# ---- block 1 ----
## src/rtl/ram_dma_pkg.sv

```systemverilog
// Shared types for the ram_dma copy/fill engine: FSM states and command modes.
package ram_dma_pkg;

    typedef enum logic [2:0] {
        IDLE,
        RD,
        CAP,
        WR,
        FIN
    } state_t;

    typedef enum logic {
        MODE_COPY = 1'b0,
        MODE_FILL = 1'b1
    } mode_t;

endpackage

```

## src/rtl/ram_dma.sv

```systemverilog
// Memory copy/fill engine driving a synchronous RAM port; copies take
// read/capture/write per word, fills write one word per cycle.
module ram_dma
    import ram_dma_pkg::*;
#(
    parameter int DATA_WIDTH = 8,
    parameter int ADDR_WIDTH = 16
) (
    input  logic                  clk,
    input  logic                  rst,
    input  logic                  start,
    input  logic                  mode,
    input  logic [ADDR_WIDTH-1:0] src,
    input  logic [ADDR_WIDTH-1:0] dst,
    input  logic [ADDR_WIDTH-1:0] len,
    input  logic [DATA_WIDTH-1:0] pattern,
    output logic                  busy,
    output logic                  done,
    output logic                  mem_we,
    output logic                  mem_re,
    output logic [ADDR_WIDTH-1:0] mem_a,
    output logic [DATA_WIDTH-1:0] mem_x,
    input  logic [DATA_WIDTH-1:0] mem_y
);

    localparam logic [ADDR_WIDTH-1:0] ONE = ADDR_WIDTH'(1);

    state_t                state;
    mode_t                 mode_q;
    mode_t                 mode_in;
    logic                  dir_down;
    logic                  down_in;
    logic [DATA_WIDTH-1:0] pat_q;
    logic [ADDR_WIDTH-1:0] cnt;
    logic [ADDR_WIDTH-1:0] sp;
    logic [ADDR_WIDTH-1:0] dp;
    logic [ADDR_WIDTH-1:0] sp_init;
    logic [ADDR_WIDTH-1:0] dp_init;
    logic [ADDR_WIDTH-1:0] sp_next;
    logic [ADDR_WIDTH-1:0] dp_next;

    // A copy whose destination lies above its source walks from the top end
    // down, so overlapping source words are read before they are overwritten.
    always_comb begin
        mode_in = mode_t'(mode);
        down_in = (mode_in == MODE_COPY) && (dst > src);
        sp_init = down_in ? (src + len - ONE) : src;
        dp_init = down_in ? (dst + len - ONE) : dst;
        sp_next = dir_down ? (sp - ONE) : (sp + ONE);
        dp_next = dir_down ? (dp - ONE) : (dp + ONE);
    end

    always_ff @(posedge clk or posedge rst) begin
        if (rst) begin
            state    <= IDLE;
            mode_q   <= MODE_COPY;
            dir_down <= 1'b0;
            pat_q    <= '0;
            cnt      <= '0;
            sp       <= '0;
            dp       <= '0;
            busy     <= 1'b0;
            done     <= 1'b0;
            mem_we   <= 1'b0;
            mem_re   <= 1'b0;
            mem_a    <= '0;
            mem_x    <= '0;
        end else begin
            case (state)
                IDLE: begin
                    if (start) begin
                        mode_q   <= mode_in;
                        pat_q    <= pattern;
                        cnt      <= len;
                        dir_down <= down_in;
                        sp       <= sp_init;
                        dp       <= dp_init;
                        if (len == '0) begin
                            state <= FIN;
                            done  <= 1'b1;
                        end else if (mode_in == MODE_FILL) begin
                            state  <= WR;
                            busy   <= 1'b1;
                            mem_we <= 1'b1;
                            mem_a  <= dp_init;
                            mem_x  <= pattern;
                        end else begin
                            state  <= RD;
                            busy   <= 1'b1;
                            mem_re <= 1'b1;
                            mem_a  <= sp_init;
                        end
                    end
                end
                RD: begin
                    state <= CAP;
                end
                // The RAM output register is valid now; it becomes the write data.
                CAP: begin
                    state  <= WR;
                    mem_re <= 1'b0;
                    mem_we <= 1'b1;
                    mem_a  <= dp;
                    mem_x  <= mem_y;
                end
                WR: begin
                    cnt <= cnt - ONE;
                    sp  <= sp_next;
                    dp  <= dp_next;
                    if (cnt == ONE) begin
                        state  <= FIN;
                        busy   <= 1'b0;
                        mem_we <= 1'b0;
                        done   <= 1'b1;
                    end else if (mode_q == MODE_COPY) begin
                        state  <= RD;
                        mem_we <= 1'b0;
                        mem_re <= 1'b1;
                        mem_a  <= sp_next;
                    end else begin
                        mem_a <= dp_next;
                        mem_x <= pat_q;
                    end
                end
                FIN: begin
                    state <= IDLE;
                    done  <= 1'b0;
                end
                default: begin
                    state  <= IDLE;
                    busy   <= 1'b0;
                    done   <= 1'b0;
                    mem_we <= 1'b0;
                    mem_re <= 1'b0;
                end
            endcase
        end
    end

endmodule
```

## config.mk

```make
export PLATFORM = sky130hd
export DESIGN_NAME = ram_dma
export DESIGN_NICKNAME = d
export VERILOG_FILES = /design/src/rtl/ram_dma_pkg.sv /design/src/rtl/ram_dma.sv
export SDC_FILE = /design/constraint.sdc
export NUM_CORES = 1
export LEC_CHECK = 0
export CAP_MARGIN = 10
export CORE_MARGIN = 2
export CORE_UTILIZATION = 53
export DETAILED_ROUTE_END_ITERATION = 6
export PLACE_DENSITY = 0.78
export SETUP_SLACK_MARGIN = 0.15
export SKIP_LAST_GASP = 1
export SYNTH_ARGS = -nofsm -noshare
export SYNTH_HDL_FRONTEND = slang
export SYNTH_SLANG_ARGS = --single-unit
```

## constraint.sdc

```tcl
create_clock -name clk -period 4.5 [get_ports clk]
set_input_delay 0.45 -clock clk [delete_from_list [all_inputs] [get_ports clk]]
set_output_delay 0.45 -clock clk [all_outputs]
set_load 0.02 [all_outputs]
```

# ---- block 2 ----
### src/rtl/alu_pkg.sv
// Shared types for the ALU issuing controller: ALU funct codes,
// request op codes and controller states.
package alu_pkg;

    localparam int XLEN_DEF = 64;

    typedef enum logic [2:0] {
        F_LOAD = 3'd0,
        F_SUM  = 3'd1,
        F_SUB  = 3'd2,
        F_AND  = 3'd3,
        F_XOR  = 3'd4,
        F_NOT  = 3'd5,
        F_INC  = 3'd6
    } alu_funct_t;

    typedef enum logic [3:0] {
        OP_ADD = 4'd0,
        OP_SUB = 4'd1,
        OP_AND = 4'd2,
        OP_XOR = 4'd3,
        OP_OR  = 4'd4,
        OP_SLT = 4'd5,
        OP_BEQ = 4'd6,
        OP_BNE = 4'd7,
        OP_BLT = 4'd8,
        OP_BGE = 4'd9,
        OP_NOT = 4'd10,
        OP_INC = 4'd11,
        OP_MOV = 4'd12
    } alu_op_t;

    typedef enum logic [2:0] {
        S_IDLE = 3'd0,
        S_P1   = 3'd1,
        S_P2   = 3'd2,
        S_P3   = 3'd3,
        S_RESP = 3'd4
    } ctrl_state_t;

    // Ops above MOV have no meaning and never reach the ALU.
    function automatic logic op_legal(input logic [3:0] op);
        return op <= 4'd12;
    endfunction

endpackage

### src/rtl/alu_op_map.sv
// Combinational table: request op + controller state -> ALU funct,
// operand select and multi-pass indication.
module alu_op_map
    import alu_pkg::*;
(
    input  logic [3:0]  i_op,
    input  ctrl_state_t i_state,
    output alu_funct_t  o_funct,
    output logic        o_sel_tmp,
    output logic        o_multi,
    output logic        o_legal
);

    // Pick the ALU function for the pass the controller is in.
    always_comb begin
        o_funct   = F_LOAD;
        o_sel_tmp = 1'b0;
        o_legal   = op_legal(i_op);
        o_multi   = (i_op == OP_OR);
        case (i_state)
            S_P1: begin
                case (i_op)
                    OP_ADD:  o_funct = F_SUM;
                    OP_SUB:  o_funct = F_SUB;
                    OP_SLT:  o_funct = F_SUB;
                    OP_BEQ:  o_funct = F_SUB;
                    OP_BNE:  o_funct = F_SUB;
                    OP_BLT:  o_funct = F_SUB;
                    OP_BGE:  o_funct = F_SUB;
                    OP_AND:  o_funct = F_AND;
                    OP_OR:   o_funct = F_AND;
                    OP_XOR:  o_funct = F_XOR;
                    OP_NOT:  o_funct = F_NOT;
                    OP_INC:  o_funct = F_INC;
                    default: o_funct = F_LOAD;
                endcase
            end
            S_P2: o_funct = F_XOR;
            S_P3: begin
                o_funct   = F_XOR;
                o_sel_tmp = 1'b1;
            end
            default: o_funct = F_LOAD;
        endcase
    end

endmodule

### src/rtl/alu_seq_ctrl.sv
// Multi-cycle ALU issuing controller: one request in, one or three
// ALU passes, one registered response out. Optional macro ALU_ERR_EN.
module alu_seq_ctrl
    import alu_pkg::*;
#(
    parameter int XLEN = 64
) (
    input  logic            clk,
    input  logic            reset,
    input  logic            req_valid,
    output logic            req_ready,
    input  logic [3:0]      req_op,
    input  logic [XLEN-1:0] req_a,
    input  logic [XLEN-1:0] req_b,
    output logic [2:0]      alu_funct,
    output logic [XLEN-1:0] alu_a,
    output logic [XLEN-1:0] alu_b,
    input  logic [XLEN-1:0] alu_result,
    input  logic            alu_overflow,
    input  logic            alu_equal,
    input  logic            alu_less,
    output logic            rsp_valid,
    input  logic            rsp_ready,
    output logic [XLEN-1:0] rsp_result,
    output logic            rsp_taken,
    output logic            rsp_overflow
`ifdef ALU_ERR_EN
    ,
    output logic            rsp_error
`endif
);

    ctrl_state_t     r_state;
    ctrl_state_t     w_next;
    logic [3:0]      r_op;
    logic [XLEN-1:0] r_a;
    logic [XLEN-1:0] r_b;
    logic [XLEN-1:0] r_tmp;
    logic [XLEN-1:0] r_res;
    logic            r_taken;
    logic            r_ovf;

    alu_funct_t      w_funct;
    logic            w_sel_tmp;
    logic            w_multi;
    logic            w_legal;
    logic [XLEN-1:0] w_res;
    logic            w_taken;
    logic            w_ovf;

    alu_op_map u_map (
        .i_op      (r_op),
        .i_state   (r_state),
        .o_funct   (w_funct),
        .o_sel_tmp (w_sel_tmp),
        .o_multi   (w_multi),
        .o_legal   (w_legal)
    );

    // ALU drive: the final OR pass combines the partial result and tmp.
    always_comb begin
        alu_funct = w_funct;
        alu_a     = w_sel_tmp ? r_res : r_a;
        alu_b     = w_sel_tmp ? r_tmp : r_b;
    end

    // Single-pass response fields derived from the ALU result and flags.
    always_comb begin
        w_res   = alu_result;
        w_taken = 1'b0;
        w_ovf   = 1'b0;
        case (r_op)
            OP_ADD:  w_ovf = alu_overflow;
            OP_SUB:  w_ovf = alu_overflow;
            OP_SLT:  w_res = {{(XLEN-1){1'b0}}, alu_less};
            OP_BEQ: begin
                w_res   = '0;
                w_taken = alu_equal;
            end
            OP_BNE: begin
                w_res   = '0;
                w_taken = ~alu_equal;
            end
            OP_BLT: begin
                w_res   = '0;
                w_taken = alu_less;
            end
            OP_BGE: begin
                w_res   = '0;
                w_taken = ~alu_less;
            end
            default: begin
                if (!w_legal) begin
                    w_res = '0;
                end
            end
        endcase
    end

    // Next-state sequencing of the passes and response handshake.
    always_comb begin
        w_next = r_state;
        case (r_state)
            S_IDLE: if (req_valid) w_next = S_P1;
            S_P1:   w_next = w_multi ? S_P2 : S_RESP;
            S_P2:   w_next = S_P3;
            S_P3:   w_next = S_RESP;
            S_RESP: if (rsp_ready) w_next = S_IDLE;
            default: w_next = S_IDLE;
        endcase
    end

    // State register.
    always_ff @(posedge clk) begin
        if (reset) begin
            r_state <= S_IDLE;
        end else begin
            r_state <= w_next;
        end
    end

    // Request latch and per-pass result capture.
    always_ff @(posedge clk) begin
        if (reset) begin
            r_op    <= '0;
            r_a     <= '0;
            r_b     <= '0;
            r_tmp   <= '0;
            r_res   <= '0;
            r_taken <= 1'b0;
            r_ovf   <= 1'b0;
        end else begin
            case (r_state)
                S_IDLE: begin
                    if (req_valid) begin
                        r_op <= req_op;
                        r_a  <= req_a;
                        r_b  <= req_b;
                    end
                end
                S_P1: begin
                    if (w_multi) begin
                        r_tmp <= alu_result;
                    end else begin
                        r_res   <= w_res;
                        r_taken <= w_taken;
                        r_ovf   <= w_ovf;
                    end
                end
                S_P2: r_res <= alu_result;
                S_P3: begin
                    r_res   <= alu_result;
                    r_taken <= 1'b0;
                    r_ovf   <= 1'b0;
                end
                default: ;
            endcase
        end
    end

`ifdef ALU_ERR_EN
    logic r_err;

    // Error flag: illegal op, or ADD/SUB that overflowed.
    always_ff @(posedge clk) begin
        if (reset) begin
            r_err <= 1'b0;
        end else if (r_state == S_P1) begin
            r_err <= !w_legal || w_ovf;
        end else if (r_state == S_P3) begin
            r_err <= 1'b0;
        end
    end

    assign rsp_error = r_err;
`endif

    assign req_ready    = (r_state == S_IDLE);
    assign rsp_valid    = (r_state == S_RESP);
    assign rsp_result   = r_res;
    assign rsp_taken    = r_taken;
    assign rsp_overflow = r_ovf;

endmodule

### config.mk
export PLATFORM = sky130hd
export DESIGN_NAME = alu_seq_ctrl
export DESIGN_NICKNAME = d
export VERILOG_FILES = /design/src/rtl/alu_pkg.sv /design/src/rtl/alu_op_map.sv /design/src/rtl/alu_seq_ctrl.sv
export SDC_FILE = /design/constraint.sdc
export NUM_CORES = 1
export LEC_CHECK = 0
export ABC_AREA = 1
export CAP_MARGIN = 10
export CORE_UTILIZATION = 45
export DETAILED_ROUTE_END_ITERATION = 8
export PLACE_DENSITY = 0.81
export SYNTH_ARGS = -nofsm -noshare
export SYNTH_HDL_FRONTEND = slang
export SYNTH_SLANG_ARGS = --single-unit
### constraint.sdc
create_clock -name clk -period 1.9 [get_ports clk]
set_input_delay 0.19 -clock clk [delete_from_list [all_inputs] [get_ports clk]]
set_output_delay 0.19 -clock clk [all_outputs]
set_load 0.005 [all_outputs]
# ---- block 3 ----
$ cat config.mk
export PLATFORM = sky130hd
export DESIGN_NAME = instr_fetch_unit
export DESIGN_NICKNAME = d
export VERILOG_FILES = /design/src/rtl/instr_fetch_unit.sv
export SDC_FILE = /design/constraint.sdc
export NUM_CORES = 1
export LEC_CHECK = 0
export CORE_MARGIN = 5
export CORE_UTILIZATION = 47
export DETAILED_ROUTE_END_ITERATION = 12
export GPL_TIMING_DRIVEN = 0
export PLACE_DENSITY_LB_ADDON = 0.15
export SETUP_SLACK_MARGIN = 0.2
export SLEW_MARGIN = 20
export SYNTH_ARGS = -nofsm -noshare
export SYNTH_HDL_FRONTEND = slang
export SYNTH_SLANG_ARGS = --single-unit
$ cat constraint.sdc
create_clock -name clk -period 4.2 [get_ports clk]
set_clock_uncertainty 0.05 [all_clocks]
set_input_delay 0.63 -clock clk [delete_from_list [all_inputs] [get_ports clk]]
set_output_delay 0.63 -clock clk [all_outputs]
set_load 0.02 [all_outputs]
$ cat src/rtl/instr_fetch_unit.sv
// Instruction fetch unit: owns the PC, issues one memory request at a time,
// buffers returned words in a small FIFO and hands them to execute as IR.
// Supports redirect (flush + new PC) and stops fetching on a HALT opcode.
module instr_fetch_unit #(
   parameter int                ADDR_W   = 16,
   parameter int                DEPTH    = 2,
   parameter logic [ADDR_W-1:0] RESET_PC = '0,
   parameter logic [4:0]        HALT_OP  = 5'b11111
) (
   input  logic              clk,
   input  logic              sys_rst,
   input  logic              start,
   output logic              imem_req,
   output logic [ADDR_W-1:0] imem_addr,
   input  logic [31:0]       imem_rdata,
   input  logic              imem_valid,
   output logic [31:0]       ir,
   output logic              ir_valid,
   input  logic              ir_ready,
   input  logic              redirect_en,
   input  logic [ADDR_W-1:0] redirect_pc,
   output logic [ADDR_W-1:0] pc,
   output logic              halted
);

   localparam int PTR_W = (DEPTH > 1) ? $clog2(DEPTH) : 1;
   localparam int CNT_W = PTR_W + 1;
   localparam logic [CNT_W-1:0] FULL = CNT_W'(DEPTH);

   typedef enum logic [2:0] {
      S_IDLE, S_ISSUE, S_WAIT, S_STALL, S_DRAIN, S_HALT
   } state_t;

   state_t            state_q, state_d;
   logic [ADDR_W-1:0] pc_q, pc_d;
   logic [CNT_W-1:0]  count_q, count_d;
   logic [PTR_W-1:0]  rd_q, rd_d, wr_q, wr_d;
   logic              discard_q, discard_d;
   logic [31:0]       buf_q [DEPTH];

   logic pop, push, flush, rsp_halt;

   // Buffer handshake events and response classification for this cycle.
   always_comb begin
      pop      = (count_q != '0) && ir_ready;
      flush    = redirect_en && (state_q != S_IDLE);
      rsp_halt = (imem_rdata[31:27] == HALT_OP);
      // A response coincident with a redirect is dropped, as is a HALT word.
      push     = (state_q == S_WAIT) && imem_valid && !redirect_en && !rsp_halt;
   end

   // Next PC and FIFO bookkeeping; a redirect always wins over the increment.
   always_comb begin
      pc_d    = pc_q;
      count_d = count_q;
      rd_d    = rd_q;
      wr_d    = wr_q;
      if (redirect_en) begin
         pc_d = redirect_pc;
      end else if ((state_q == S_WAIT) && imem_valid) begin
         pc_d = pc_q + 1'b1;
      end
      if (flush) begin
         count_d = '0;
         rd_d    = '0;
         wr_d    = '0;
      end else begin
         if (pop)  rd_d = rd_q + 1'b1;
         if (push) wr_d = wr_q + 1'b1;
         count_d = count_q + CNT_W'(push) - CNT_W'(pop);
      end
   end

   // Next-state logic; count_d already reflects this cycle's push and pop.
   always_comb begin
      state_d = state_q;
      case (state_q)
         S_IDLE:  if (start) state_d = S_ISSUE;
         // The pulse already on the bus stays outstanding across a redirect.
         S_ISSUE: state_d = redirect_en ? S_DRAIN : S_WAIT;
         S_WAIT: begin
            if (redirect_en) begin
               state_d = imem_valid ? S_ISSUE : S_DRAIN;
            end else if (imem_valid) begin
               if (rsp_halt)             state_d = S_HALT;
               else if (count_d < FULL)  state_d = S_ISSUE;
               else                      state_d = S_STALL;
            end
         end
         S_STALL: if (redirect_en || (count_d < FULL)) state_d = S_ISSUE;
         S_DRAIN: if (imem_valid && discard_q) state_d = S_ISSUE;
         S_HALT:  if (redirect_en) state_d = S_ISSUE;
         default: state_d = S_IDLE;
      endcase
      discard_d = (state_d == S_DRAIN);
   end

   // Control state register with asynchronous active-low reset.
   always_ff @(posedge clk or negedge sys_rst) begin
      if (!sys_rst) begin
         state_q   <= S_IDLE;
         pc_q      <= RESET_PC;
         count_q   <= '0;
         rd_q      <= '0;
         wr_q      <= '0;
         discard_q <= 1'b0;
      end else begin
         state_q   <= state_d;
         pc_q      <= pc_d;
         count_q   <= count_d;
         rd_q      <= rd_d;
         wr_q      <= wr_d;
         discard_q <= discard_d;
      end
   end

   // Instruction storage; contents are only visible while count is non-zero.
   always_ff @(posedge clk) begin
      if (push) buf_q[wr_q] <= imem_rdata;
   end

   // Outputs decoded from registered state only.
   always_comb begin
      imem_req  = (state_q == S_ISSUE);
      imem_addr = (state_q == S_ISSUE) ? pc_q : '0;
      ir_valid  = (count_q != '0);
      ir        = (count_q != '0) ? buf_q[rd_q] : '0;
      halted    = (state_q == S_HALT) && (count_q == '0);
      pc        = pc_q;
   end

endmodule


==> layout pictures side by side <==
Where the registers sit.
picture 1
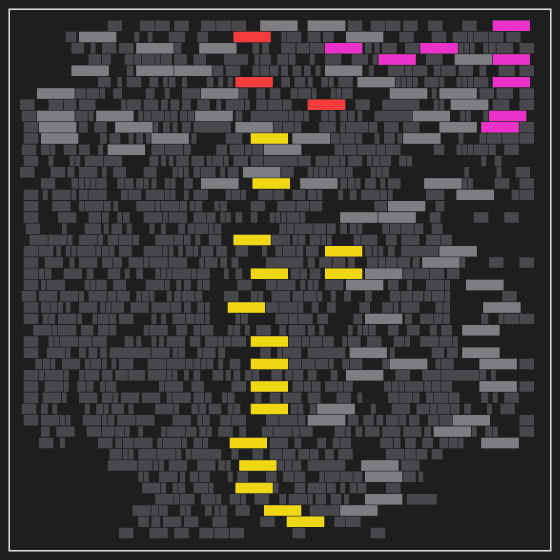
picture 2
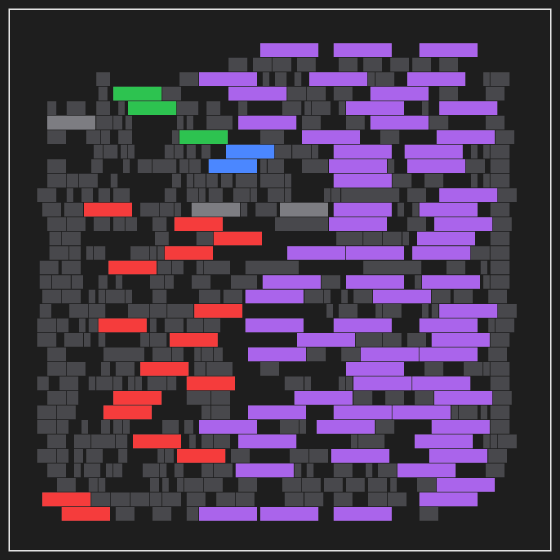
picture 3
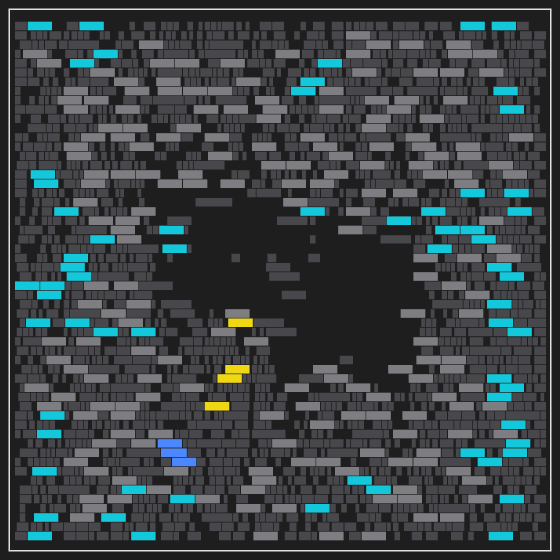
Picture 2 is block 3.
Picture 3 is block 2.
Picture 1 is block 1.

Key to picture 2:
- count_q: blue (placed flops 2)
- buf_q: purple (placed flops 64)
- state_q: green (placed flops 3)
- pc: red (placed flops 16)
- not colored: 3

==> block_3/final_clocks.png <==
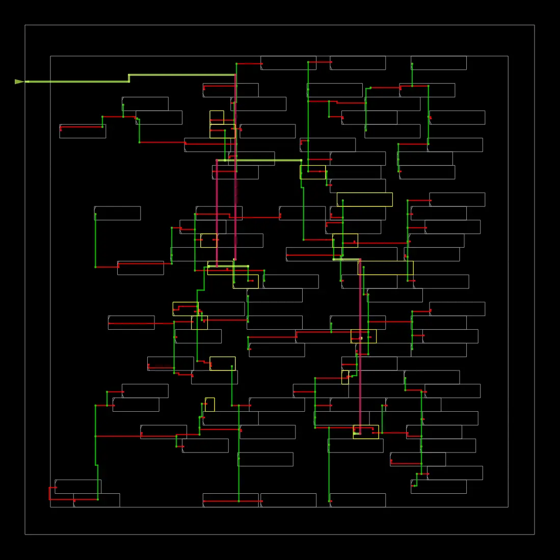
Flop Count: 88
total CTS buffers: 9

==> block_3/clock_map.png <==
The bar under the picture is 20 um long.
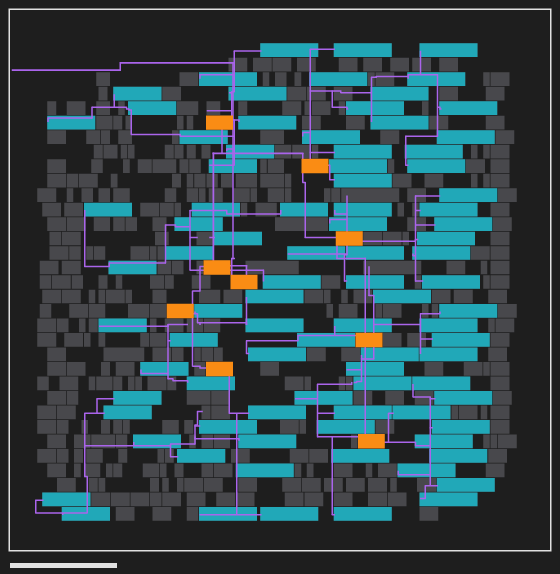
- cells driving clock nets: orange (count 9)
- flip-flops: cyan (count 88)
- clock wires: purple (length 977 um)
- routed clock nets: 10

==> impl_metrics.ini, block 3 <==
; implementation run metrics
[sta]
tns_ns = 0
setup-violations-final = 0
fin_ws_ns = 0.615
fin_crit_sh_pct = 85.4

[yosys]
synth_nets = 369
ys_cells = 312
postSynthAreaPerCell_sq_um = 12.6
postSynthSeqShare_pct = 64.3
xor_area_share_pct = 3.12
top_area_cell = edfxtp_1
ys_sh_simple_pct = 15.7

[clock_network]
ctsResizeCount = 0
cts_tree = done
htree_levels = 3

[finish]
stdcell_area_sq_mm = 0.00554
lay_top_count = clkdlybuf4s50_1
largest_register_ffs = 64
seq_share_pct = 45.5
stdcell_count = 555
comb_area_sq_mm = 0.00133

[place]
place_area_sq_mm = 0.00532
gp_congestion = 0.841
io_buffers = 120

[routing]
met3WireLength_um = 609

[power]
power_leader = combinational logic
power_density_mw_per_mm2 = 530
vdd_drop_max_v = 0.000225
seq_power_share_pct = 35.5
sw_frac_of_total_pct = 34.7
p_int_mw = 1.92

[setup_path]
path_depth = 5
crit_chain = clkbuf_1 -> nor3b_1 -> clkbuf_1 -> and2_1 -> clkdlybuf4s50_1
start_kind = flop
cp_max_fo = 10
cp-startpoint = state_q[2]$_DFF_PN0_

[run_status]
status = finished clean

[global_route]
grtUsageTotal_pct = 18.5
met3_usage_pct = 4.96
grt_pass1_vias = 3102
gr-max-usage-layer = met2
use_met2_pct = 30.5
==> block_2/final_clocks.png <==
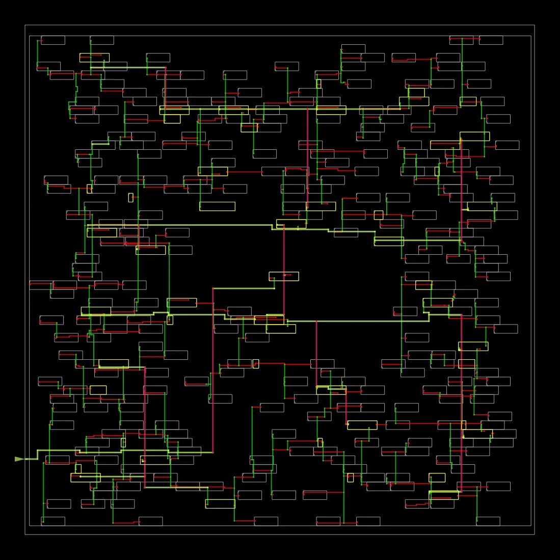
Flop Count: 268
total CTS buffers: 29
clkbuf count: 44
clock skew: 0.0157 ns

==> impl_metrics.ini, block 2 <==
; implementation run metrics
[finish]
lay_top_count = o21ai_0
area_delta_synth_final_pct = 58.5
clkCellAreaFrac_pct = 5.27
final_layout_top_logic_cells = o21ai_0 (285), clkdlybuf4s50_1 (268), dfxtp_1 (267), a21oi_1 (195), nand2_1 (159)
multi_input_comb_cells = 971

[power]
pg_comb_mw = 2.85

[yosys]
ys_types = 25
synth.most_common_cell = o21ai_0

[run_status]
violations = setup timing
status = finished with violations

[sta]
setup-violations-final = 128
hold_viol = 0
fin_ws_ns = -0.374

[place]
placedCellCount = 2160

[floorplan]
n_tap_cell = 319
rows = 56

[setup_path]
worst_setup_path_end_kind = primary output
crit_chain = inv_2 -> nand2_4 -> nor2_4 -> buf_6 -> buf_12 -> buf_12 -> buf_16 -> buf_8 -> buf_6 -> o21ai_4 -> buf_2
regToRegSetupSlack_ns = 0.05
worstPathRequired_ns = 1.71

[routing]
drc_errors = 0

[global_route]
gr-max-usage-layer = met2
grt_pass1_vias = 11500
==> block_1/met4.png <==
Supply wires on this layer in gray.
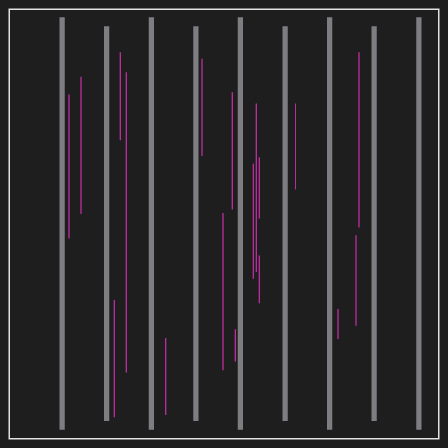
- wire length on this layer: 616 um
- longest straight run: 91.1 um
- share of all routed wire: 2.6%
- nets with wire on the layer: 16
- main direction: vertical
routed vias: 7917
Post-Route WL: 23800 um

==> block_1/final_clocks.png <==
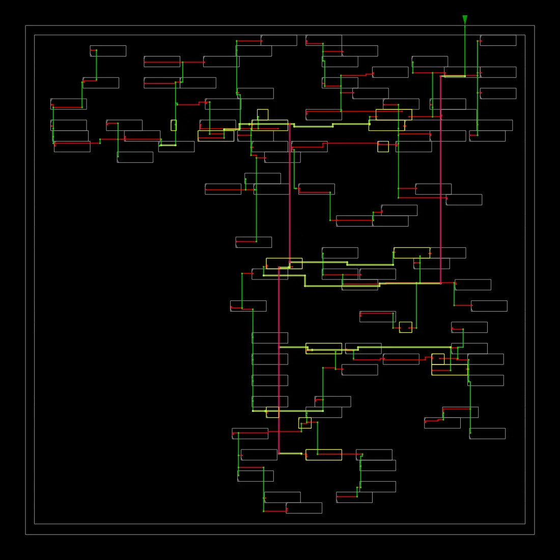
clock skew: 0.0125 ns
clkbuf count: 10
Flop Count: 89
clock latency (worst-skew pair): 0.36 ns
total CTS buffers: 9

==> impl_metrics.ini, block 1 <==
; implementation run metrics
[power]
power_density_mw_per_mm2 = 682
comb_power_share_pct = 66.8
seq_power_share_pct = 22.5
vdd_drop_max_v = 0.000327
sequentialPower_mw = 1.52
leakage_nw = 4.69

[floorplan]
dieWidth_um = 130
die_h_um = 130
ioPinCount = 96
die_area_sq_mm = 0.0170

[global_route]
overflow = 0
grt_pass1_wl_um = 37600
use_met2_pct = 44.5
met3_usage_pct = 4.35

[place]
io_buffers = 95
place_area_sq_mm = 0.00967

[yosys]
ys_warn_count = 0
yosys_most_used_dff = dfrtp_1
postSynthAreaPerCell_sq_um = 8.16
ys_types = 62

[worst_hold_path]
min_delay_worst_endpoint = pat_q[1]$_DFFE_PP0P_
hold_start = pat_q[1]$_DFFE_PP0P_

[setup_path]
arrival_ns = 4.07
worstSetupPathType = flop to flop
worst_setup_path_end_kind = flop
worstPathRequired_ns = 4.74
r2r-end = mem_a[14]$_DFFE_PP0P_
cp_top_family = AND-OR/OR-AND gates

[sta]
slew_viol_final = 0
fin_crit_sh_pct = 85.2
setup-violations-final = 0
max_freq_mhz = 261
maxSlewHeadroom_pct = 31.7

[finish]
n_all_buffers = 113
lay_top_count = inv_1
comb_area_sq_mm = 0.00561
multi_input_comb_cells = 777
fin_util_pct = 63.3

[clock_network]
path_clk_slew_ns = 0.07
ctsLongestPathBuffers = 2

[run_status]
status = finished clean

[routing]
drc_errors = 0

# ---- block 4 ----
==> block_4/final_clocks.png <==
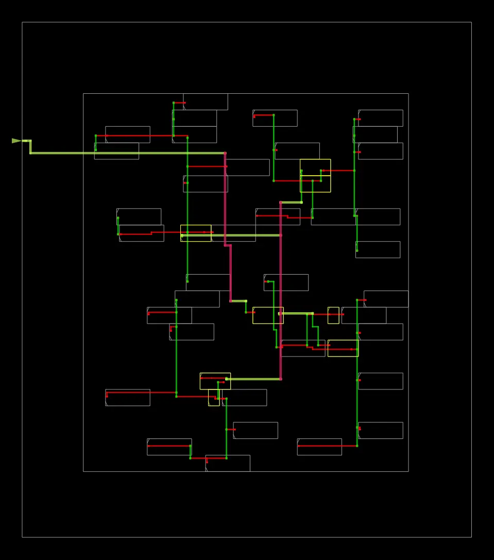

===== config.mk =====
export PLATFORM = sky130hd
export DESIGN_NAME = regfile_access_ctrl
export DESIGN_NICKNAME = d
export VERILOG_FILES = /design/src/rtl/regfile_access_ctrl.sv
export SDC_FILE = /design/constraint.sdc
export NUM_CORES = 1
export LEC_CHECK = 0
export CORE_ASPECT_RATIO = 1.2
export CORE_MARGIN = 10
export CORE_UTILIZATION = 45
export CTS_CLUSTER_SIZE = 40
export DETAILED_ROUTE_END_ITERATION = 10
export DONT_BUFFER_PORTS = 1
export PLACE_DENSITY = 0.68
export SYNTH_ARGS = -nofsm -noshare
export SYNTH_HDL_FRONTEND = slang
export SYNTH_SLANG_ARGS = --single-unit

===== constraint.sdc =====
create_clock -name clock -period 3.2 [get_ports clock]
set_clock_uncertainty 0.1 [all_clocks]
set_input_delay 0.48 -clock clock [delete_from_list [all_inputs] [get_ports clock]]
set_output_delay 0.48 -clock clock [all_outputs]
set_load 0.02 [all_outputs]

===== src/rtl/regfile_access_ctrl.sv =====
// Command-driven initiator for the 16x8 register unit: single read/write plus bulk
// fill/dump, sampling read data after a programmable settle window.
module regfile_access_ctrl #(
    parameter int REG_COUNT     = 16,
    parameter int DATA_WIDTH    = 8,
    parameter int SETTLE_CYCLES = 2
) (
    input  logic                  clock,
    input  logic                  reset,
    input  logic                  cmd_valid,
    output logic                  cmd_ready,
    input  logic [1:0]            cmd_op,
    input  logic [3:0]            cmd_addr,
    input  logic [DATA_WIDTH-1:0] cmd_data,
    output logic                  rsp_valid,
    input  logic                  rsp_ready,
    output logic [3:0]            rsp_addr,
    output logic [DATA_WIDTH-1:0] rsp_data,
    output logic                  rsp_last,
    output logic                  rf_load,
    output logic [3:0]            rf_addr,
    output logic [DATA_WIDTH-1:0] rf_data_in,
    input  logic [DATA_WIDTH-1:0] rf_data_out,
    output logic                  busy
);
    localparam logic [3:0] LAST_IDX = 4'(REG_COUNT - 1);
    localparam logic [3:0] SETTLE   = 4'(SETTLE_CYCLES);

    typedef enum logic [1:0] {
        OP_READ  = 2'b00,
        OP_WRITE = 2'b01,
        OP_DUMP  = 2'b10,
        OP_FILL  = 2'b11
    } op_e;

    typedef enum logic [1:0] {IDLE, WRITE, READ_WAIT, RESP} state_e;

    state_e                state_q;
    op_e                   op_q;
    logic [3:0]            idx_q;
    logic [3:0]            cnt_q;
    logic                  cmd_ready_q;
    logic                  rsp_valid_q;
    logic [3:0]            rsp_addr_q;
    logic [DATA_WIDTH-1:0] rsp_data_q;
    logic                  rsp_last_q;
    logic                  rf_load_q;
    logic [3:0]            rf_addr_q;
    logic [DATA_WIDTH-1:0] rf_data_in_q;

    logic       accept;
    logic [3:0] idx_d;
    logic [3:0] start_idx_d;

    assign accept      = cmd_valid && cmd_ready_q;
    assign idx_d       = idx_q + 4'd1;
    // Bulk ops (op[1] set) always start at slot 0.
    assign start_idx_d = cmd_op[1] ? 4'd0 : cmd_addr;

    always_ff @(posedge clock) begin
        if (reset) begin
            state_q      <= IDLE;
            op_q         <= OP_READ;
            idx_q        <= 4'd0;
            cnt_q        <= 4'd0;
            cmd_ready_q  <= 1'b0;
            rsp_valid_q  <= 1'b0;
            rsp_addr_q   <= 4'd0;
            rsp_data_q   <= '0;
            rsp_last_q   <= 1'b0;
            rf_load_q    <= 1'b0;
            rf_addr_q    <= 4'd0;
            rf_data_in_q <= '0;
        end else begin
            case (state_q)
                IDLE: begin
                    // Ready only rises after a full cycle spent idle.
                    cmd_ready_q <= !accept;
                    if (accept) begin
                        op_q      <= op_e'(cmd_op);
                        idx_q     <= start_idx_d;
                        rf_addr_q <= start_idx_d;
                        if (cmd_op[0]) begin
                            state_q      <= WRITE;
                            rf_load_q    <= 1'b1;
                            rf_data_in_q <= cmd_data;
                        end else begin
                            state_q <= READ_WAIT;
                            cnt_q   <= SETTLE;
                        end
                    end
                end
                WRITE: begin
                    if (op_q == OP_FILL && idx_q != LAST_IDX) begin
                        idx_q     <= idx_d;
                        rf_addr_q <= idx_d;
                    end else begin
                        rf_load_q <= 1'b0;
                        state_q   <= IDLE;
                    end
                end
                READ_WAIT: begin
                    cnt_q <= cnt_q - 4'd1;
                    if (cnt_q == 4'd1) begin
                        rsp_valid_q <= 1'b1;
                        rsp_data_q  <= rf_data_out;
                        rsp_addr_q  <= idx_q;
                        rsp_last_q  <= (op_q == OP_READ) || (idx_q == LAST_IDX);
                        state_q     <= RESP;
                    end
                end
                RESP: begin
                    if (rsp_ready) begin
                        rsp_valid_q <= 1'b0;
                        if (op_q == OP_DUMP && idx_q != LAST_IDX) begin
                            idx_q     <= idx_d;
                            rf_addr_q <= idx_d;
                            cnt_q     <= SETTLE;
                            state_q   <= READ_WAIT;
                        end else begin
                            state_q <= IDLE;
                        end
                    end
                end
                default: state_q <= IDLE;
            endcase
        end
    end

    assign cmd_ready  = cmd_ready_q;
    assign rsp_valid  = rsp_valid_q;
    assign rsp_addr   = rsp_addr_q;
    assign rsp_data   = rsp_data_q;
    assign rsp_last   = rsp_last_q;
    assign rf_load    = rf_load_q;
    assign rf_addr    = rf_addr_q;
    assign rf_data_in = rf_data_in_q;
    assign busy       = (state_q != IDLE);
endmodule


# ---- block 5 ----
$ cat config.mk
export PLATFORM = sky130hd
export DESIGN_NAME = deck_shuffle_writer_flat
export DESIGN_NICKNAME = d
export VERILOG_FILES = /design/src/rtl/deck_shuffle_writer_if.sv /design/src/rtl/deck_shuffle_writer.sv /design/src/flat_wrapper.sv
export SDC_FILE = /design/constraint.sdc
export NUM_CORES = 1
export LEC_CHECK = 0
export ABC_AREA = 0
export CAP_MARGIN = 20
export CORE_MARGIN = 4
export CORE_UTILIZATION = 59
export CTS_BUF_LIST = sky130_fd_sc_hd__clkbuf_4
export DETAILED_ROUTE_END_ITERATION = 10
export DONT_BUFFER_PORTS = 1
export HOLD_SLACK_MARGIN = 0.12
export PLACE_DENSITY = 0.74
export RECOVER_POWER = 100
export SLEW_MARGIN = 20
export SYNTH_ARGS = -nofsm -noshare
export SYNTH_HDL_FRONTEND = slang
export SYNTH_SLANG_ARGS = --single-unit
$ cat constraint.sdc
create_clock -name clk -period 4.1 [get_ports clk]
set_clock_uncertainty 0.2 [all_clocks]
set_input_delay 0.82 -clock clk [delete_from_list [all_inputs] [get_ports clk]]
set_output_delay 0.82 -clock clk [all_outputs]
set_load 0.01 [all_outputs]
$ cat src/rtl/deck_shuffle_writer_if.sv
// Card-memory write port plus game-control handshake for deck_shuffle_writer.
// master: game controller side; slave: the deck writer.
interface deck_shuffle_writer_if;
    logic        start;
    logic        seed_load;
    logic [15:0] seed;
    logic        busy;
    logic        done;
    logic        wr_en;
    logic [5:0]  wr_addr;
    logic [3:0]  wr_data;

    modport master (
        output start, seed_load, seed,
        input  busy, done, wr_en, wr_addr, wr_data
    );

    modport slave (
        input  start, seed_load, seed,
        output busy, done, wr_en, wr_addr, wr_data
    );
endinterface

$ cat src/rtl/deck_shuffle_writer.sv
// Builds a deck of card ranks, optionally shuffles it with an LFSR-driven Fisher-Yates,
// and streams it into card memory. Shuffle is compiled in with `DECK_SHUFFLE_EN.
module deck_shuffle_writer #(
    parameter int unsigned DECK_SIZE    = 52,
    parameter logic [15:0] DEFAULT_SEED = 16'hACE1
) (
    input  logic                 clk,
    input  logic                 reset,
    deck_shuffle_writer_if.slave bus
);
    localparam int unsigned AW    = 6;
    localparam int unsigned DW    = 4;
    localparam int unsigned LW    = 16;
    localparam int unsigned RANKS = 13;
    localparam logic [LW-1:0] LFSR_TAPS = 16'hB400;
    localparam logic [AW-1:0] LAST_ADDR = AW'(DECK_SIZE - 1);

`ifdef DECK_SHUFFLE_EN
    typedef enum logic [1:0] {IDLE, INIT, SHUFFLE, WRITE} state_t;
`else
    typedef enum logic [1:0] {IDLE, INIT, WRITE} state_t;
`endif

    state_t          state_q;
    logic [DW-1:0]   deck_q [DECK_SIZE];
    logic [LW-1:0]   lfsr_q;
    logic            busy_q;
    logic            done_q;
    logic            wr_en_q;
    logic [AW-1:0]   wr_addr_q;
    logic [DW-1:0]   wr_data_q;
    logic [LW-1:0]   seed_val_c;
    logic [LW-1:0]   lfsr_idle_c;

    // Galois LFSR, right shift
    function automatic logic [LW-1:0] lfsr_step(input logic [LW-1:0] v);
        return v[0] ? ((v >> 1) ^ LFSR_TAPS) : (v >> 1);
    endfunction

    assign seed_val_c = (bus.seed == '0) ? DEFAULT_SEED : bus.seed;

`ifdef DECK_SHUFFLE_EN
    logic [AW-1:0] i_q;
    logic [AW-1:0] mask_c;
    logic [AW-1:0] cand_c;

    // Smallest all-ones mask covering i, so rejection keeps j uniform over 0..i
    function automatic logic [AW-1:0] cover_mask(input logic [AW-1:0] v);
        logic [AW-1:0] m1;
        logic [AW-1:0] m2;
        m1 = v | (v >> 1);
        m2 = m1 | (m1 >> 2);
        return m2 | (m2 >> 4);
    endfunction

    assign mask_c      = cover_mask(i_q);
    assign cand_c      = lfsr_q[AW-1:0] & mask_c;
    assign lfsr_idle_c = lfsr_step(lfsr_q);
`else
    assign lfsr_idle_c = lfsr_q;
`endif

    always_ff @(posedge clk or negedge reset) begin
        if (!reset) begin
            state_q   <= IDLE;
            lfsr_q    <= DEFAULT_SEED;
            busy_q    <= 1'b0;
            done_q    <= 1'b0;
            wr_en_q   <= 1'b0;
            wr_addr_q <= '0;
            wr_data_q <= '0;
            for (int k = 0; k < int'(DECK_SIZE); k++) deck_q[k] <= '0;
`ifdef DECK_SHUFFLE_EN
            i_q       <= '0;
`endif
        end else begin
            done_q <= 1'b0;
            case (state_q)
                IDLE: begin
                    if (bus.start) begin
                        state_q <= INIT;
                        busy_q  <= 1'b1;
                    end
                    // start wins over seed_load
                    lfsr_q <= (bus.seed_load && !bus.start) ? seed_val_c : lfsr_idle_c;
                end
                INIT: begin
                    for (int k = 0; k < int'(DECK_SIZE); k++)
                        deck_q[k] <= DW'((k % int'(RANKS)) + 1);
`ifdef DECK_SHUFFLE_EN
                    i_q     <= LAST_ADDR;
                    state_q <= SHUFFLE;
`else
                    // first card of the ordered deck goes out as INIT completes
                    state_q   <= WRITE;
                    wr_en_q   <= 1'b1;
                    wr_addr_q <= '0;
                    wr_data_q <= DW'(1);
`endif
                end
`ifdef DECK_SHUFFLE_EN
                SHUFFLE: begin
                    lfsr_q <= lfsr_step(lfsr_q);
                    if (cand_c <= i_q) begin
                        deck_q[i_q]    <= deck_q[cand_c];
                        deck_q[cand_c] <= deck_q[i_q];
                        if (i_q == AW'(1)) begin
                            // last swap is 0<->1 or a no-op; present post-swap card 0
                            state_q   <= WRITE;
                            wr_en_q   <= 1'b1;
                            wr_addr_q <= '0;
                            wr_data_q <= (cand_c == '0) ? deck_q[1] : deck_q[0];
                        end else begin
                            i_q <= i_q - AW'(1);
                        end
                    end
                end
`endif
                WRITE: begin
                    if (wr_addr_q == LAST_ADDR) begin
                        state_q <= IDLE;
                        wr_en_q <= 1'b0;
                        busy_q  <= 1'b0;
                        done_q  <= 1'b1;
                    end else begin
                        wr_addr_q <= wr_addr_q + AW'(1);
                        wr_data_q <= deck_q[wr_addr_q + AW'(1)];
                    end
                end
                default: state_q <= IDLE;
            endcase
        end
    end

    assign bus.busy    = busy_q;
    assign bus.done    = done_q;
    assign bus.wr_en   = wr_en_q;
    assign bus.wr_addr = wr_addr_q;
    assign bus.wr_data = wr_data_q;
endmodule

$ cat src/flat_wrapper.sv
// flat-port wrapper written by rule: the top's interface ports become plain ports
module deck_shuffle_writer_flat 
#(
    parameter int unsigned DECK_SIZE    = 52,
    parameter logic [15:0] DEFAULT_SEED = 16'hACE1
)
  (clk, reset, bus_start, bus_seed_load, bus_seed, bus_busy, bus_done, bus_wr_en, bus_wr_addr, bus_wr_data);
  deck_shuffle_writer_if bus_i ();
  input  logic clk;
  input  logic reset;
  input wire logic [$bits(bus_i.start)-1:0] bus_start;
  input wire logic [$bits(bus_i.seed_load)-1:0] bus_seed_load;
  input wire logic [$bits(bus_i.seed)-1:0] bus_seed;
  output wire logic [$bits(bus_i.busy)-1:0] bus_busy;
  output wire logic [$bits(bus_i.done)-1:0] bus_done;
  output wire logic [$bits(bus_i.wr_en)-1:0] bus_wr_en;
  output wire logic [$bits(bus_i.wr_addr)-1:0] bus_wr_addr;
  output wire logic [$bits(bus_i.wr_data)-1:0] bus_wr_data;
  assign bus_i.start = bus_start;
  assign bus_i.seed_load = bus_seed_load;
  assign bus_i.seed = bus_seed;
  assign bus_busy = bus_i.busy;
  assign bus_done = bus_i.done;
  assign bus_wr_en = bus_i.wr_en;
  assign bus_wr_addr = bus_i.wr_addr;
  assign bus_wr_data = bus_i.wr_data;
  deck_shuffle_writer #(.DECK_SIZE(DECK_SIZE), .DEFAULT_SEED(DEFAULT_SEED)) u_core (.clk(clk), .reset(reset), .bus(bus_i));
endmodule
# ---- block 6 ----
<file path="src/rtl/mcm_collect.sv">
// Frame collector: hunts for a two-byte sync marker, then streams FRAME_LEN payload
// bytes into the MCM RAM write port, with inter-byte timeout supervision.
module mcm_collect #(
  parameter int          FRAME_LEN = 144,
  parameter logic [7:0]  SYNC0     = 8'h5A,
  parameter logic [7:0]  SYNC1     = 8'hA5,
  parameter int          TIMEOUT   = 50000
) (
  input  logic       clk,
  input  logic       reset,
  input  logic [7:0] iRxData,
  input  logic       iRxValid,
  input  logic       iRequest,
  output logic [7:0] oWrData,
  output logic [7:0] oWrAddr,
  output logic       oWrEn,
  output logic       oDone,
  output logic       oErr,
  output logic [7:0] oErrCnt
);

  typedef enum logic [2:0] {
    IDLE    = 3'd0,
    HUNT0   = 3'd1,
    HUNT1   = 3'd2,
    COLLECT = 3'd3,
    DONE    = 3'd4
  } CollectState;

  localparam logic [7:0]  LAST_IDX = 8'(FRAME_LEN - 1);
  localparam logic [15:0] TO_LIMIT = 16'(TIMEOUT - 1);

  CollectState state;
  logic [15:0] toCnt;
  logic [7:0]  curIdx;

  // oWrAddr advances the cycle after a write pulse, so the index for the byte
  // arriving now must account for an increment that is still pending.
  assign curIdx = oWrEn ? oWrAddr + 8'd1 : oWrAddr;

  // Single-process FSM; every output is a register updated here.
  always_ff @(posedge clk or negedge reset) begin
    if (!reset) begin
      state   <= IDLE;
      oWrData <= 8'h00;
      oWrAddr <= 8'h00;
      oWrEn   <= 1'b0;
      oDone   <= 1'b0;
      oErr    <= 1'b0;
      oErrCnt <= 8'h00;
      toCnt   <= 16'h0000;
    end else begin
      oWrEn <= 1'b0;
      oErr  <= 1'b0;
      case (state)
        IDLE: begin
          toCnt <= 16'h0000;
          if (iRequest) state <= HUNT0;
        end
        HUNT0: begin
          toCnt <= 16'h0000;
          if (iRequest) begin
            oWrAddr <= 8'h00;
          end else if (iRxValid && iRxData == SYNC0) begin
            state <= HUNT1;
          end
        end
        HUNT1: begin
          if (iRequest) begin
            state   <= HUNT0;
            oWrAddr <= 8'h00;
            toCnt   <= 16'h0000;
          end else if (iRxValid) begin
            toCnt <= 16'h0000;
            if (iRxData == SYNC1) begin
              state   <= COLLECT;
              oWrAddr <= 8'h00;
            end else if (iRxData != SYNC0) begin
              state <= HUNT0;
            end
          end else if (toCnt == TO_LIMIT) begin
            state   <= HUNT0;
            oErr    <= 1'b1;
            oWrAddr <= 8'h00;
            toCnt   <= 16'h0000;
            if (oErrCnt != 8'hFF) oErrCnt <= oErrCnt + 8'd1;
          end else begin
            toCnt <= toCnt + 16'd1;
          end
        end
        COLLECT: begin
          // A request beats a same-cycle byte; a byte beats a same-cycle timeout.
          if (iRequest) begin
            state   <= HUNT0;
            oWrAddr <= 8'h00;
            toCnt   <= 16'h0000;
          end else if (iRxValid) begin
            toCnt   <= 16'h0000;
            oWrEn   <= 1'b1;
            oWrData <= iRxData;
            oWrAddr <= curIdx;
            if (curIdx == LAST_IDX) state <= DONE;
          end else if (toCnt == TO_LIMIT) begin
            state   <= HUNT0;
            oErr    <= 1'b1;
            oWrAddr <= 8'h00;
            toCnt   <= 16'h0000;
            if (oErrCnt != 8'hFF) oErrCnt <= oErrCnt + 8'd1;
          end else begin
            toCnt   <= toCnt + 16'd1;
            oWrAddr <= curIdx;
          end
        end
        DONE: begin
          toCnt <= 16'h0000;
          if (iRequest) begin
            state   <= HUNT0;
            oDone   <= 1'b0;
            oWrAddr <= 8'h00;
          end else begin
            oDone <= 1'b1;
          end
        end
        default: begin
          state <= IDLE;
          toCnt <= 16'h0000;
        end
      endcase
    end
  end

endmodule

</file>
<file path="config.mk">
export PLATFORM = sky130hd
export DESIGN_NAME = mcm_collect
export DESIGN_NICKNAME = d
export VERILOG_FILES = /design/src/rtl/mcm_collect.sv
export SDC_FILE = /design/constraint.sdc
export NUM_CORES = 1
export LEC_CHECK = 0
export CAP_MARGIN = 40
export CORE_ASPECT_RATIO = 0.6
export CORE_MARGIN = 2
export CORE_UTILIZATION = 45
export DETAILED_ROUTE_END_ITERATION = 16
export PLACE_DENSITY = 0.71
export SYNTH_ARGS = -nofsm -noshare
export SYNTH_HDL_FRONTEND = slang
export SYNTH_SLANG_ARGS = --single-unit
export TNS_END_PERCENT = 10
</file>
<file path="constraint.sdc">
create_clock -name clk -period 2.7 [get_ports clk]
set_input_delay 0.405 -clock clk [delete_from_list [all_inputs] [get_ports clk]]
set_output_delay 0.405 -clock clk [all_outputs]
set_load 0.05 [all_outputs]
</file>
# ---- block 7 ----
===== config.mk =====
export PLATFORM = sky130hd
export DESIGN_NAME = reg_writeback
export DESIGN_NICKNAME = d
export VERILOG_FILES = /design/src/rtl/reg_wb_pkg.sv /design/src/rtl/reg_wb_fifo.sv /design/src/rtl/reg_writeback.sv
export SDC_FILE = /design/constraint.sdc
export NUM_CORES = 1
export LEC_CHECK = 0
export ABC_CLOCK_PERIOD_IN_PS = 3300
export CAP_MARGIN = 20
export CORE_MARGIN = 2
export CORE_UTILIZATION = 55
export CTS_CLUSTER_SIZE = 30
export DETAILED_ROUTE_END_ITERATION = 7
export DONT_BUFFER_PORTS = 1
export HOLD_SLACK_MARGIN = 0.15
export PLACE_DENSITY = 0.7
export SLEW_MARGIN = 0
export SYNTH_ARGS = -nofsm -noshare
export SYNTH_HDL_FRONTEND = slang
export SYNTH_SLANG_ARGS = --single-unit

===== constraint.sdc =====
create_clock -name clk -period 3.3 [get_ports clk]
set_input_delay 0.66 -clock clk [delete_from_list [all_inputs] [get_ports clk]]
set_output_delay 0.66 -clock clk [all_outputs]
set_load 0.05 [all_outputs]

===== src/rtl/reg_wb_pkg.sv =====
// Shared types for the writeback block: register-address width, data width and the result record.
// The load FIFO and the writeback top both carry results as wb_result_t.
package reg_wb_pkg;

    localparam int XLEN       = 32;
    localparam int REG_ADDR_W = 5;
    localparam int NUM_REGS   = 1 << REG_ADDR_W;

    typedef struct packed {
        logic [REG_ADDR_W-1:0] rd;
        logic [XLEN-1:0]       data;
    } wb_result_t;

    function automatic logic [NUM_REGS-1:0] rd_onehot(input logic [REG_ADDR_W-1:0] a);
        logic [NUM_REGS-1:0] v;
        v    = '0;
        v[a] = 1'b1;
        return v;
    endfunction

endpackage


===== src/rtl/reg_wb_fifo.sv =====
// Synchronous FIFO of wb_result_t, depth DEPTH (power of two, >= 2), head visible combinationally.
// Latency: a push at edge N is at the head in cycle N+1. Pushes while full and pops while empty are ignored.
module reg_wb_fifo
    import reg_wb_pkg::*;
#(
    parameter int DEPTH = 4
) (
    input  logic       clk,
    input  logic       reset,
    input  logic       i_wr_en,
    input  wb_result_t i_wr_dat,
    input  logic       i_rd_en,
    output wb_result_t o_rd_dat,
    output logic       o_full,
    output logic       o_empty
);

    localparam int AW = $clog2(DEPTH);
    localparam logic [AW:0] PTR_ONE = 1;

    logic [AW:0] r_wptr;
    logic [AW:0] r_rptr;
    wb_result_t  r_mem [DEPTH];

    logic w_push;
    logic w_pop;

    // Extra MSB on each pointer separates the full case from the empty case.
    assign o_empty  = (r_wptr == r_rptr);
    assign o_full   = (r_wptr[AW] != r_rptr[AW]) && (r_wptr[AW-1:0] == r_rptr[AW-1:0]);
    assign w_push   = i_wr_en && !o_full;
    assign w_pop    = i_rd_en && !o_empty;
    assign o_rd_dat = r_mem[r_rptr[AW-1:0]];

    always_ff @(posedge clk or posedge reset) begin
        if (reset) begin
            r_wptr <= '0;
            r_rptr <= '0;
        end else begin
            if (w_push) r_wptr <= r_wptr + PTR_ONE;
            if (w_pop)  r_rptr <= r_rptr + PTR_ONE;
        end
    end

    always_ff @(posedge clk) begin
        if (w_push) r_mem[r_wptr[AW-1:0]] <= i_wr_dat;
    end

endmodule


===== src/rtl/reg_writeback.sv =====
// Register-file write-port arbiter (ALU first, then buffered loads) plus RAW scoreboard; 1-cycle ALU, >=2-cycle load latency.
// ALU results are never stalled; loads are held by the producer while ld_ready is low. REG_WB_BYPASS_EN adds source forwarding.
module reg_writeback
    import reg_wb_pkg::*;
#(
    parameter int XLEN     = reg_wb_pkg::XLEN,
    parameter int LQ_DEPTH = 4
) (
    input  logic                  clk,
    input  logic                  reset,
    input  logic                  issue_valid,
    input  logic [REG_ADDR_W-1:0] issue_rd,
    input  logic                  alu_valid,
    input  logic [REG_ADDR_W-1:0] alu_rd,
    input  logic [XLEN-1:0]       alu_data,
    input  logic                  ld_valid,
    input  logic [REG_ADDR_W-1:0] ld_rd,
    input  logic [XLEN-1:0]       ld_data,
    output logic                  ld_ready,
    input  logic [REG_ADDR_W-1:0] rs1,
    input  logic [REG_ADDR_W-1:0] rs2,
    output logic                  rs1_busy,
    output logic                  rs2_busy,
`ifdef REG_WB_BYPASS_EN
    output logic                  rs1_fwd_valid,
    output logic [XLEN-1:0]       rs1_fwd_data,
    output logic                  rs2_fwd_valid,
    output logic [XLEN-1:0]       rs2_fwd_data,
`endif
    output logic                  reg_write_en,
    output logic [REG_ADDR_W-1:0] rd,
    output logic [XLEN-1:0]       write_data,
    output logic                  lq_full,
    output logic                  lq_empty
);

    wb_result_t w_alu_res;
    wb_result_t w_ld_res;
    wb_result_t w_head;
    wb_result_t w_sel;
    logic       w_lq_full;
    logic       w_lq_empty;
    logic       w_lq_push;
    logic       w_lq_pop;
    logic       w_sel_vld;
    logic       w_wr;

    logic [NUM_REGS-1:0] w_set;
    logic [NUM_REGS-1:0] w_clr;
    logic [NUM_REGS-1:0] w_pend_nxt;
    logic [NUM_REGS-1:0] r_pend;

    logic                  r_we;
    logic [REG_ADDR_W-1:0] r_rd;
    logic [XLEN-1:0]       r_data;

    assign w_alu_res = '{rd: alu_rd, data: alu_data};
    assign w_ld_res  = '{rd: ld_rd,  data: ld_data};

    assign w_lq_push = ld_valid && !w_lq_full;
    assign w_lq_pop  = !alu_valid && !w_lq_empty;

    reg_wb_fifo #(
        .DEPTH    (LQ_DEPTH)
    ) u_lq (
        .clk      (clk),
        .reset    (reset),
        .i_wr_en  (w_lq_push),
        .i_wr_dat (w_ld_res),
        .i_rd_en  (w_lq_pop),
        .o_rd_dat (w_head),
        .o_full   (w_lq_full),
        .o_empty  (w_lq_empty)
    );

    // The ALU has no backpressure, so it always wins; the FIFO head only drains on ALU-idle cycles.
    assign w_sel_vld = alu_valid || !w_lq_empty;
    assign w_sel     = alu_valid ? w_alu_res : w_head;
    assign w_wr      = w_sel_vld && (w_sel.rd != '0);

    always_comb begin
        w_set = '0;
        w_clr = '0;
        if (issue_valid && (issue_rd != '0)) w_set = rd_onehot(issue_rd);
        if (w_wr)                            w_clr = rd_onehot(w_sel.rd);
        // Set is applied after clear so a re-issue of the same register stays pending.
        w_pend_nxt    = (r_pend & ~w_clr) | w_set;
        w_pend_nxt[0] = 1'b0;
    end

    always_ff @(posedge clk or posedge reset) begin
        if (reset) begin
            r_pend <= '0;
            r_we   <= 1'b0;
            r_rd   <= '0;
            r_data <= '0;
        end else begin
            r_pend <= w_pend_nxt;
            r_we   <= w_wr;
            if (w_wr) begin
                r_rd   <= w_sel.rd;
                r_data <= w_sel.data;
            end
        end
    end

    assign reg_write_en = r_we;
    assign rd           = r_rd;
    assign write_data   = r_data;
    assign lq_full      = w_lq_full;
    assign lq_empty     = w_lq_empty;
    assign ld_ready     = !w_lq_full;

`ifdef REG_WB_BYPASS_EN
    logic w_fwd1;
    logic w_fwd2;

    assign w_fwd1        = w_wr && (w_sel.rd == rs1);
    assign w_fwd2        = w_wr && (w_sel.rd == rs2);
    assign rs1_fwd_valid = w_fwd1;
    assign rs2_fwd_valid = w_fwd2;
    assign rs1_fwd_data  = w_sel.data;
    assign rs2_fwd_data  = w_sel.data;
    assign rs1_busy      = r_pend[rs1] && !w_fwd1;
    assign rs2_busy      = r_pend[rs2] && !w_fwd2;
`else
    assign rs1_busy      = r_pend[rs1];
    assign rs2_busy      = r_pend[rs2];
`endif

endmodule



==> notes/layouts.md <==
Pictures saved along the way, in no particular order.

Sizing map.
image #1
The bar under the picture is 20 um long.
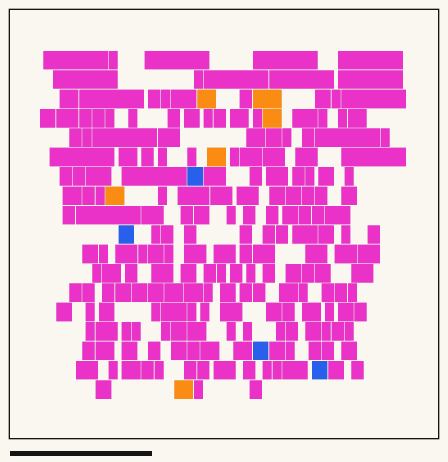
image #2
The bar under the picture is 20 um long.
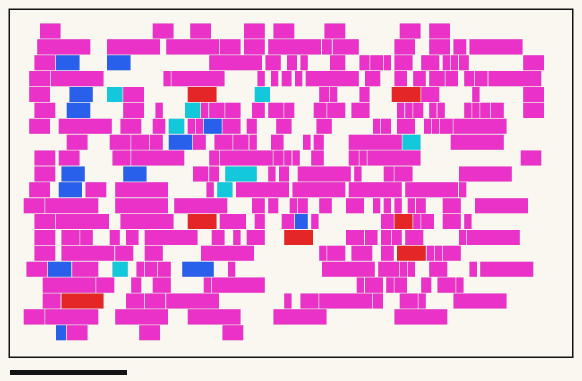
image #3
The bar under the picture is 20 um long.
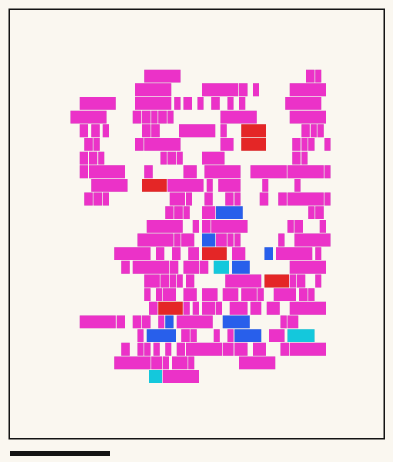
image #4
The bar under the picture is 50 um long.
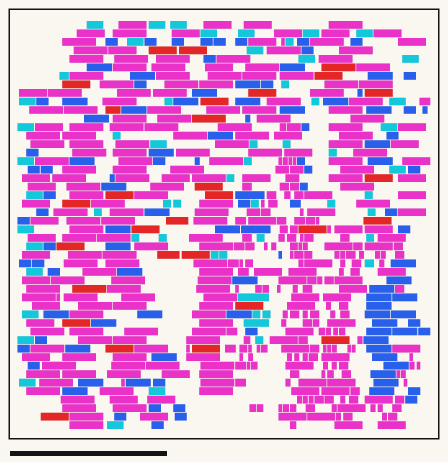
block 7 -> image #4
block 5 -> image #1
block 6 -> image #2
block 4 -> image #3
The one with the smallest die is image #1.
The one with the most cells is image #4.

==> block_5/final_clocks.png <==
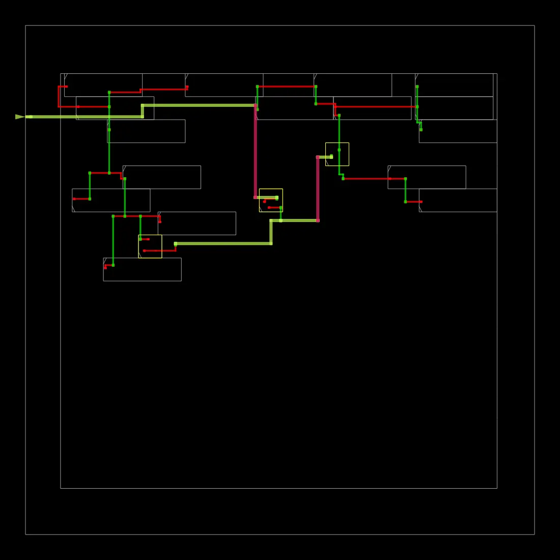
clkbuf count: 3
Flop Count: 16
clock latency (worst-skew pair): 0.28 ns
number of clock sinks: 16
P_clk: 0.0795 mW

==> block_5/met4.png <==
Supply wires on this layer in gray.
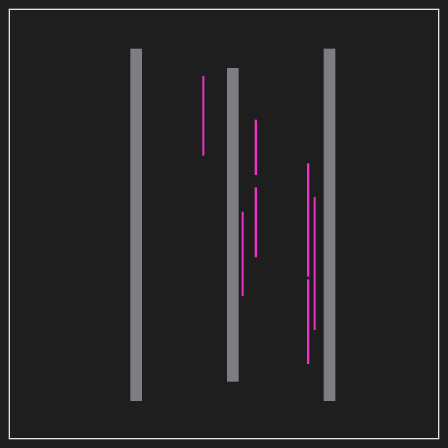
- longest straight run: 18.4 um
- share of all routed wire: 2.0%
- wire length on this layer: 85.0 um
- main direction: vertical
- nets with wire on the layer: 7

==> impl_metrics.ini, block 5 <==
; implementation run metrics
[run_status]
status = finished clean

[finish]
stdcell_area_sq_mm = 0.00159
area_delta_synth_final_pct = -0.547
area.sequential_sq_um = 400
clkCellAreaFrac_pct = 1.42
comb_area_sq_mm = 0.00106
lay_top_count = nand2_1

[setup_path]
crit_chain = buf_4 -> ha_1 -> clkbuf_1 -> a41oi_1 -> nand2_4 -> and2_0 -> inv_1 -> o32a_1 -> and3_1
start_kind = flop
cp-startpoint = u_core.bus.wr_addr[0]$_DFFE_PN0P_
worstSetupPathType = flop to flop
regToRegSetupSlack_ns = 0.94
r2r-end = u_core.bus.wr_data[0]$_DFFE_PN0P_

[routing]
drt_iter0_markers = 116
viasPerCell = 6.96
firstDrtPassIters = 5
drtAntennaViolNets = 0
drt-total-wl_um = 4220
wire_per_inst_um = 17.4

[yosys]
synth.most_common_cell = nand2_1
postSynthSeqShare_pct = 25.0
ys_types = 51
common_cells = nand2_1 (29), o21ai_0 (21), dfrtp_1 (16)
yosys_most_used_dff = dfrtp_1
synth_nets = 244
xor_area_share_pct = 3.83
ys_warn_count = 0

[global_route]
grt_pass1_vias = 1477
grtUsageTotal_pct = 25.1
use_met2_pct = 36.4

[power]
p_switching_mw = 0.573
p_int_mw = 0.492
leakage_nw = 0.612
sw_frac_of_total_pct = 53.8
power_density_mw_per_mm2 = 669
comb_power_share_pct = 66.7

[clock_network]
numCtsBuffers = 3

[place]
place_area_sq_mm = 0.00159
io_buffers = 0
place_ws_ns = 1.45
placedCellCount = 239

[worst_hold_path]
min_path_type = flop to flop
holdPathStages = 2

[sta]
fin_crit_sh_pct = 77.1
tns_ns = 0

[run]
maxCapViolCount = 0

[floorplan]
ioPinCount = 33
die_area_sq_mm = 0.00361
==> block_4/gate_families.png <==
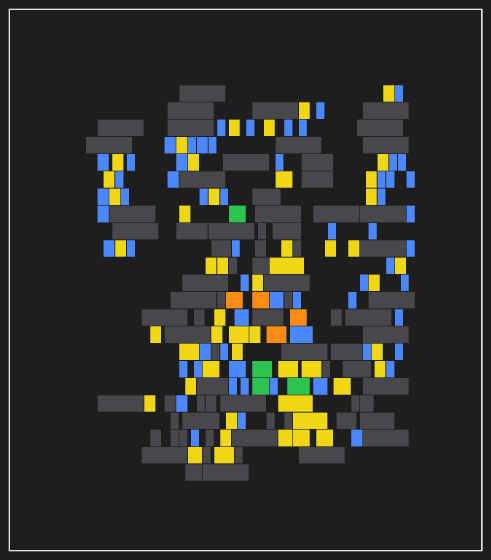
- AND-OR and OR-AND gates: green (cells 4)
- AND and OR gates: orange (cells 4; where center)
- NAND gates: blue (cells 60; most used nand2_1)
- inverting AOI/OAI gates: yellow (cells 49; most used a21oi_1)
fraction of area in multi-input gates: 47.1%
Commonest Layout Cell: nand2_1
final std cells w/o fill: 229

==> block_4/registers.png <==
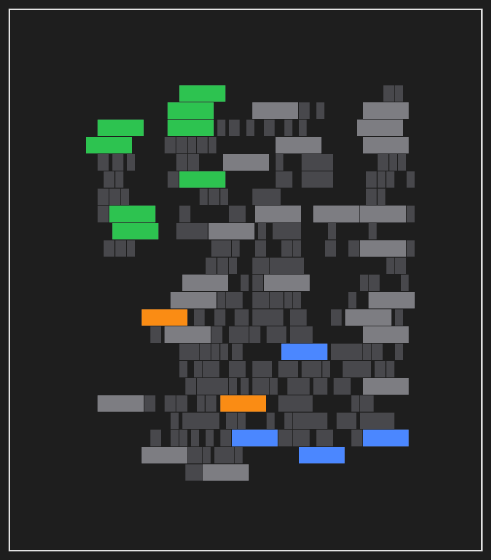
- op_q: orange (placed flops 2)
- rf_data_in: green (placed flops 8)
- rf_addr: blue (placed flops 4)
- not colored: 22
fraction of area in registers: 42.9%
Util after Layout: 49.9%
FF+latch area: 721 sq um
sequential power: 0.499 mW

## Picture notes: block_4/final_clocks.png
Flop Count: 36
P_clk: 0.328 mW
clock latency (worst-skew pair): 0.29 ns

==> impl_metrics.ini, block 4 <==
; implementation run metrics
[yosys]
ys_sh_simple_pct = 23.4
edf_count = 0
top_area_share_pct = 45.1
area_leaders = dfxtp_1 (45%), nand2_1 (10%), a21oi_1 (9.7%), nand3_1 (3.4%), nor2_1 (2.6%)
xor_area_share_pct = 1.10
synthTopLogicFamily = simple AND/OR/NAND/NOR gates

[clock_network]
post_cts_buffers = 0
clock_sinks = 36
ctsResizeCount = 0

[finish]
comb_area_sq_um = 792
area_dominant_class = multi-input combinational cells
clkCellAreaFrac_pct = 5.51
fin_nets = 220

[routing]
drc_errors = 0
wire_per_inst_um = 17.4

[setup_path]
cp_top_family = flip-flops
worstSetupPathType = flop to flop
worst_setup_path_end_kind = flop
reg2reg_depth = 5

[run]
tool_warnings = 27

[floorplan]
core_area_sq_mm = 0.00337
die_h_um = 85.3
n_tap_cell = 37

[global_route]
grt_pass1_wl_um = 6330
grt_start_max_net_pins = 40
grt_pass1_vias = 1271
antenna_found_initial = 0

[worst_hold_path]
min_delay_worst_endpoint = rsp_addr[2]$_SDFFE_PP0P_

[sta]
min_period_ns = 1.91
setup-violations-final = 0

[power]
pwr-share-clk_pct = 36.4
vdd_drop_max_v = 0.000329

[run_status]
status = finished clean
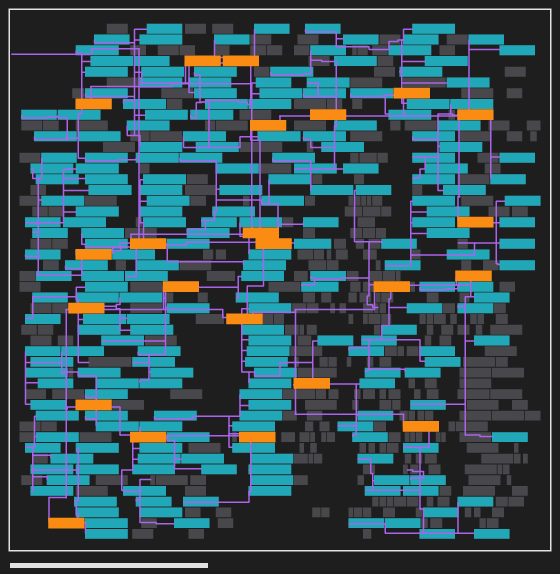
(block_7/clock_map.png)
The bar under the picture is 50 um long.
- cells driving clock nets: orange (count 23)
- flip-flops: cyan (count 223)
- clock wires: purple (length 2530 um)
- routed clock nets: 24
- flops lie: widely spread

==> impl_metrics.ini, block 7 <==
; implementation run metrics
[run_status]
status = finished clean

[sta]
setup-violations-final = 0
fin_ws_ns = 0.358
fin_worst_skew_ns = 0.0141
tightestPinTransition_ns = 0.815
maxSlewHeadroom_pct = 45.2
hold_viol = 0

[yosys]
postSynthAreaPerCell_sq_um = 18.0
ys.flops = 223
edf_count = 148
synth_area_sq_mm = 0.00968
synth_nets = 636
compound_area_share_pct = 5.99

[place]
placedCellCount = 757
place_area_sq_mm = 0.0100
io_buffers = 0

[finish]
area_delta_synth_final_pct = 11.6
lay_top_count = edfxtp_1
largest_register_ffs = 148
fin_util_pct = 62.6
clkCellAreaFrac_pct = 6.99
stdcell_area_sq_mm = 0.0108

[power]
pwr-share-clk_pct = 23.2
seq_power_share_pct = 47.6
sequentialPower_mw = 5.27
sw_frac_of_total_pct = 36.2

[floorplan]
ioPinCount = 137
n_tap_cell = 225

[global_route]
use_met2_pct = 34.6
globalRouteMet1Util_pct = 28.6

[setup_path]
arrival_ns = 2.28
r2r-start = u_lq.r_rptr[0]$_DFFE_PP0P_

[clock_network]
cts_hold_buf = 1
ctsResizeCount = 0
htree_levels = 1
ctsLongestPathBuffers = 3
numCtsBuffers = 23
cts_tree = done
path_clk_slew_ns = 0.06

[run]
maxCapViolCount = 0

[routing]
drt_iter0_markers = 348
wire_per_inst_um = 24.3
drt-total-wl_um = 19400
==> block_6/registers.png <==
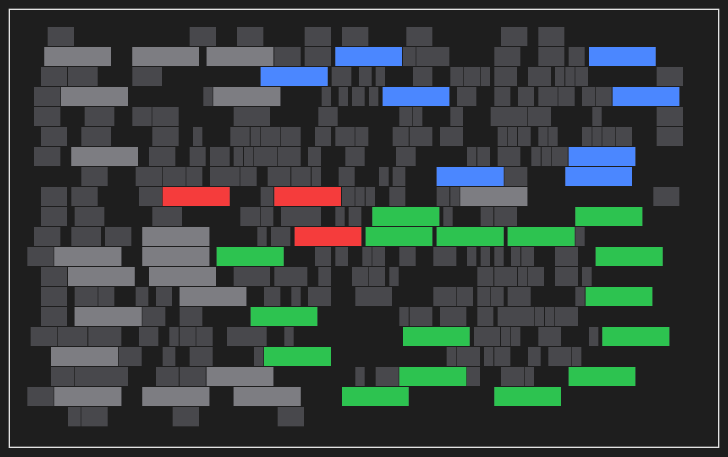
- state: red (placed flops 3)
- oWrAddr: blue (placed flops 8)
- toCnt: green (placed flops 16)

==> block_6/final_clocks.png <==
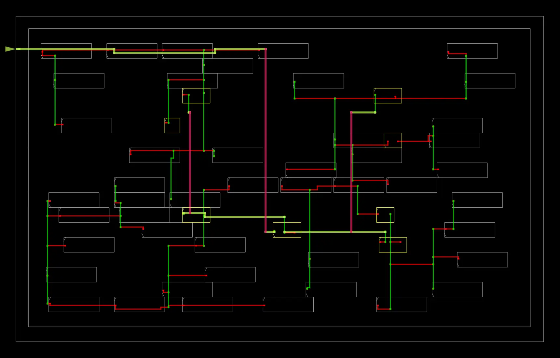
number of clock sinks: 46
Flop Count: 46

==> impl_metrics.ini, block 6 <==
; implementation run metrics
[place]
place_ws_ns = -0.129

[power]
leakage_nw = 1.18
power_density_mw_per_mm2 = 724
power_mw = 2.09
sequentialPower_mw = 0.877
p_clk_mw = 0.445
comb_power_share_pct = 36.9
vdd_drop_max_v = 0.000573
p_int_mw = 1.27

[run_status]
status = finished clean

[yosys]
syn_inst = 229
ys_cells = 229
synthMuxAreaShare_pct = 5.06
yosys_most_used_dff = dfrtp_1
xor_area_share_pct = 9.15
synth_nets = 244
ys_chip_area_sq_mm = 0.00230
common_cells = dfrtp_1 (46), nor2_1 (28), nand2_1 (25)
ys_types = 38
ys_sh_adder_pct = 1.63
ys_sh_simple_pct = 23.1
synthTopLogicFamily = simple AND/OR/NAND/NOR gates

[floorplan]
rows = 20
ioPinCount = 39
die_h_um = 59.4
die_area_sq_mm = 0.00571
dieWidth_um = 96.3
fp_util_pct = 46.2

[setup_path]
cp-startpoint = iRxData[0]
cp_max_fo = 3
arrival_ns = 2.69
crit_end = state[1]$_DFFE_PN0P_
cp_slowest_cell = or4b_1
worst_setup_path_end_kind = flop
start_kind = input pin

[global_route]
grtUsageTotal_pct = 19.4
grt_pass1_vias = 1672
antenna_found_initial = 0
use_met2_pct = 24.4

[finish]
area_delta_synth_final_pct = 25.9
fill_cells = 445
fin_util_pct = 58.1
final_layout_top_logic_cells = dfrtp_1 (46), clkdlybuf4s50_1 (37), nor2_1 (28), nand2_1 (25), xnor2_1 (16)
nClkBuffers = 5
comb_area_sq_mm = 0.00111
area_dominant_class = flip-flops and latches
buffer_area_share_pct = 15.3
top_register = toCnt
largest_register_ffs = 16

[sta]
max_freq_mhz = 401
slew_viol_final = 0
maxSlewHeadroom_pct = 59.7
min_period_ns = 2.49
rsz0062_at_grt = no
tns_ns = 0
setup-violations-final = 0
fin_hold_ws_ns = 0.475

[routing]
drt-total-wl_um = 4750
met3WireLength_um = 251
viasPerCell = 5.28
drtAntennaViolNets = 0

[worst_hold_path]
min_delay_worst_endpoint = toCnt[0]$_DFF_PN0_
holdPathStages = 1

[clock_network]
clockRootBuffer = clkbuf_8
post_cts_buffers = 0
path_clk_slew_ns = 0.09
clkLatencyLatePin_ns = 0.31

[run]
maxCapViolCount = 0

# ---- block 8 ----
==> block_8/met4.png <==
Supply wires on this layer in gray.
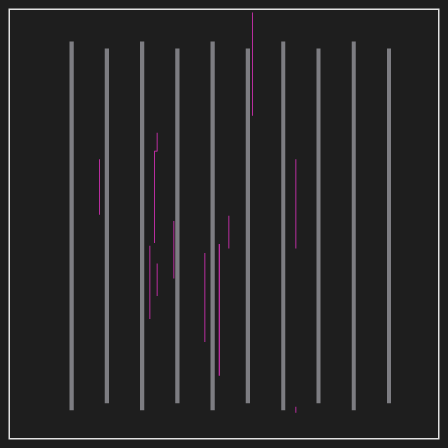

`src/rtl/pea_feeder.sv`:
```
// ============================================================================
// Module   : pea_feeder
// Brief    : Feeds weight columns and ifm column groups into a ROWxCOL PE
//            array and generates the per-column psum-valid strobes.
// Revision : 1.0 - initial release
// ============================================================================
`default_nettype none

module pea_feeder #(
    parameter int ROW       = 3,
    parameter int COL       = 8,
    parameter int WGT_WIDTH = 24,
    parameter int IFM_WIDTH = 128,
    parameter int CNT_W     = 8
) (
    input  logic                 clk,
    input  logic                 rst,
    input  logic                 cfg_start,
    input  logic [CNT_W-1:0]     cfg_ic_num,
    input  logic [CNT_W-1:0]     cfg_oc_num,
    input  logic [CNT_W-1:0]     cfg_ifm_w,
    input  logic                 cfg_stride,
    input  logic                 wgt_valid,
    input  logic [WGT_WIDTH-1:0] wgt_data,
    output logic                 wgt_ready,
    input  logic                 ifm_valid,
    input  logic [IFM_WIDTH-1:0] ifm_data,
    output logic                 ifm_ready,
    output logic                 wgt_read,
    output logic [WGT_WIDTH-1:0] wgt_group,
    output logic                 ifm_read,
    output logic [IFM_WIDTH-1:0] ifm_group,
    output logic [COL-1:0]       pvalid,
    output logic                 ic_done,
    output logic                 oc_done,
    output logic                 busy,
    output logic                 done,
    output logic                 cfg_err
);

    localparam int                   IFM_USED = (ROW + COL - 1) * 8;
    localparam logic [IFM_WIDTH-1:0] IFM_MASK = ~({IFM_WIDTH{1'b1}} << IFM_USED);

    typedef enum logic [1:0] {
        IDLE       = 2'd0,
        LOAD_WGT   = 2'd1,
        STREAM_IFM = 2'd2,
        DRAIN      = 2'd3
    } state_t;

    state_t               state_q;
    logic [CNT_W-1:0]     ic_num_q, oc_num_q, ifm_w_q;
    logic                 stride_q;
    logic [CNT_W-1:0]     ic_cnt_q, oc_cnt_q, col_cnt_q;
    logic [1:0]           wgt_cnt_q;
    logic [1:0]           qual_q, icd_q, ocd_q;

    logic                 wgt_read_q, ifm_read_q;
    logic [WGT_WIDTH-1:0] wgt_group_q;
    logic [IFM_WIDTH-1:0] ifm_group_q;
    logic [COL-1:0]       pvalid_q;
    logic                 ic_done_q, oc_done_q, done_q, cfg_err_q;

    logic wgt_fire, ifm_fire, col_last, qual, last_qual, ic_fin, oc_fin;

    assign wgt_ready = (state_q == LOAD_WGT);
    assign ifm_ready = (state_q == STREAM_IFM);
    assign busy      = (state_q != IDLE);

    assign wgt_fire  = wgt_valid && wgt_ready;
    assign ifm_fire  = ifm_valid && ifm_ready;
    assign col_last  = (col_cnt_q == ifm_w_q - CNT_W'(1));
    // Stride 2 keeps only even beat indices; the last kept one is w-1 or w-2.
    assign qual      = ifm_fire && (col_cnt_q >= CNT_W'(2)) && (!stride_q || !col_cnt_q[0]);
    assign last_qual = qual && (col_last || (stride_q && col_cnt_q == ifm_w_q - CNT_W'(2)));
    assign ic_fin    = last_qual && (ic_cnt_q == ic_num_q);
    assign oc_fin    = ic_fin && (oc_cnt_q == oc_num_q);

    always_ff @(posedge clk or posedge rst) begin
        if (rst) begin
            state_q     <= IDLE;
            ic_num_q    <= '0;
            oc_num_q    <= '0;
            ifm_w_q     <= '0;
            stride_q    <= 1'b0;
            ic_cnt_q    <= '0;
            oc_cnt_q    <= '0;
            col_cnt_q   <= '0;
            wgt_cnt_q   <= '0;
            qual_q      <= '0;
            icd_q       <= '0;
            ocd_q       <= '0;
            wgt_read_q  <= 1'b0;
            ifm_read_q  <= 1'b0;
            wgt_group_q <= '0;
            ifm_group_q <= '0;
            pvalid_q    <= '0;
            ic_done_q   <= 1'b0;
            oc_done_q   <= 1'b0;
            done_q      <= 1'b0;
            cfg_err_q   <= 1'b0;
        end else begin
            wgt_read_q <= wgt_fire;
            ifm_read_q <= ifm_fire;
            if (wgt_fire) wgt_group_q <= wgt_data;
            if (ifm_fire) ifm_group_q <= ifm_data & IFM_MASK;

            // Register stage plus the two-stage PE latency.
            qual_q    <= {qual_q[0], qual};
            icd_q     <= {icd_q[0], ic_fin};
            ocd_q     <= {ocd_q[0], oc_fin};
            pvalid_q  <= {COL{qual_q[1]}};
            ic_done_q <= icd_q[1];
            oc_done_q <= ocd_q[1];

            done_q    <= 1'b0;
            cfg_err_q <= 1'b0;

            case (state_q)
                IDLE: begin
                    if (cfg_start) begin
                        if (cfg_ifm_w >= CNT_W'(3)) begin
                            ic_num_q  <= cfg_ic_num;
                            oc_num_q  <= cfg_oc_num;
                            ifm_w_q   <= cfg_ifm_w;
                            stride_q  <= cfg_stride;
                            ic_cnt_q  <= '0;
                            oc_cnt_q  <= '0;
                            col_cnt_q <= '0;
                            wgt_cnt_q <= '0;
                            state_q   <= LOAD_WGT;
                        end else begin
                            cfg_err_q <= 1'b1;
                        end
                    end
                end
                LOAD_WGT: begin
                    if (wgt_fire) begin
                        if (wgt_cnt_q == 2'd2) begin
                            wgt_cnt_q <= '0;
                            col_cnt_q <= '0;
                            state_q   <= STREAM_IFM;
                        end else begin
                            wgt_cnt_q <= wgt_cnt_q + 2'd1;
                        end
                    end
                end
                STREAM_IFM: begin
                    if (ifm_fire) begin
                        if (col_last) begin
                            col_cnt_q <= '0;
                            if (ic_cnt_q < ic_num_q) begin
                                ic_cnt_q <= ic_cnt_q + CNT_W'(1);
                                state_q  <= LOAD_WGT;
                            end else if (oc_cnt_q < oc_num_q) begin
                                ic_cnt_q <= '0;
                                oc_cnt_q <= oc_cnt_q + CNT_W'(1);
                                state_q  <= LOAD_WGT;
                            end else begin
                                state_q  <= DRAIN;
                            end
                        end else begin
                            col_cnt_q <= col_cnt_q + CNT_W'(1);
                        end
                    end
                end
                DRAIN: begin
                    if (qual_q == 2'b00) begin
                        done_q  <= 1'b1;
                        state_q <= IDLE;
                    end
                end
                default: state_q <= IDLE;
            endcase
        end
    end

    assign wgt_read  = wgt_read_q;
    assign wgt_group = wgt_group_q;
    assign ifm_read  = ifm_read_q;
    assign ifm_group = ifm_group_q;
    assign pvalid    = pvalid_q;
    assign ic_done   = ic_done_q;
    assign oc_done   = oc_done_q;
    assign done      = done_q;
    assign cfg_err   = cfg_err_q;

endmodule

`default_nettype wire

```
`config.mk`:
```
export PLATFORM = sky130hd
export DESIGN_NAME = pea_feeder
export DESIGN_NICKNAME = d
export VERILOG_FILES = /design/src/rtl/pea_feeder.sv
export SDC_FILE = /design/constraint.sdc
export NUM_CORES = 1
export LEC_CHECK = 0
export CORE_MARGIN = 10
export CORE_UTILIZATION = 38
export DETAILED_ROUTE_END_ITERATION = 6
export HOLD_SLACK_MARGIN = 0.15
export PLACE_DENSITY = 0.85
export SYNTH_ARGS = -nofsm -noshare
export SYNTH_HDL_FRONTEND = slang
export SYNTH_SLANG_ARGS = --single-unit
```
`constraint.sdc`:
```
create_clock -name clk -period 5.55 [get_ports clk]
set_input_delay 0.8325 -clock clk [delete_from_list [all_inputs] [get_ports clk]]
set_output_delay 0.8325 -clock clk [all_outputs]
set_load 0.02 [all_outputs]
```
# ---- block 9 ----
$ cat config.mk
export PLATFORM = sky130hd
export DESIGN_NAME = wrr_credit_arbiter
export DESIGN_NICKNAME = d
export VERILOG_FILES = /design/src/rtl/wrr_pkg.sv /design/src/rtl/wrr_rr_pick.sv /design/src/rtl/wrr_credit_arbiter.sv
export SDC_FILE = /design/constraint.sdc
export NUM_CORES = 1
export LEC_CHECK = 0
export ABC_AREA = 1
export CAP_MARGIN = 20
export CORE_MARGIN = 5
export CORE_UTILIZATION = 55
export CTS_CLUSTER_SIZE = 28
export DETAILED_ROUTE_END_ITERATION = 10
export PLACE_DENSITY = 0.76
export SKIP_CTS_REPAIR_TIMING = 1
export SLEW_MARGIN = 20
export SYNTH_ARGS = -nofsm -noshare
export SYNTH_HDL_FRONTEND = slang
export SYNTH_HIERARCHICAL = 1
export SYNTH_SLANG_ARGS = --single-unit
$ cat constraint.sdc
create_clock -name clk -period 5.05 [get_ports clk]
set_input_delay 1.515 -clock clk [delete_from_list [all_inputs] [get_ports clk]]
set_output_delay 1.515 -clock clk [all_outputs]
set_load 0.03 [all_outputs]
$ cat src/rtl/wrr_pkg.sv
// Shared types and helpers for the weighted round-robin credit arbiter.
//
// Contents:
//   weight_t       - weight/credit word at the default width (4 bits)
//   STAT_CNT_W     - width of the optional replenish event counter
//   onehot_to_idx  - binary index of the set bit in a one-hot word (up to 32)
package wrr_pkg;

  localparam int WEIGHT_W_DEFAULT = 4;
  localparam int STAT_CNT_W       = 16;

  typedef logic [WEIGHT_W_DEFAULT-1:0] weight_t;

  // Callers zero-extend narrower vectors to 32 bits and truncate the result
  // to their own index width. A zero input returns index 0.
  function automatic logic [4:0] onehot_to_idx(input logic [31:0] onehot);
    logic [4:0] idx;
    idx = '0;
    for (int i = 0; i < 32; i++) begin
      if (onehot[i]) idx = idx | 5'(i);
    end
    return idx;
  endfunction

endpackage

$ cat src/rtl/wrr_rr_pick.sv
// Combinational rotating-priority picker.
//
// Ports:
//   eligible  [NUM_REQ] - candidates for this arbitration slot
//   ptr       [ID_W]    - highest-priority index (search starts here, wraps)
//   pick      [NUM_REQ] - one-hot winner, zero when nothing is eligible
//   any_valid           - at least one candidate was eligible
module wrr_rr_pick #(
  parameter  int NUM_REQ = 8,
  localparam int ID_W    = $clog2(NUM_REQ)
) (
  input  logic [NUM_REQ-1:0] eligible,
  input  logic [ID_W-1:0]    ptr,
  output logic [NUM_REQ-1:0] pick,
  output logic               any_valid
);

  always_comb begin
    int idx;
    pick      = '0;
    any_valid = 1'b0;
    idx       = 0;
    for (int k = 0; k < NUM_REQ; k++) begin
      // ptr is always below NUM_REQ, so one subtraction wraps correctly
      idx = int'(ptr) + k;
      if (idx >= NUM_REQ) idx = idx - NUM_REQ;
      if (!any_valid && eligible[idx]) begin
        pick[idx] = 1'b1;
        any_valid = 1'b1;
      end
    end
  end

endmodule

$ cat src/rtl/wrr_credit_arbiter.sv
// Weighted round-robin arbiter with per-requestor credit counters.
//
// Each requestor holds a programmable weight and a credit counter. An accepted
// grant costs one credit; a requestor with no credit left is skipped. When
// requests are pending but nobody has credit, every counter reloads from its
// weight (one idle cycle), so the arbiter never stalls. Weight 0 disables a
// requestor permanently.
//
// Ports:
//   clk, rst_b            - clock, asynchronous active-low reset
//   req        [NUM_REQ]  - level-sensitive requests
//   weight_cfg [NUM_REQ*WEIGHT_W] - new weights, requestor i at [i*WEIGHT_W +: WEIGHT_W]
//   cfg_load              - one-cycle pulse capturing weight_cfg (also reloads credits)
//   gnt_valid / gnt_ready - grant handshake toward the shared resource
//   gnt        [NUM_REQ]  - registered one-hot grant, zero when gnt_valid=0
//   gnt_id     [ID_W]     - binary index of the granted requestor
//
// Optional build macro WRR_REPLENISH_STAT_EN adds:
//   replenish_pulse       - one-cycle pulse after every replenish edge
//   replenish_cnt  [16]   - saturating count of replenish events
module wrr_credit_arbiter
  import wrr_pkg::*;
#(
  parameter  int NUM_REQ        = 8,
  parameter  int WEIGHT_W       = 4,
  parameter  int DEFAULT_WEIGHT = 3,
  localparam int ID_W           = $clog2(NUM_REQ)
) (
  input  logic                        clk,
  input  logic                        rst_b,
  input  logic [NUM_REQ-1:0]          req,
  input  logic [NUM_REQ*WEIGHT_W-1:0] weight_cfg,
  input  logic                        cfg_load,
  output logic                        gnt_valid,
  input  logic                        gnt_ready,
  output logic [NUM_REQ-1:0]          gnt,
  output logic [ID_W-1:0]             gnt_id
`ifdef WRR_REPLENISH_STAT_EN
  ,
  output logic                        replenish_pulse,
  output logic [STAT_CNT_W-1:0]       replenish_cnt
`endif
);

  logic [WEIGHT_W-1:0] weight_q   [NUM_REQ];
  logic [WEIGHT_W-1:0] weight_d   [NUM_REQ];
  logic [WEIGHT_W-1:0] credit_q   [NUM_REQ];
  logic [WEIGHT_W-1:0] credit_d   [NUM_REQ];
  logic [WEIGHT_W-1:0] credit_dec [NUM_REQ];

  logic [ID_W-1:0]     ptr_q, ptr_d, ptr_adv;
  logic                gnt_valid_q, gnt_valid_d;
  logic [NUM_REQ-1:0]  gnt_q, gnt_d;
  logic [ID_W-1:0]     gnt_id_q, gnt_id_d;

  logic                accept;
  logic                slot_open;
  logic [NUM_REQ-1:0]  eligible;
  logic [NUM_REQ-1:0]  req_live;
  logic [NUM_REQ-1:0]  pick;
  logic                any_valid;
  logic [31:0]         pick_ext;

  // Credit after this cycle's accept, and the pointer after this cycle's
  // advance. Arbitrating on these lets an accept cycle register the next grant
  // on the same edge without re-picking the requestor just served.
  always_comb begin
    accept    = gnt_valid_q & gnt_ready;
    slot_open = !gnt_valid_q | accept;

    ptr_adv = ptr_q;
    if (accept) begin
      ptr_adv = (gnt_id_q == ID_W'(NUM_REQ - 1)) ? '0 : gnt_id_q + ID_W'(1);
    end

    for (int i = 0; i < NUM_REQ; i++) begin
      credit_dec[i] = credit_q[i];
      // Guarded so a credit zeroed by a reconfiguration under a held grant
      // cannot wrap on the accept.
      if (accept && gnt_q[i] && (credit_q[i] != '0)) begin
        credit_dec[i] = credit_q[i] - WEIGHT_W'(1);
      end
      eligible[i] = req[i] & (credit_dec[i] != '0);
      req_live[i] = req[i] & (weight_q[i] != '0);
    end
  end

  wrr_rr_pick #(
    .NUM_REQ   (NUM_REQ)
  ) u_pick (
    .eligible  (eligible),
    .ptr       (ptr_adv),
    .pick      (pick),
    .any_valid (any_valid)
  );

  always_comb begin
    pick_ext                = '0;
    pick_ext[NUM_REQ-1:0]   = pick;
  end

  always_comb begin
    weight_d    = weight_q;
    credit_d    = credit_q;
    ptr_d       = ptr_q;
    gnt_valid_d = gnt_valid_q;
    gnt_d       = gnt_q;
    gnt_id_d    = gnt_id_q;

    if (cfg_load) begin
      // Reload beats any decrement; a held grant stays held, an accepted one
      // completes and the slot reopens on the next cycle.
      for (int i = 0; i < NUM_REQ; i++) begin
        weight_d[i] = weight_cfg[i*WEIGHT_W +: WEIGHT_W];
        credit_d[i] = weight_cfg[i*WEIGHT_W +: WEIGHT_W];
      end
      if (accept) begin
        ptr_d       = ptr_adv;
        gnt_valid_d = 1'b0;
        gnt_d       = '0;
      end
    end else if (slot_open) begin
      ptr_d = ptr_adv;
      if (any_valid) begin
        gnt_valid_d = 1'b1;
        gnt_d       = pick;
        gnt_id_d    = ID_W'(onehot_to_idx(pick_ext));
        credit_d    = credit_dec;
      end else begin
        gnt_valid_d = 1'b0;
        gnt_d       = '0;
        if (|req_live) begin
          credit_d = weight_q;
        end else begin
          credit_d = credit_dec;
        end
      end
    end
  end

  always_ff @(posedge clk or negedge rst_b) begin
    if (!rst_b) begin
      for (int i = 0; i < NUM_REQ; i++) begin
        weight_q[i] <= WEIGHT_W'(DEFAULT_WEIGHT);
        credit_q[i] <= WEIGHT_W'(DEFAULT_WEIGHT);
      end
      ptr_q       <= '0;
      gnt_valid_q <= 1'b0;
      gnt_q       <= '0;
      gnt_id_q    <= '0;
    end else begin
      weight_q    <= weight_d;
      credit_q    <= credit_d;
      ptr_q       <= ptr_d;
      gnt_valid_q <= gnt_valid_d;
      gnt_q       <= gnt_d;
      gnt_id_q    <= gnt_id_d;
    end
  end

  assign gnt_valid = gnt_valid_q;
  assign gnt       = gnt_q;
  assign gnt_id    = gnt_id_q;

`ifdef WRR_REPLENISH_STAT_EN
  logic                  replenish_evt;
  logic                  replenish_pulse_q, replenish_pulse_d;
  logic [STAT_CNT_W-1:0] replenish_cnt_q, replenish_cnt_d;

  // Same condition that selects the credit reload above.
  assign replenish_evt = !cfg_load & slot_open & !any_valid & (|req_live);

  always_comb begin
    replenish_pulse_d = replenish_evt;
    replenish_cnt_d   = replenish_cnt_q;
    if (replenish_evt && (replenish_cnt_q != '1)) begin
      replenish_cnt_d = replenish_cnt_q + STAT_CNT_W'(1);
    end
  end

  always_ff @(posedge clk or negedge rst_b) begin
    if (!rst_b) begin
      replenish_pulse_q <= 1'b0;
      replenish_cnt_q   <= '0;
    end else begin
      replenish_pulse_q <= replenish_pulse_d;
      replenish_cnt_q   <= replenish_cnt_d;
    end
  end

  assign replenish_pulse = replenish_pulse_q;
  assign replenish_cnt   = replenish_cnt_q;
`endif

endmodule

# ---- block 10 ----
==> src/rtl/inv_sched.sv <==
// Two-requester modular-inverse scheduler: round-robin grant into a single
// iterative extended-Euclid engine, one result strobe per accepted request.
module inv_sched #(
  parameter int IP_WIDTH = 6
) (
  input  logic                clk,
  input  logic                rst_n,
  input  logic                req0_valid,
  input  logic [IP_WIDTH-1:0] req0_a,
  input  logic [IP_WIDTH-1:0] req0_p,
  input  logic                req1_valid,
  input  logic [IP_WIDTH-1:0] req1_a,
  input  logic [IP_WIDTH-1:0] req1_p,
  output logic                req0_ready,
  output logic                req1_ready,
  output logic                out_valid,
  output logic [IP_WIDTH-1:0] out_inv,
  output logic                out_id,
  output logic                out_err
);

  localparam int TW = IP_WIDTH + 2;

  typedef enum logic [1:0] {IDLE, ITER, DONE} state_t;

  state_t                     state_q, state_d;
  logic [IP_WIDTH-1:0]        r0_q, r0_d, r1_q, r1_d, p_q, p_d;
  logic signed [TW-1:0]       t0_q, t0_d, t1_q, t1_d;
  logic                       id_q, id_d, last_q, last_d;
  logic [IP_WIDTH-1:0]        inv_q, inv_d;
  logic                       oid_q, oid_d, err_q, err_d;

  logic                       gnt0, gnt1;
  logic [IP_WIDTH-1:0]        acc_a, acc_p, q, inv_w;
  logic signed [TW-1:0]       qs;

  // last_q==1 means requester 1 was served last, so requester 0 wins a tie
  always_comb begin
    gnt0 = 1'b0;
    gnt1 = 1'b0;
    if (state_q == IDLE && rst_n) begin
      if (req0_valid && req1_valid) begin
        gnt0 = last_q;
        gnt1 = !last_q;
      end else begin
        gnt0 = req0_valid;
        gnt1 = req1_valid;
      end
    end
  end

  assign req0_ready = gnt0;
  assign req1_ready = gnt1;
  assign acc_a      = gnt1 ? req1_a : req0_a;
  assign acc_p      = gnt1 ? req1_p : req0_p;
  assign q          = (r1_q != '0) ? r0_q / r1_q : '0;
  assign qs         = $signed({2'b00, q});
  // low bits of (t0 + p) when t0 is negative; modular add gives the truncation
  assign inv_w      = t0_q[IP_WIDTH-1:0] + (t0_q[TW-1] ? p_q : '0);

  always_comb begin
    state_d = state_q;
    r0_d    = r0_q;
    r1_d    = r1_q;
    p_d     = p_q;
    t0_d    = t0_q;
    t1_d    = t1_q;
    id_d    = id_q;
    last_d  = last_q;
    inv_d   = inv_q;
    oid_d   = oid_q;
    err_d   = err_q;
    unique case (state_q)
      IDLE: begin
        if (gnt0 || gnt1) begin
          id_d   = gnt1;
          last_d = gnt1;
          r0_d   = acc_p;
          r1_d   = acc_a;
          p_d    = acc_p;
          t0_d   = '0;
          t1_d   = TW'(1);
          if (acc_p < IP_WIDTH'(2) || acc_a >= acc_p) begin
            state_d = DONE;
            oid_d   = gnt1;
            err_d   = 1'b1;
            inv_d   = '0;
          end else begin
            state_d = ITER;
          end
        end
      end
      ITER: begin
        if (r1_q != '0) begin
          r0_d = r1_q;
          r1_d = r0_q - q * r1_q;
          t0_d = t1_q;
          t1_d = t0_q - qs * t1_q;
        end else begin
          state_d = DONE;
          oid_d   = id_q;
          err_d   = (r0_q != IP_WIDTH'(1));
          inv_d   = (r0_q != IP_WIDTH'(1)) ? '0 : inv_w;
        end
      end
      DONE:    state_d = IDLE;
      default: state_d = IDLE;
    endcase
  end

  always_ff @(posedge clk) begin
    if (!rst_n) begin
      state_q <= IDLE;
      r0_q    <= '0;
      r1_q    <= '0;
      p_q     <= '0;
      t0_q    <= '0;
      t1_q    <= '0;
      id_q    <= 1'b0;
      last_q  <= 1'b1;
      inv_q   <= '0;
      oid_q   <= 1'b0;
      err_q   <= 1'b0;
    end else begin
      state_q <= state_d;
      r0_q    <= r0_d;
      r1_q    <= r1_d;
      p_q     <= p_d;
      t0_q    <= t0_d;
      t1_q    <= t1_d;
      id_q    <= id_d;
      last_q  <= last_d;
      inv_q   <= inv_d;
      oid_q   <= oid_d;
      err_q   <= err_d;
    end
  end

  assign out_valid = (state_q == DONE);
  assign out_inv   = inv_q;
  assign out_id    = oid_q;
  assign out_err   = err_q;

endmodule
==> config.mk <==
export PLATFORM = sky130hd
export DESIGN_NAME = inv_sched
export DESIGN_NICKNAME = d
export VERILOG_FILES = /design/src/rtl/inv_sched.sv
export SDC_FILE = /design/constraint.sdc
export NUM_CORES = 1
export LEC_CHECK = 0
export ABC_CLOCK_PERIOD_IN_PS = 11730
export CORE_MARGIN = 2
export CORE_UTILIZATION = 38
export CTS_BUF_LIST = sky130_fd_sc_hd__clkbuf_8
export DETAILED_ROUTE_END_ITERATION = 12
export DONT_BUFFER_PORTS = 1
export MAX_ROUTING_LAYER = met4
export PLACE_DENSITY = 0.51
export SLEW_MARGIN = 40
export SYNTH_ARGS = -nofsm -noshare
export SYNTH_HDL_FRONTEND = slang
export SYNTH_SLANG_ARGS = --single-unit
==> constraint.sdc <==
create_clock -name clk -period 11.73 [get_ports clk]
set_clock_uncertainty 0.05 [all_clocks]
set_input_delay 1.7595 -clock clk [delete_from_list [all_inputs] [get_ports clk]]
set_output_delay 1.7595 -clock clk [all_outputs]
set_load 0.02 [all_outputs]
# ---- block 11 ----
--- src/rtl/fifo_burst_rd_if.sv ---
// Handshake bundle between the burst reader, the FIFO read port and the downstream sink.
// master = burst reader side; slave = FIFO + sink side.
interface fifo_burst_rd_if #(
  parameter int DW = 8
);
  logic          fifo_rd_en;
  logic [DW-1:0] fifo_dout;
  logic          empty;
  logic          almost_empty;
  logic [DW-1:0] out_data;
  logic          out_valid;
  logic          out_ready;

  modport master (
    output fifo_rd_en, out_data, out_valid,
    input  fifo_dout, empty, almost_empty, out_ready
  );

  modport slave (
    input  fifo_rd_en, out_data, out_valid,
    output fifo_dout, empty, almost_empty, out_ready
  );
endinterface

--- src/rtl/fifo_burst_rd.sv ---
// Read-side burst controller for a dual-clock FIFO: sync almost_full, settle, then burst-read.
// Optional FIFO_BURST_RD_STATS_EN adds saturating words_total / bursts_total counters.
module fifo_burst_rd #(
  parameter int DW          = 8,
  parameter int SYNC_STAGES = 2,
  parameter int SETTLE_CYC  = 10,
  parameter int BURST_LEN   = 64,
  parameter int TIMEOUT     = 255,
  localparam int CW         = $clog2(BURST_LEN + 1)
) (
  input  logic                 clk,
  input  logic                 rst,
  input  logic                 mode,
  input  logic                 almost_full,
  fifo_burst_rd_if.master      bus,
  output logic                 busy,
  output logic [CW-1:0]        burst_cnt,
  output logic                 timeout_err
`ifdef FIFO_BURST_RD_STATS_EN
  ,
  output logic [31:0]          words_total,
  output logic [15:0]          bursts_total
`endif
);

  localparam int SW = $clog2(SETTLE_CYC + 1);
  localparam int EW = $clog2(TIMEOUT + 1);

  typedef enum logic [1:0] {
    IDLE,
    SETTLE,
    READ
  } state_t;

  state_t                 state_q, state_d;
  logic [SYNC_STAGES-1:0] af_sync_q, af_sync_d;
  logic                   armed_q, armed_d;
  logic                   mode_q, mode_d;
  logic [CW-1:0]          burst_cnt_q, burst_cnt_d;
  logic [SW-1:0]          settle_cnt_q, settle_cnt_d;
  logic [EW-1:0]          empty_cnt_q, empty_cnt_d;
  logic                   timeout_err_q, timeout_err_d;
  logic                   out_valid_q, out_valid_d;

  logic                   af_syn;
  logic                   stop;
  logic                   rd_en;
  logic [DW-1:0]          dout_w;

  assign af_syn = af_sync_q[SYNC_STAGES-1];

  always_comb begin
    state_d       = state_q;
    af_sync_d     = {af_sync_q[SYNC_STAGES-2:0], almost_full};
    armed_d       = armed_q;
    mode_d        = mode_q;
    burst_cnt_d   = burst_cnt_q;
    settle_cnt_d  = settle_cnt_q;
    empty_cnt_d   = empty_cnt_q;
    timeout_err_d = timeout_err_q;
    rd_en         = 1'b0;
    // Drain mode must stop in the same cycle almost_empty rises, so stop stays combinational.
    stop          = mode_q ? (burst_cnt_q == CW'(BURST_LEN)) : bus.almost_empty;

    if (!af_syn) begin
      armed_d = 1'b1;
    end

    case (state_q)
      IDLE: begin
        if (af_syn && armed_q) begin
          state_d      = SETTLE;
          armed_d      = 1'b0;
          mode_d       = mode;
          burst_cnt_d  = '0;
          settle_cnt_d = '0;
          empty_cnt_d  = '0;
        end
      end
      SETTLE: begin
        if (settle_cnt_q == SW'(SETTLE_CYC - 1)) begin
          state_d = READ;
        end else begin
          settle_cnt_d = settle_cnt_q + 1'b1;
        end
      end
      READ: begin
        rd_en = bus.out_ready & ~bus.empty & ~stop;
        if (rd_en && (burst_cnt_q != CW'(BURST_LEN))) begin
          burst_cnt_d = burst_cnt_q + 1'b1;
        end
        if (stop) begin
          state_d = IDLE;
        end else if (mode_q) begin
          if (rd_en) begin
            empty_cnt_d = '0;
          end else if (bus.empty) begin
            if (empty_cnt_q == EW'(TIMEOUT - 1)) begin
              state_d       = IDLE;
              timeout_err_d = 1'b1;
            end else begin
              empty_cnt_d = empty_cnt_q + 1'b1;
            end
          end
        end
      end
      default: state_d = IDLE;
    endcase

    out_valid_d = rd_en;
  end

  always_ff @(posedge clk) begin
    if (rst) begin
      state_q       <= IDLE;
      af_sync_q     <= '0;
      armed_q       <= 1'b1;
      mode_q        <= 1'b0;
      burst_cnt_q   <= '0;
      settle_cnt_q  <= '0;
      empty_cnt_q   <= '0;
      timeout_err_q <= 1'b0;
      out_valid_q   <= 1'b0;
    end else begin
      state_q       <= state_d;
      af_sync_q     <= af_sync_d;
      armed_q       <= armed_d;
      mode_q        <= mode_d;
      burst_cnt_q   <= burst_cnt_d;
      settle_cnt_q  <= settle_cnt_d;
      empty_cnt_q   <= empty_cnt_d;
      timeout_err_q <= timeout_err_d;
      out_valid_q   <= out_valid_d;
    end
  end

  assign dout_w         = bus.fifo_dout;
  assign bus.out_data   = dout_w;
  assign bus.out_valid  = out_valid_q;
  assign bus.fifo_rd_en = rd_en;
  assign busy           = (state_q != IDLE);
  assign burst_cnt      = burst_cnt_q;
  assign timeout_err    = timeout_err_q;

`ifdef FIFO_BURST_RD_STATS_EN
  logic [31:0] words_total_q, words_total_d;
  logic [15:0] bursts_total_q, bursts_total_d;

  // Timeout aborts leave READ the same way as normal stops, so both are counted.
  always_comb begin
    words_total_d  = words_total_q;
    bursts_total_d = bursts_total_q;
    if (rd_en && (words_total_q != '1)) begin
      words_total_d = words_total_q + 1'b1;
    end
    if ((state_q == READ) && (state_d == IDLE) && (bursts_total_q != '1)) begin
      bursts_total_d = bursts_total_q + 1'b1;
    end
  end

  always_ff @(posedge clk) begin
    if (rst) begin
      words_total_q  <= '0;
      bursts_total_q <= '0;
    end else begin
      words_total_q  <= words_total_d;
      bursts_total_q <= bursts_total_d;
    end
  end

  assign words_total  = words_total_q;
  assign bursts_total = bursts_total_q;
`endif

endmodule
--- src/flat_wrapper.sv ---
// flat-port wrapper written by rule: the top's interface ports become plain ports
module fifo_burst_rd_flat 
#(
  parameter int DW          = 8,
  parameter int SYNC_STAGES = 2,
  parameter int SETTLE_CYC  = 10,
  parameter int BURST_LEN   = 64,
  parameter int TIMEOUT     = 255,
  localparam int CW         = $clog2(BURST_LEN + 1)
)
  (clk, rst, mode, almost_full, busy, burst_cnt, timeout_err, bus_fifo_rd_en, bus_out_data, bus_out_valid, bus_fifo_dout, bus_empty, bus_almost_empty, bus_out_ready);
  fifo_burst_rd_if #(.DW(DW)) bus_i ();
  input  logic clk;
  input  logic rst;
  input  logic mode;
  input  logic almost_full;
  output logic busy;
  output logic [CW-1:0] burst_cnt;
  output logic timeout_err;
  output wire logic [$bits(bus_i.fifo_rd_en)-1:0] bus_fifo_rd_en;
  output wire logic [$bits(bus_i.out_data)-1:0] bus_out_data;
  output wire logic [$bits(bus_i.out_valid)-1:0] bus_out_valid;
  input wire logic [$bits(bus_i.fifo_dout)-1:0] bus_fifo_dout;
  input wire logic [$bits(bus_i.empty)-1:0] bus_empty;
  input wire logic [$bits(bus_i.almost_empty)-1:0] bus_almost_empty;
  input wire logic [$bits(bus_i.out_ready)-1:0] bus_out_ready;
  assign bus_fifo_rd_en = bus_i.fifo_rd_en;
  assign bus_out_data = bus_i.out_data;
  assign bus_out_valid = bus_i.out_valid;
  assign bus_i.fifo_dout = bus_fifo_dout;
  assign bus_i.empty = bus_empty;
  assign bus_i.almost_empty = bus_almost_empty;
  assign bus_i.out_ready = bus_out_ready;
  fifo_burst_rd #(.DW(DW), .SYNC_STAGES(SYNC_STAGES), .SETTLE_CYC(SETTLE_CYC), .BURST_LEN(BURST_LEN), .TIMEOUT(TIMEOUT)) u_core (.clk(clk), .rst(rst), .mode(mode), .almost_full(almost_full), .bus(bus_i), .busy(busy), .burst_cnt(burst_cnt), .timeout_err(timeout_err));
endmodule
--- config.mk ---
export PLATFORM = sky130hd
export DESIGN_NAME = fifo_burst_rd_flat
export DESIGN_NICKNAME = d
export VERILOG_FILES = /design/src/rtl/fifo_burst_rd_if.sv /design/src/rtl/fifo_burst_rd.sv /design/src/flat_wrapper.sv
export SDC_FILE = /design/constraint.sdc
export NUM_CORES = 1
export LEC_CHECK = 0
export ABC_AREA = 1
export ABC_CLOCK_PERIOD_IN_PS = 2900
export CAP_MARGIN = 20
export CORE_MARGIN = 2
export CORE_UTILIZATION = 51
export CTS_CLUSTER_DIAMETER = 100
export DETAILED_ROUTE_END_ITERATION = 8
export PLACE_DENSITY = 0.8
export SYNTH_ARGS = -nofsm -noshare
export SYNTH_HDL_FRONTEND = slang
export SYNTH_SLANG_ARGS = --single-unit
--- constraint.sdc ---
create_clock -name clk -period 2.9 [get_ports clk]
set_clock_uncertainty 0.2 [all_clocks]
set_input_delay 0.58 -clock clk [delete_from_list [all_inputs] [get_ports clk]]
set_output_delay 0.58 -clock clk [all_outputs]
set_load 0.05 [all_outputs]

==> screenshots <==
Clock nets.
(a)
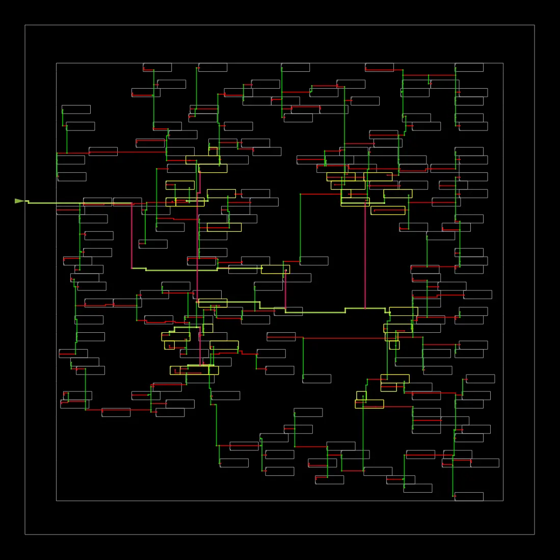
(b)
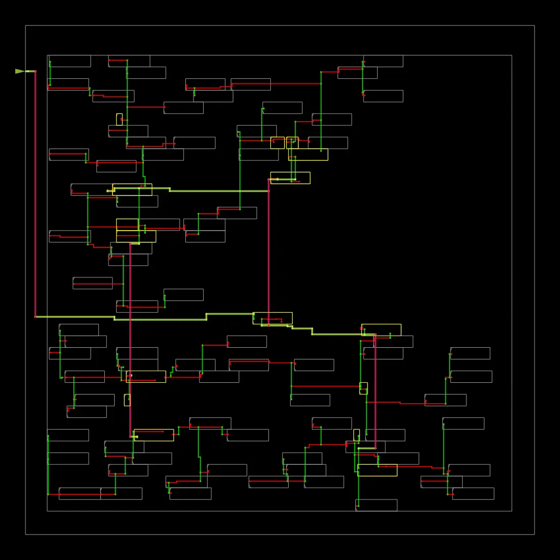
(c)
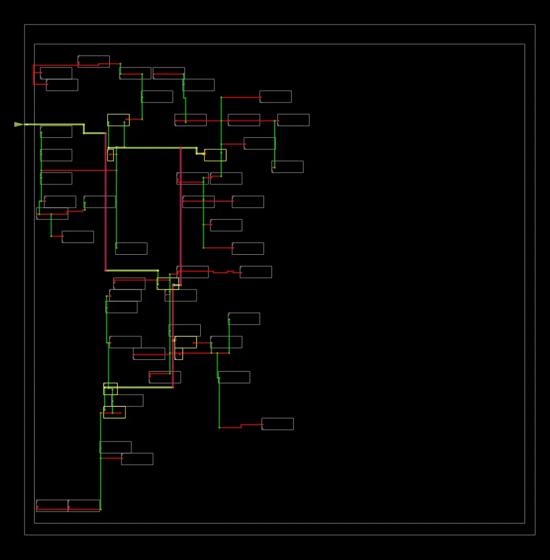
(d)
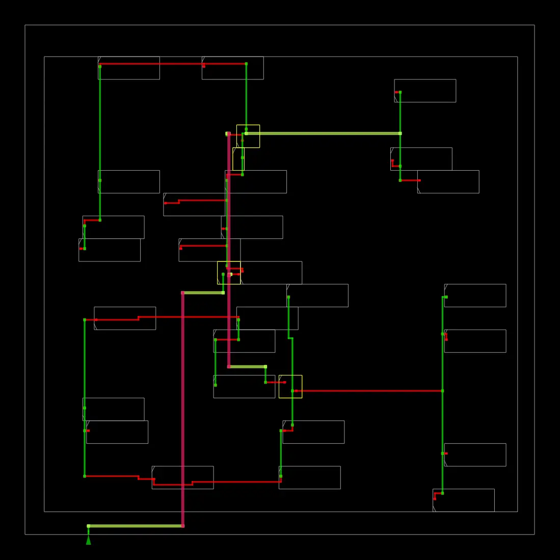
block 11 -> (d)
block 10 -> (c)
block 9 -> (b)
block 8 -> (a)

==> block_11/registers.png <==
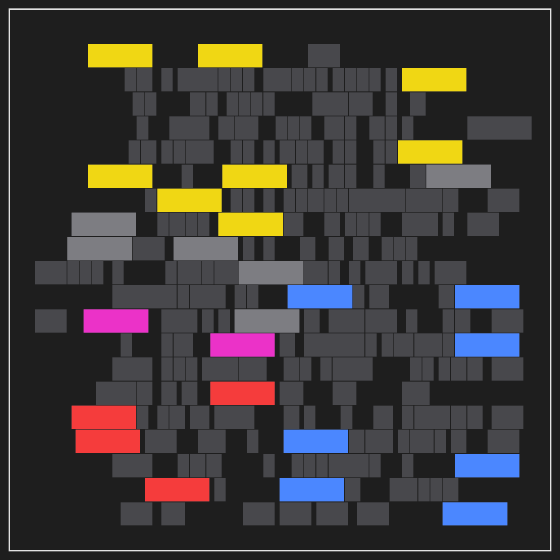
- u_core.burst_cnt: blue (placed flops 7; where lower right)
- u_core.empty_cnt_q: yellow (placed flops 8)
- u_core.settle_cnt_q: red (placed flops 4; where lower left)
- u_core.state_q: magenta (placed flops 2)

==> block_11/drive_strength.png <==
The bar under the picture is 20 um long.
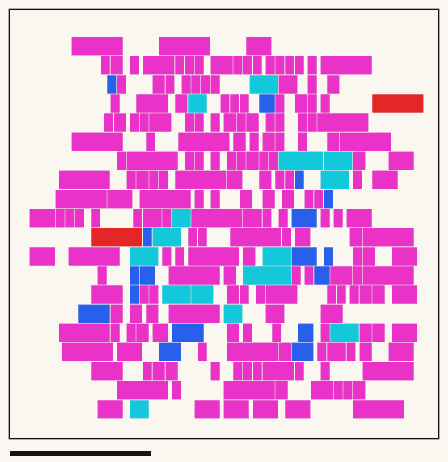
- drive 6 and up: red (cells 2; share 0.83%)
- drive 2: blue (cells 17; share 7.1%)
- drive 3 to 4: cyan (cells 15; share 6.3%)
- drive 1 or less: magenta (cells 206; share 86%)

==> impl_metrics.ini, block 11 <==
; implementation run metrics
[run_status]
status = finished clean

[finish]
lay_top_count = nand2_1
clkCellAreaFrac_pct = 1.42
diodes = 0
stdcell_area_sq_mm = 0.00184
flops = 27
drive_gt1_share_pct = 14.2
fin_util_pct = 59.9
inv_count = 36

[setup_path]
worstPathRequired_ns = 2.12
regToRegSetupSlack_ns = 1.03
max_stage_delay_ns = 0.48
arrival_ns = 1.89
crit_chain = clkdlybuf4s50_1 -> inv_2 -> nand2_1 -> inv_1 -> nand3_2 -> nor2_1 -> buf_12
cp-startpoint = bus_empty
reg2reg_depth = 10

[routing]
viasPerCell = 4.73
firstDrtPassIters = 4
vias = 1344
drtAntennaViolNets = 0

[place]
io_buffers = 17
place_area_sq_mm = 0.00182
gp_congestion = 0.810

[floorplan]
core_area_sq_mm = 0.00308
n_tap_cell = 44
rows = 20

[yosys]
compound_area_share_pct = 11.3
syn_inst = 228
synth_area_sq_mm = 0.00165
postSynthSeqShare_pct = 32.7
synthArstFlopShare_pct = 0
postSynthAreaPerCell_sq_um = 7.24
ys_chip_area_sq_mm = 0.00165
ys_sh_simple_pct = 35.7
area_leaders = dfxtp_1 (33%), nand2_1 (9.1%), nor2_1 (8.2%), inv_1 (6.4%), ha_1 (4.5%)
synthMuxAreaShare_pct = 0
yosys_most_used_dff = dfxtp_1
synth_nets = 249

[worst_hold_path]
holdPathStages = 2
min_delay_worst_endpoint = u_core.af_sync_q[1]$_SDFF_PP0_

[global_route]
grt_pass1_wl_um = 4950
met3_usage_pct = 2.56
overflow = 0
antenna_found_initial = 0

[sta]
fin_crit_sh_pct = 92.1
max_freq_mhz = 374

[clock_network]
htree_levels = 1
numCtsBuffers = 3
path_clk_slew_ns = 0.14
ctsResizeCount = 0
clockRootBuffer = clkbuf_4

[run]
tool_warnings = 29
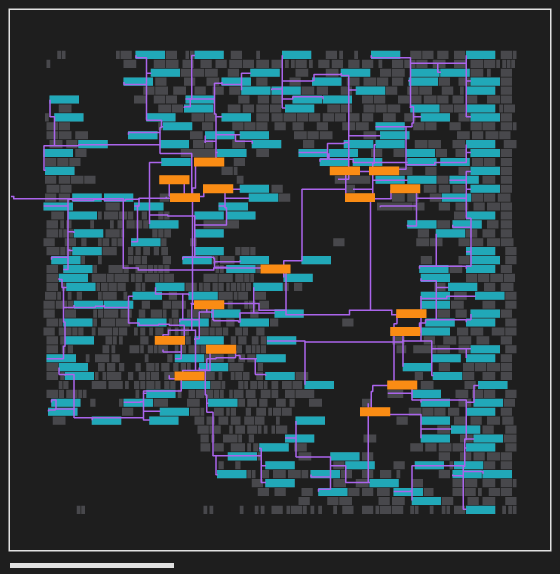
(block_8/clock_map.png)
The bar under the picture is 50 um long.
- clock wires: purple (length 2120 um)
- flip-flops: cyan (count 170)
- cells driving clock nets: orange (count 17)
- routed clock nets: 18
clock skew: 0.00810 ns
clock latency (worst-skew pair): 0.42 ns

Notes on block_8/met4.png above:
- main direction: vertical
- nets with wire on the layer: 8
- longest straight run: 50.3 um
routed vias: 5878
Post-Route WL: 22200 um

==> impl_metrics.ini, block 8 <==
; implementation run metrics
[setup_path]
critPathBufInv = 1
cp-startpoint = ifm_w_q[2]$_DFFE_PP0P_
r2r-end = ic_cnt_q[6]$_DFFE_PP0P_
worstSetupPathType = flop to flop
crit_end = ic_cnt_q[6]$_DFFE_PP0P_
crit_chain = inv_1 -> ha_1 -> or3b_1 -> or4_4 -> xnor2_2 -> o2111ai_1 -> and2_0 -> nor2_1 -> a21oi_1
cp_max_fo = 14
worst_setup_path_end_kind = flop

[clock_network]
htree_levels = 4
ctsResizeCount = 0
cts_tree = done
post_cts_buffers = 0
ctsLongestPathBuffers = 2
cts_hold_buf = 0

[routing]
met1_length_um = 8590
wl_met2_um = 11400
met3WireLength_um = 1930
drc_errors = 0
viasPerCell = 4.91

[place]
io_buffers = 254

[yosys]
ys_types = 55
area_leaders = dfrtp_1 (54%), mux2_2 (16%), buf_4 (5.2%), ha_1 (4.1%), o21ai_0 (2.5%)
synth.most_common_cell = dfrtp_1
synthTopLogicFamily = multiplexers
ys_warn_count = 0
syn_inst = 672
synthArstFlopShare_pct = 100
synthMuxAreaShare_pct = 16.1
top_area_share_pct = 53.5
postSynthSeqShare_pct = 53.5

[finish]
buffer_area_share_pct = 23.0
n_all_buffers = 257
seq_share_pct = 38.0
area_dominant_class = flip-flops and latches
clkCellAreaFrac_pct = 5.79
fin_util_pct = 54.8
inv_count = 33

[worst_hold_path]
hold_start = icd_q[0]$_DFF_PP0_

[sta]
min_period_ns = 3.63
rsz0062_at_grt = no
tightestPinTransition_ns = 1.10
fin_hold_ws_ns = 0.348
fin_ws_ns = 1.92
setup-violations-final = 0

[global_route]
overflow = 0

[floorplan]
ioPinCount = 351
die_h_um = 165
rows = 52

[run_status]
status = finished clean
==> block_10/drive_strength.png <==
The bar under the picture is 20 um long.
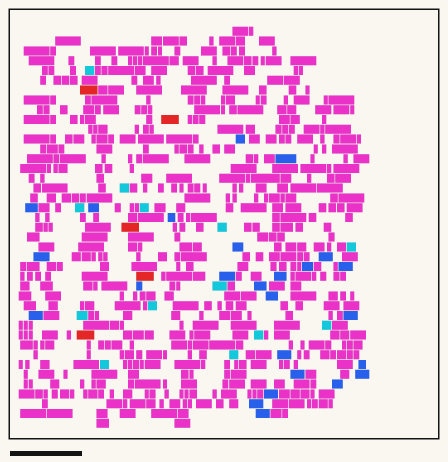
- drive 2: blue (cells 25; share 4.1%)
- drive 3 to 4: cyan (cells 13; share 2.1%)
- drive 1 or less: magenta (cells 565; share 93%)
- drive 6 and up: red (cells 5; share 0.82%)

==> impl_metrics.ini, block 10 <==
; implementation run metrics
[clock_network]
clkLatencyLatePin_ns = 0.31

[sta]
fin_ws_ns = 1.04
min_period_ns = 10.69

[finish]
comb-cell-share_pct = 71.5
stdcell_area_sq_mm = 0.00528
drive_gt1_share_pct = 7.07
lay_top_count = ha_1
fin_nets = 727

[yosys]
top_area_cell = dfxtp_1
ys_warn_count = 0

[place]
io_buffers = 0

[routing]
drt_iter0_markers = 191
viasPerCell = 5.42

[setup_path]
r2r-start = r1_q[0]$_SDFFE_PN0P_
r2r-end = t1_q[7]$_SDFFE_PN0P_

[run_status]
status = finished clean
==> block_9/drive_strength.png <==
The bar under the picture is 20 um long.
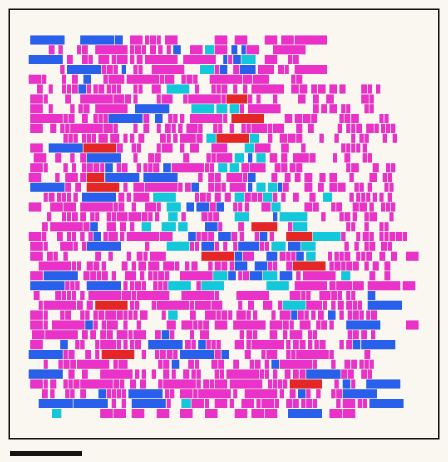
- drive 6 and up: red (cells 13; share 1.3%)
- drive 2: blue (cells 86; share 8.7%)
- drive 3 to 4: cyan (cells 44; share 4.5%)
- drive 1 or less: magenta (cells 843; share 85%)

==> block_9/clock_map.png <==
The bar under the picture is 20 um long.
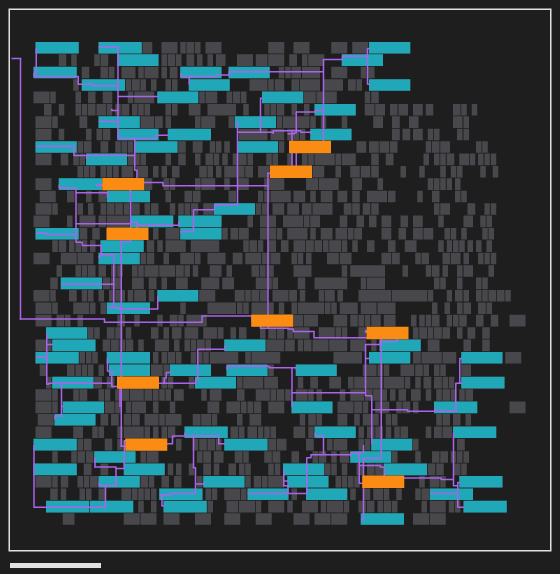
- flip-flops: cyan (count 79)
- clock wires: purple (length 1140 um)
- cells driving clock nets: orange (count 9)
- routed clock nets: 10

==> impl_metrics.ini, block 9 <==
; implementation run metrics
[place]
hpwl_um = 12800

[sta]
maxSlewHeadroom_pct = 28.4
hold_viol = 0

[floorplan]
fp_util_pct = 56.4

[run_status]
status = finished clean

[yosys]
ys_cells = 925
syn_inst = 925

[finish]
area.sequential_sq_mm = 0.00202
drive_gt1_share_pct = 14.5
inv_count = 135

[setup_path]
worst_setup_path_end_kind = flop
reg2reg_depth = 18
worstSetupPathType = input pin to flop

[routing]
drc_errors = 0


==> screenshots <==
Sizing map.
panel A
The bar under the picture is 50 um long.
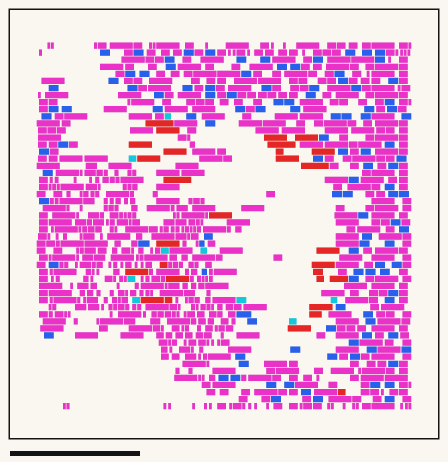
panel B
The bar under the picture is 50 um long.
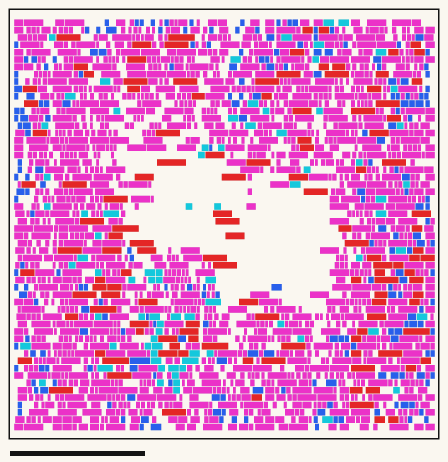
panel C
The bar under the picture is 20 um long.
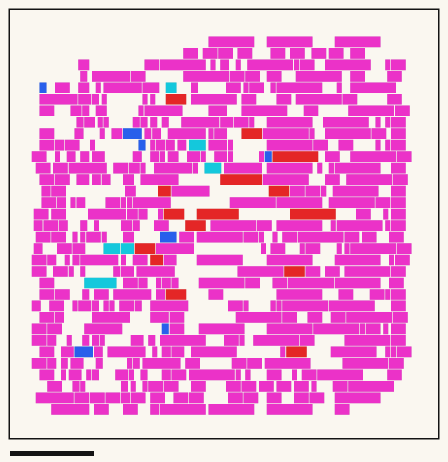
panel D
The bar under the picture is 50 um long.
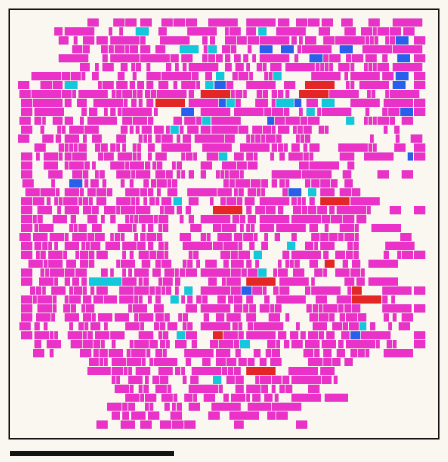
| picture | from |
|---|---|
| panel B | block 2 |
| panel A | block 8 |
| panel C | block 3 |
| panel D | block 1 |
Of these, smallest die: panel C
Of these, fewest cells: panel C

Key to panel C:
- drive 6 and up: red (cells 15; share 3.3%)
- drive 1 or less: magenta (cells 422; share 94%)
- drive 3 to 4: cyan (cells 6; share 1.3%)
- drive 2: blue (cells 7; share 1.6%)


==> screenshots <==
M4 wires.
Supply wires on this layer in gray.
Plate I
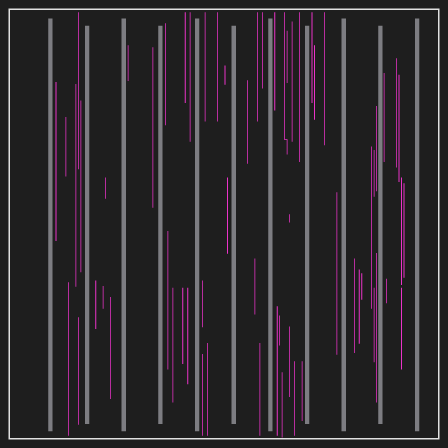
Plate II
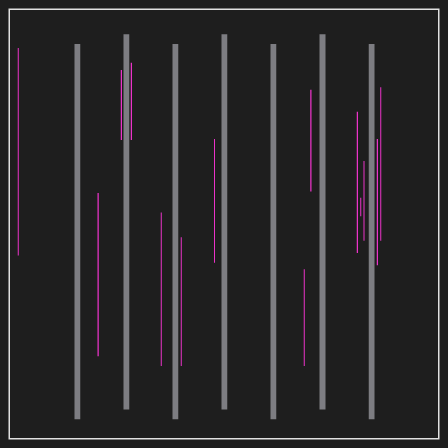
Plate III
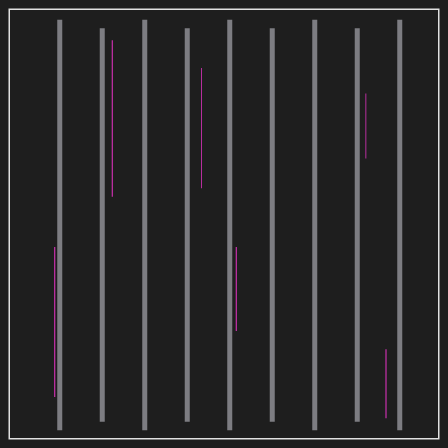
Plate III: block 7
Plate I: block 2
Plate II: block 9

Key to Plate III:
- longest straight run: 49.6 um
- wire length on this layer: 204 um
- share of all routed wire: 1.1%
- nets with wire on the layer: 4
- main direction: vertical

Power and IR drop assume default switching activity.
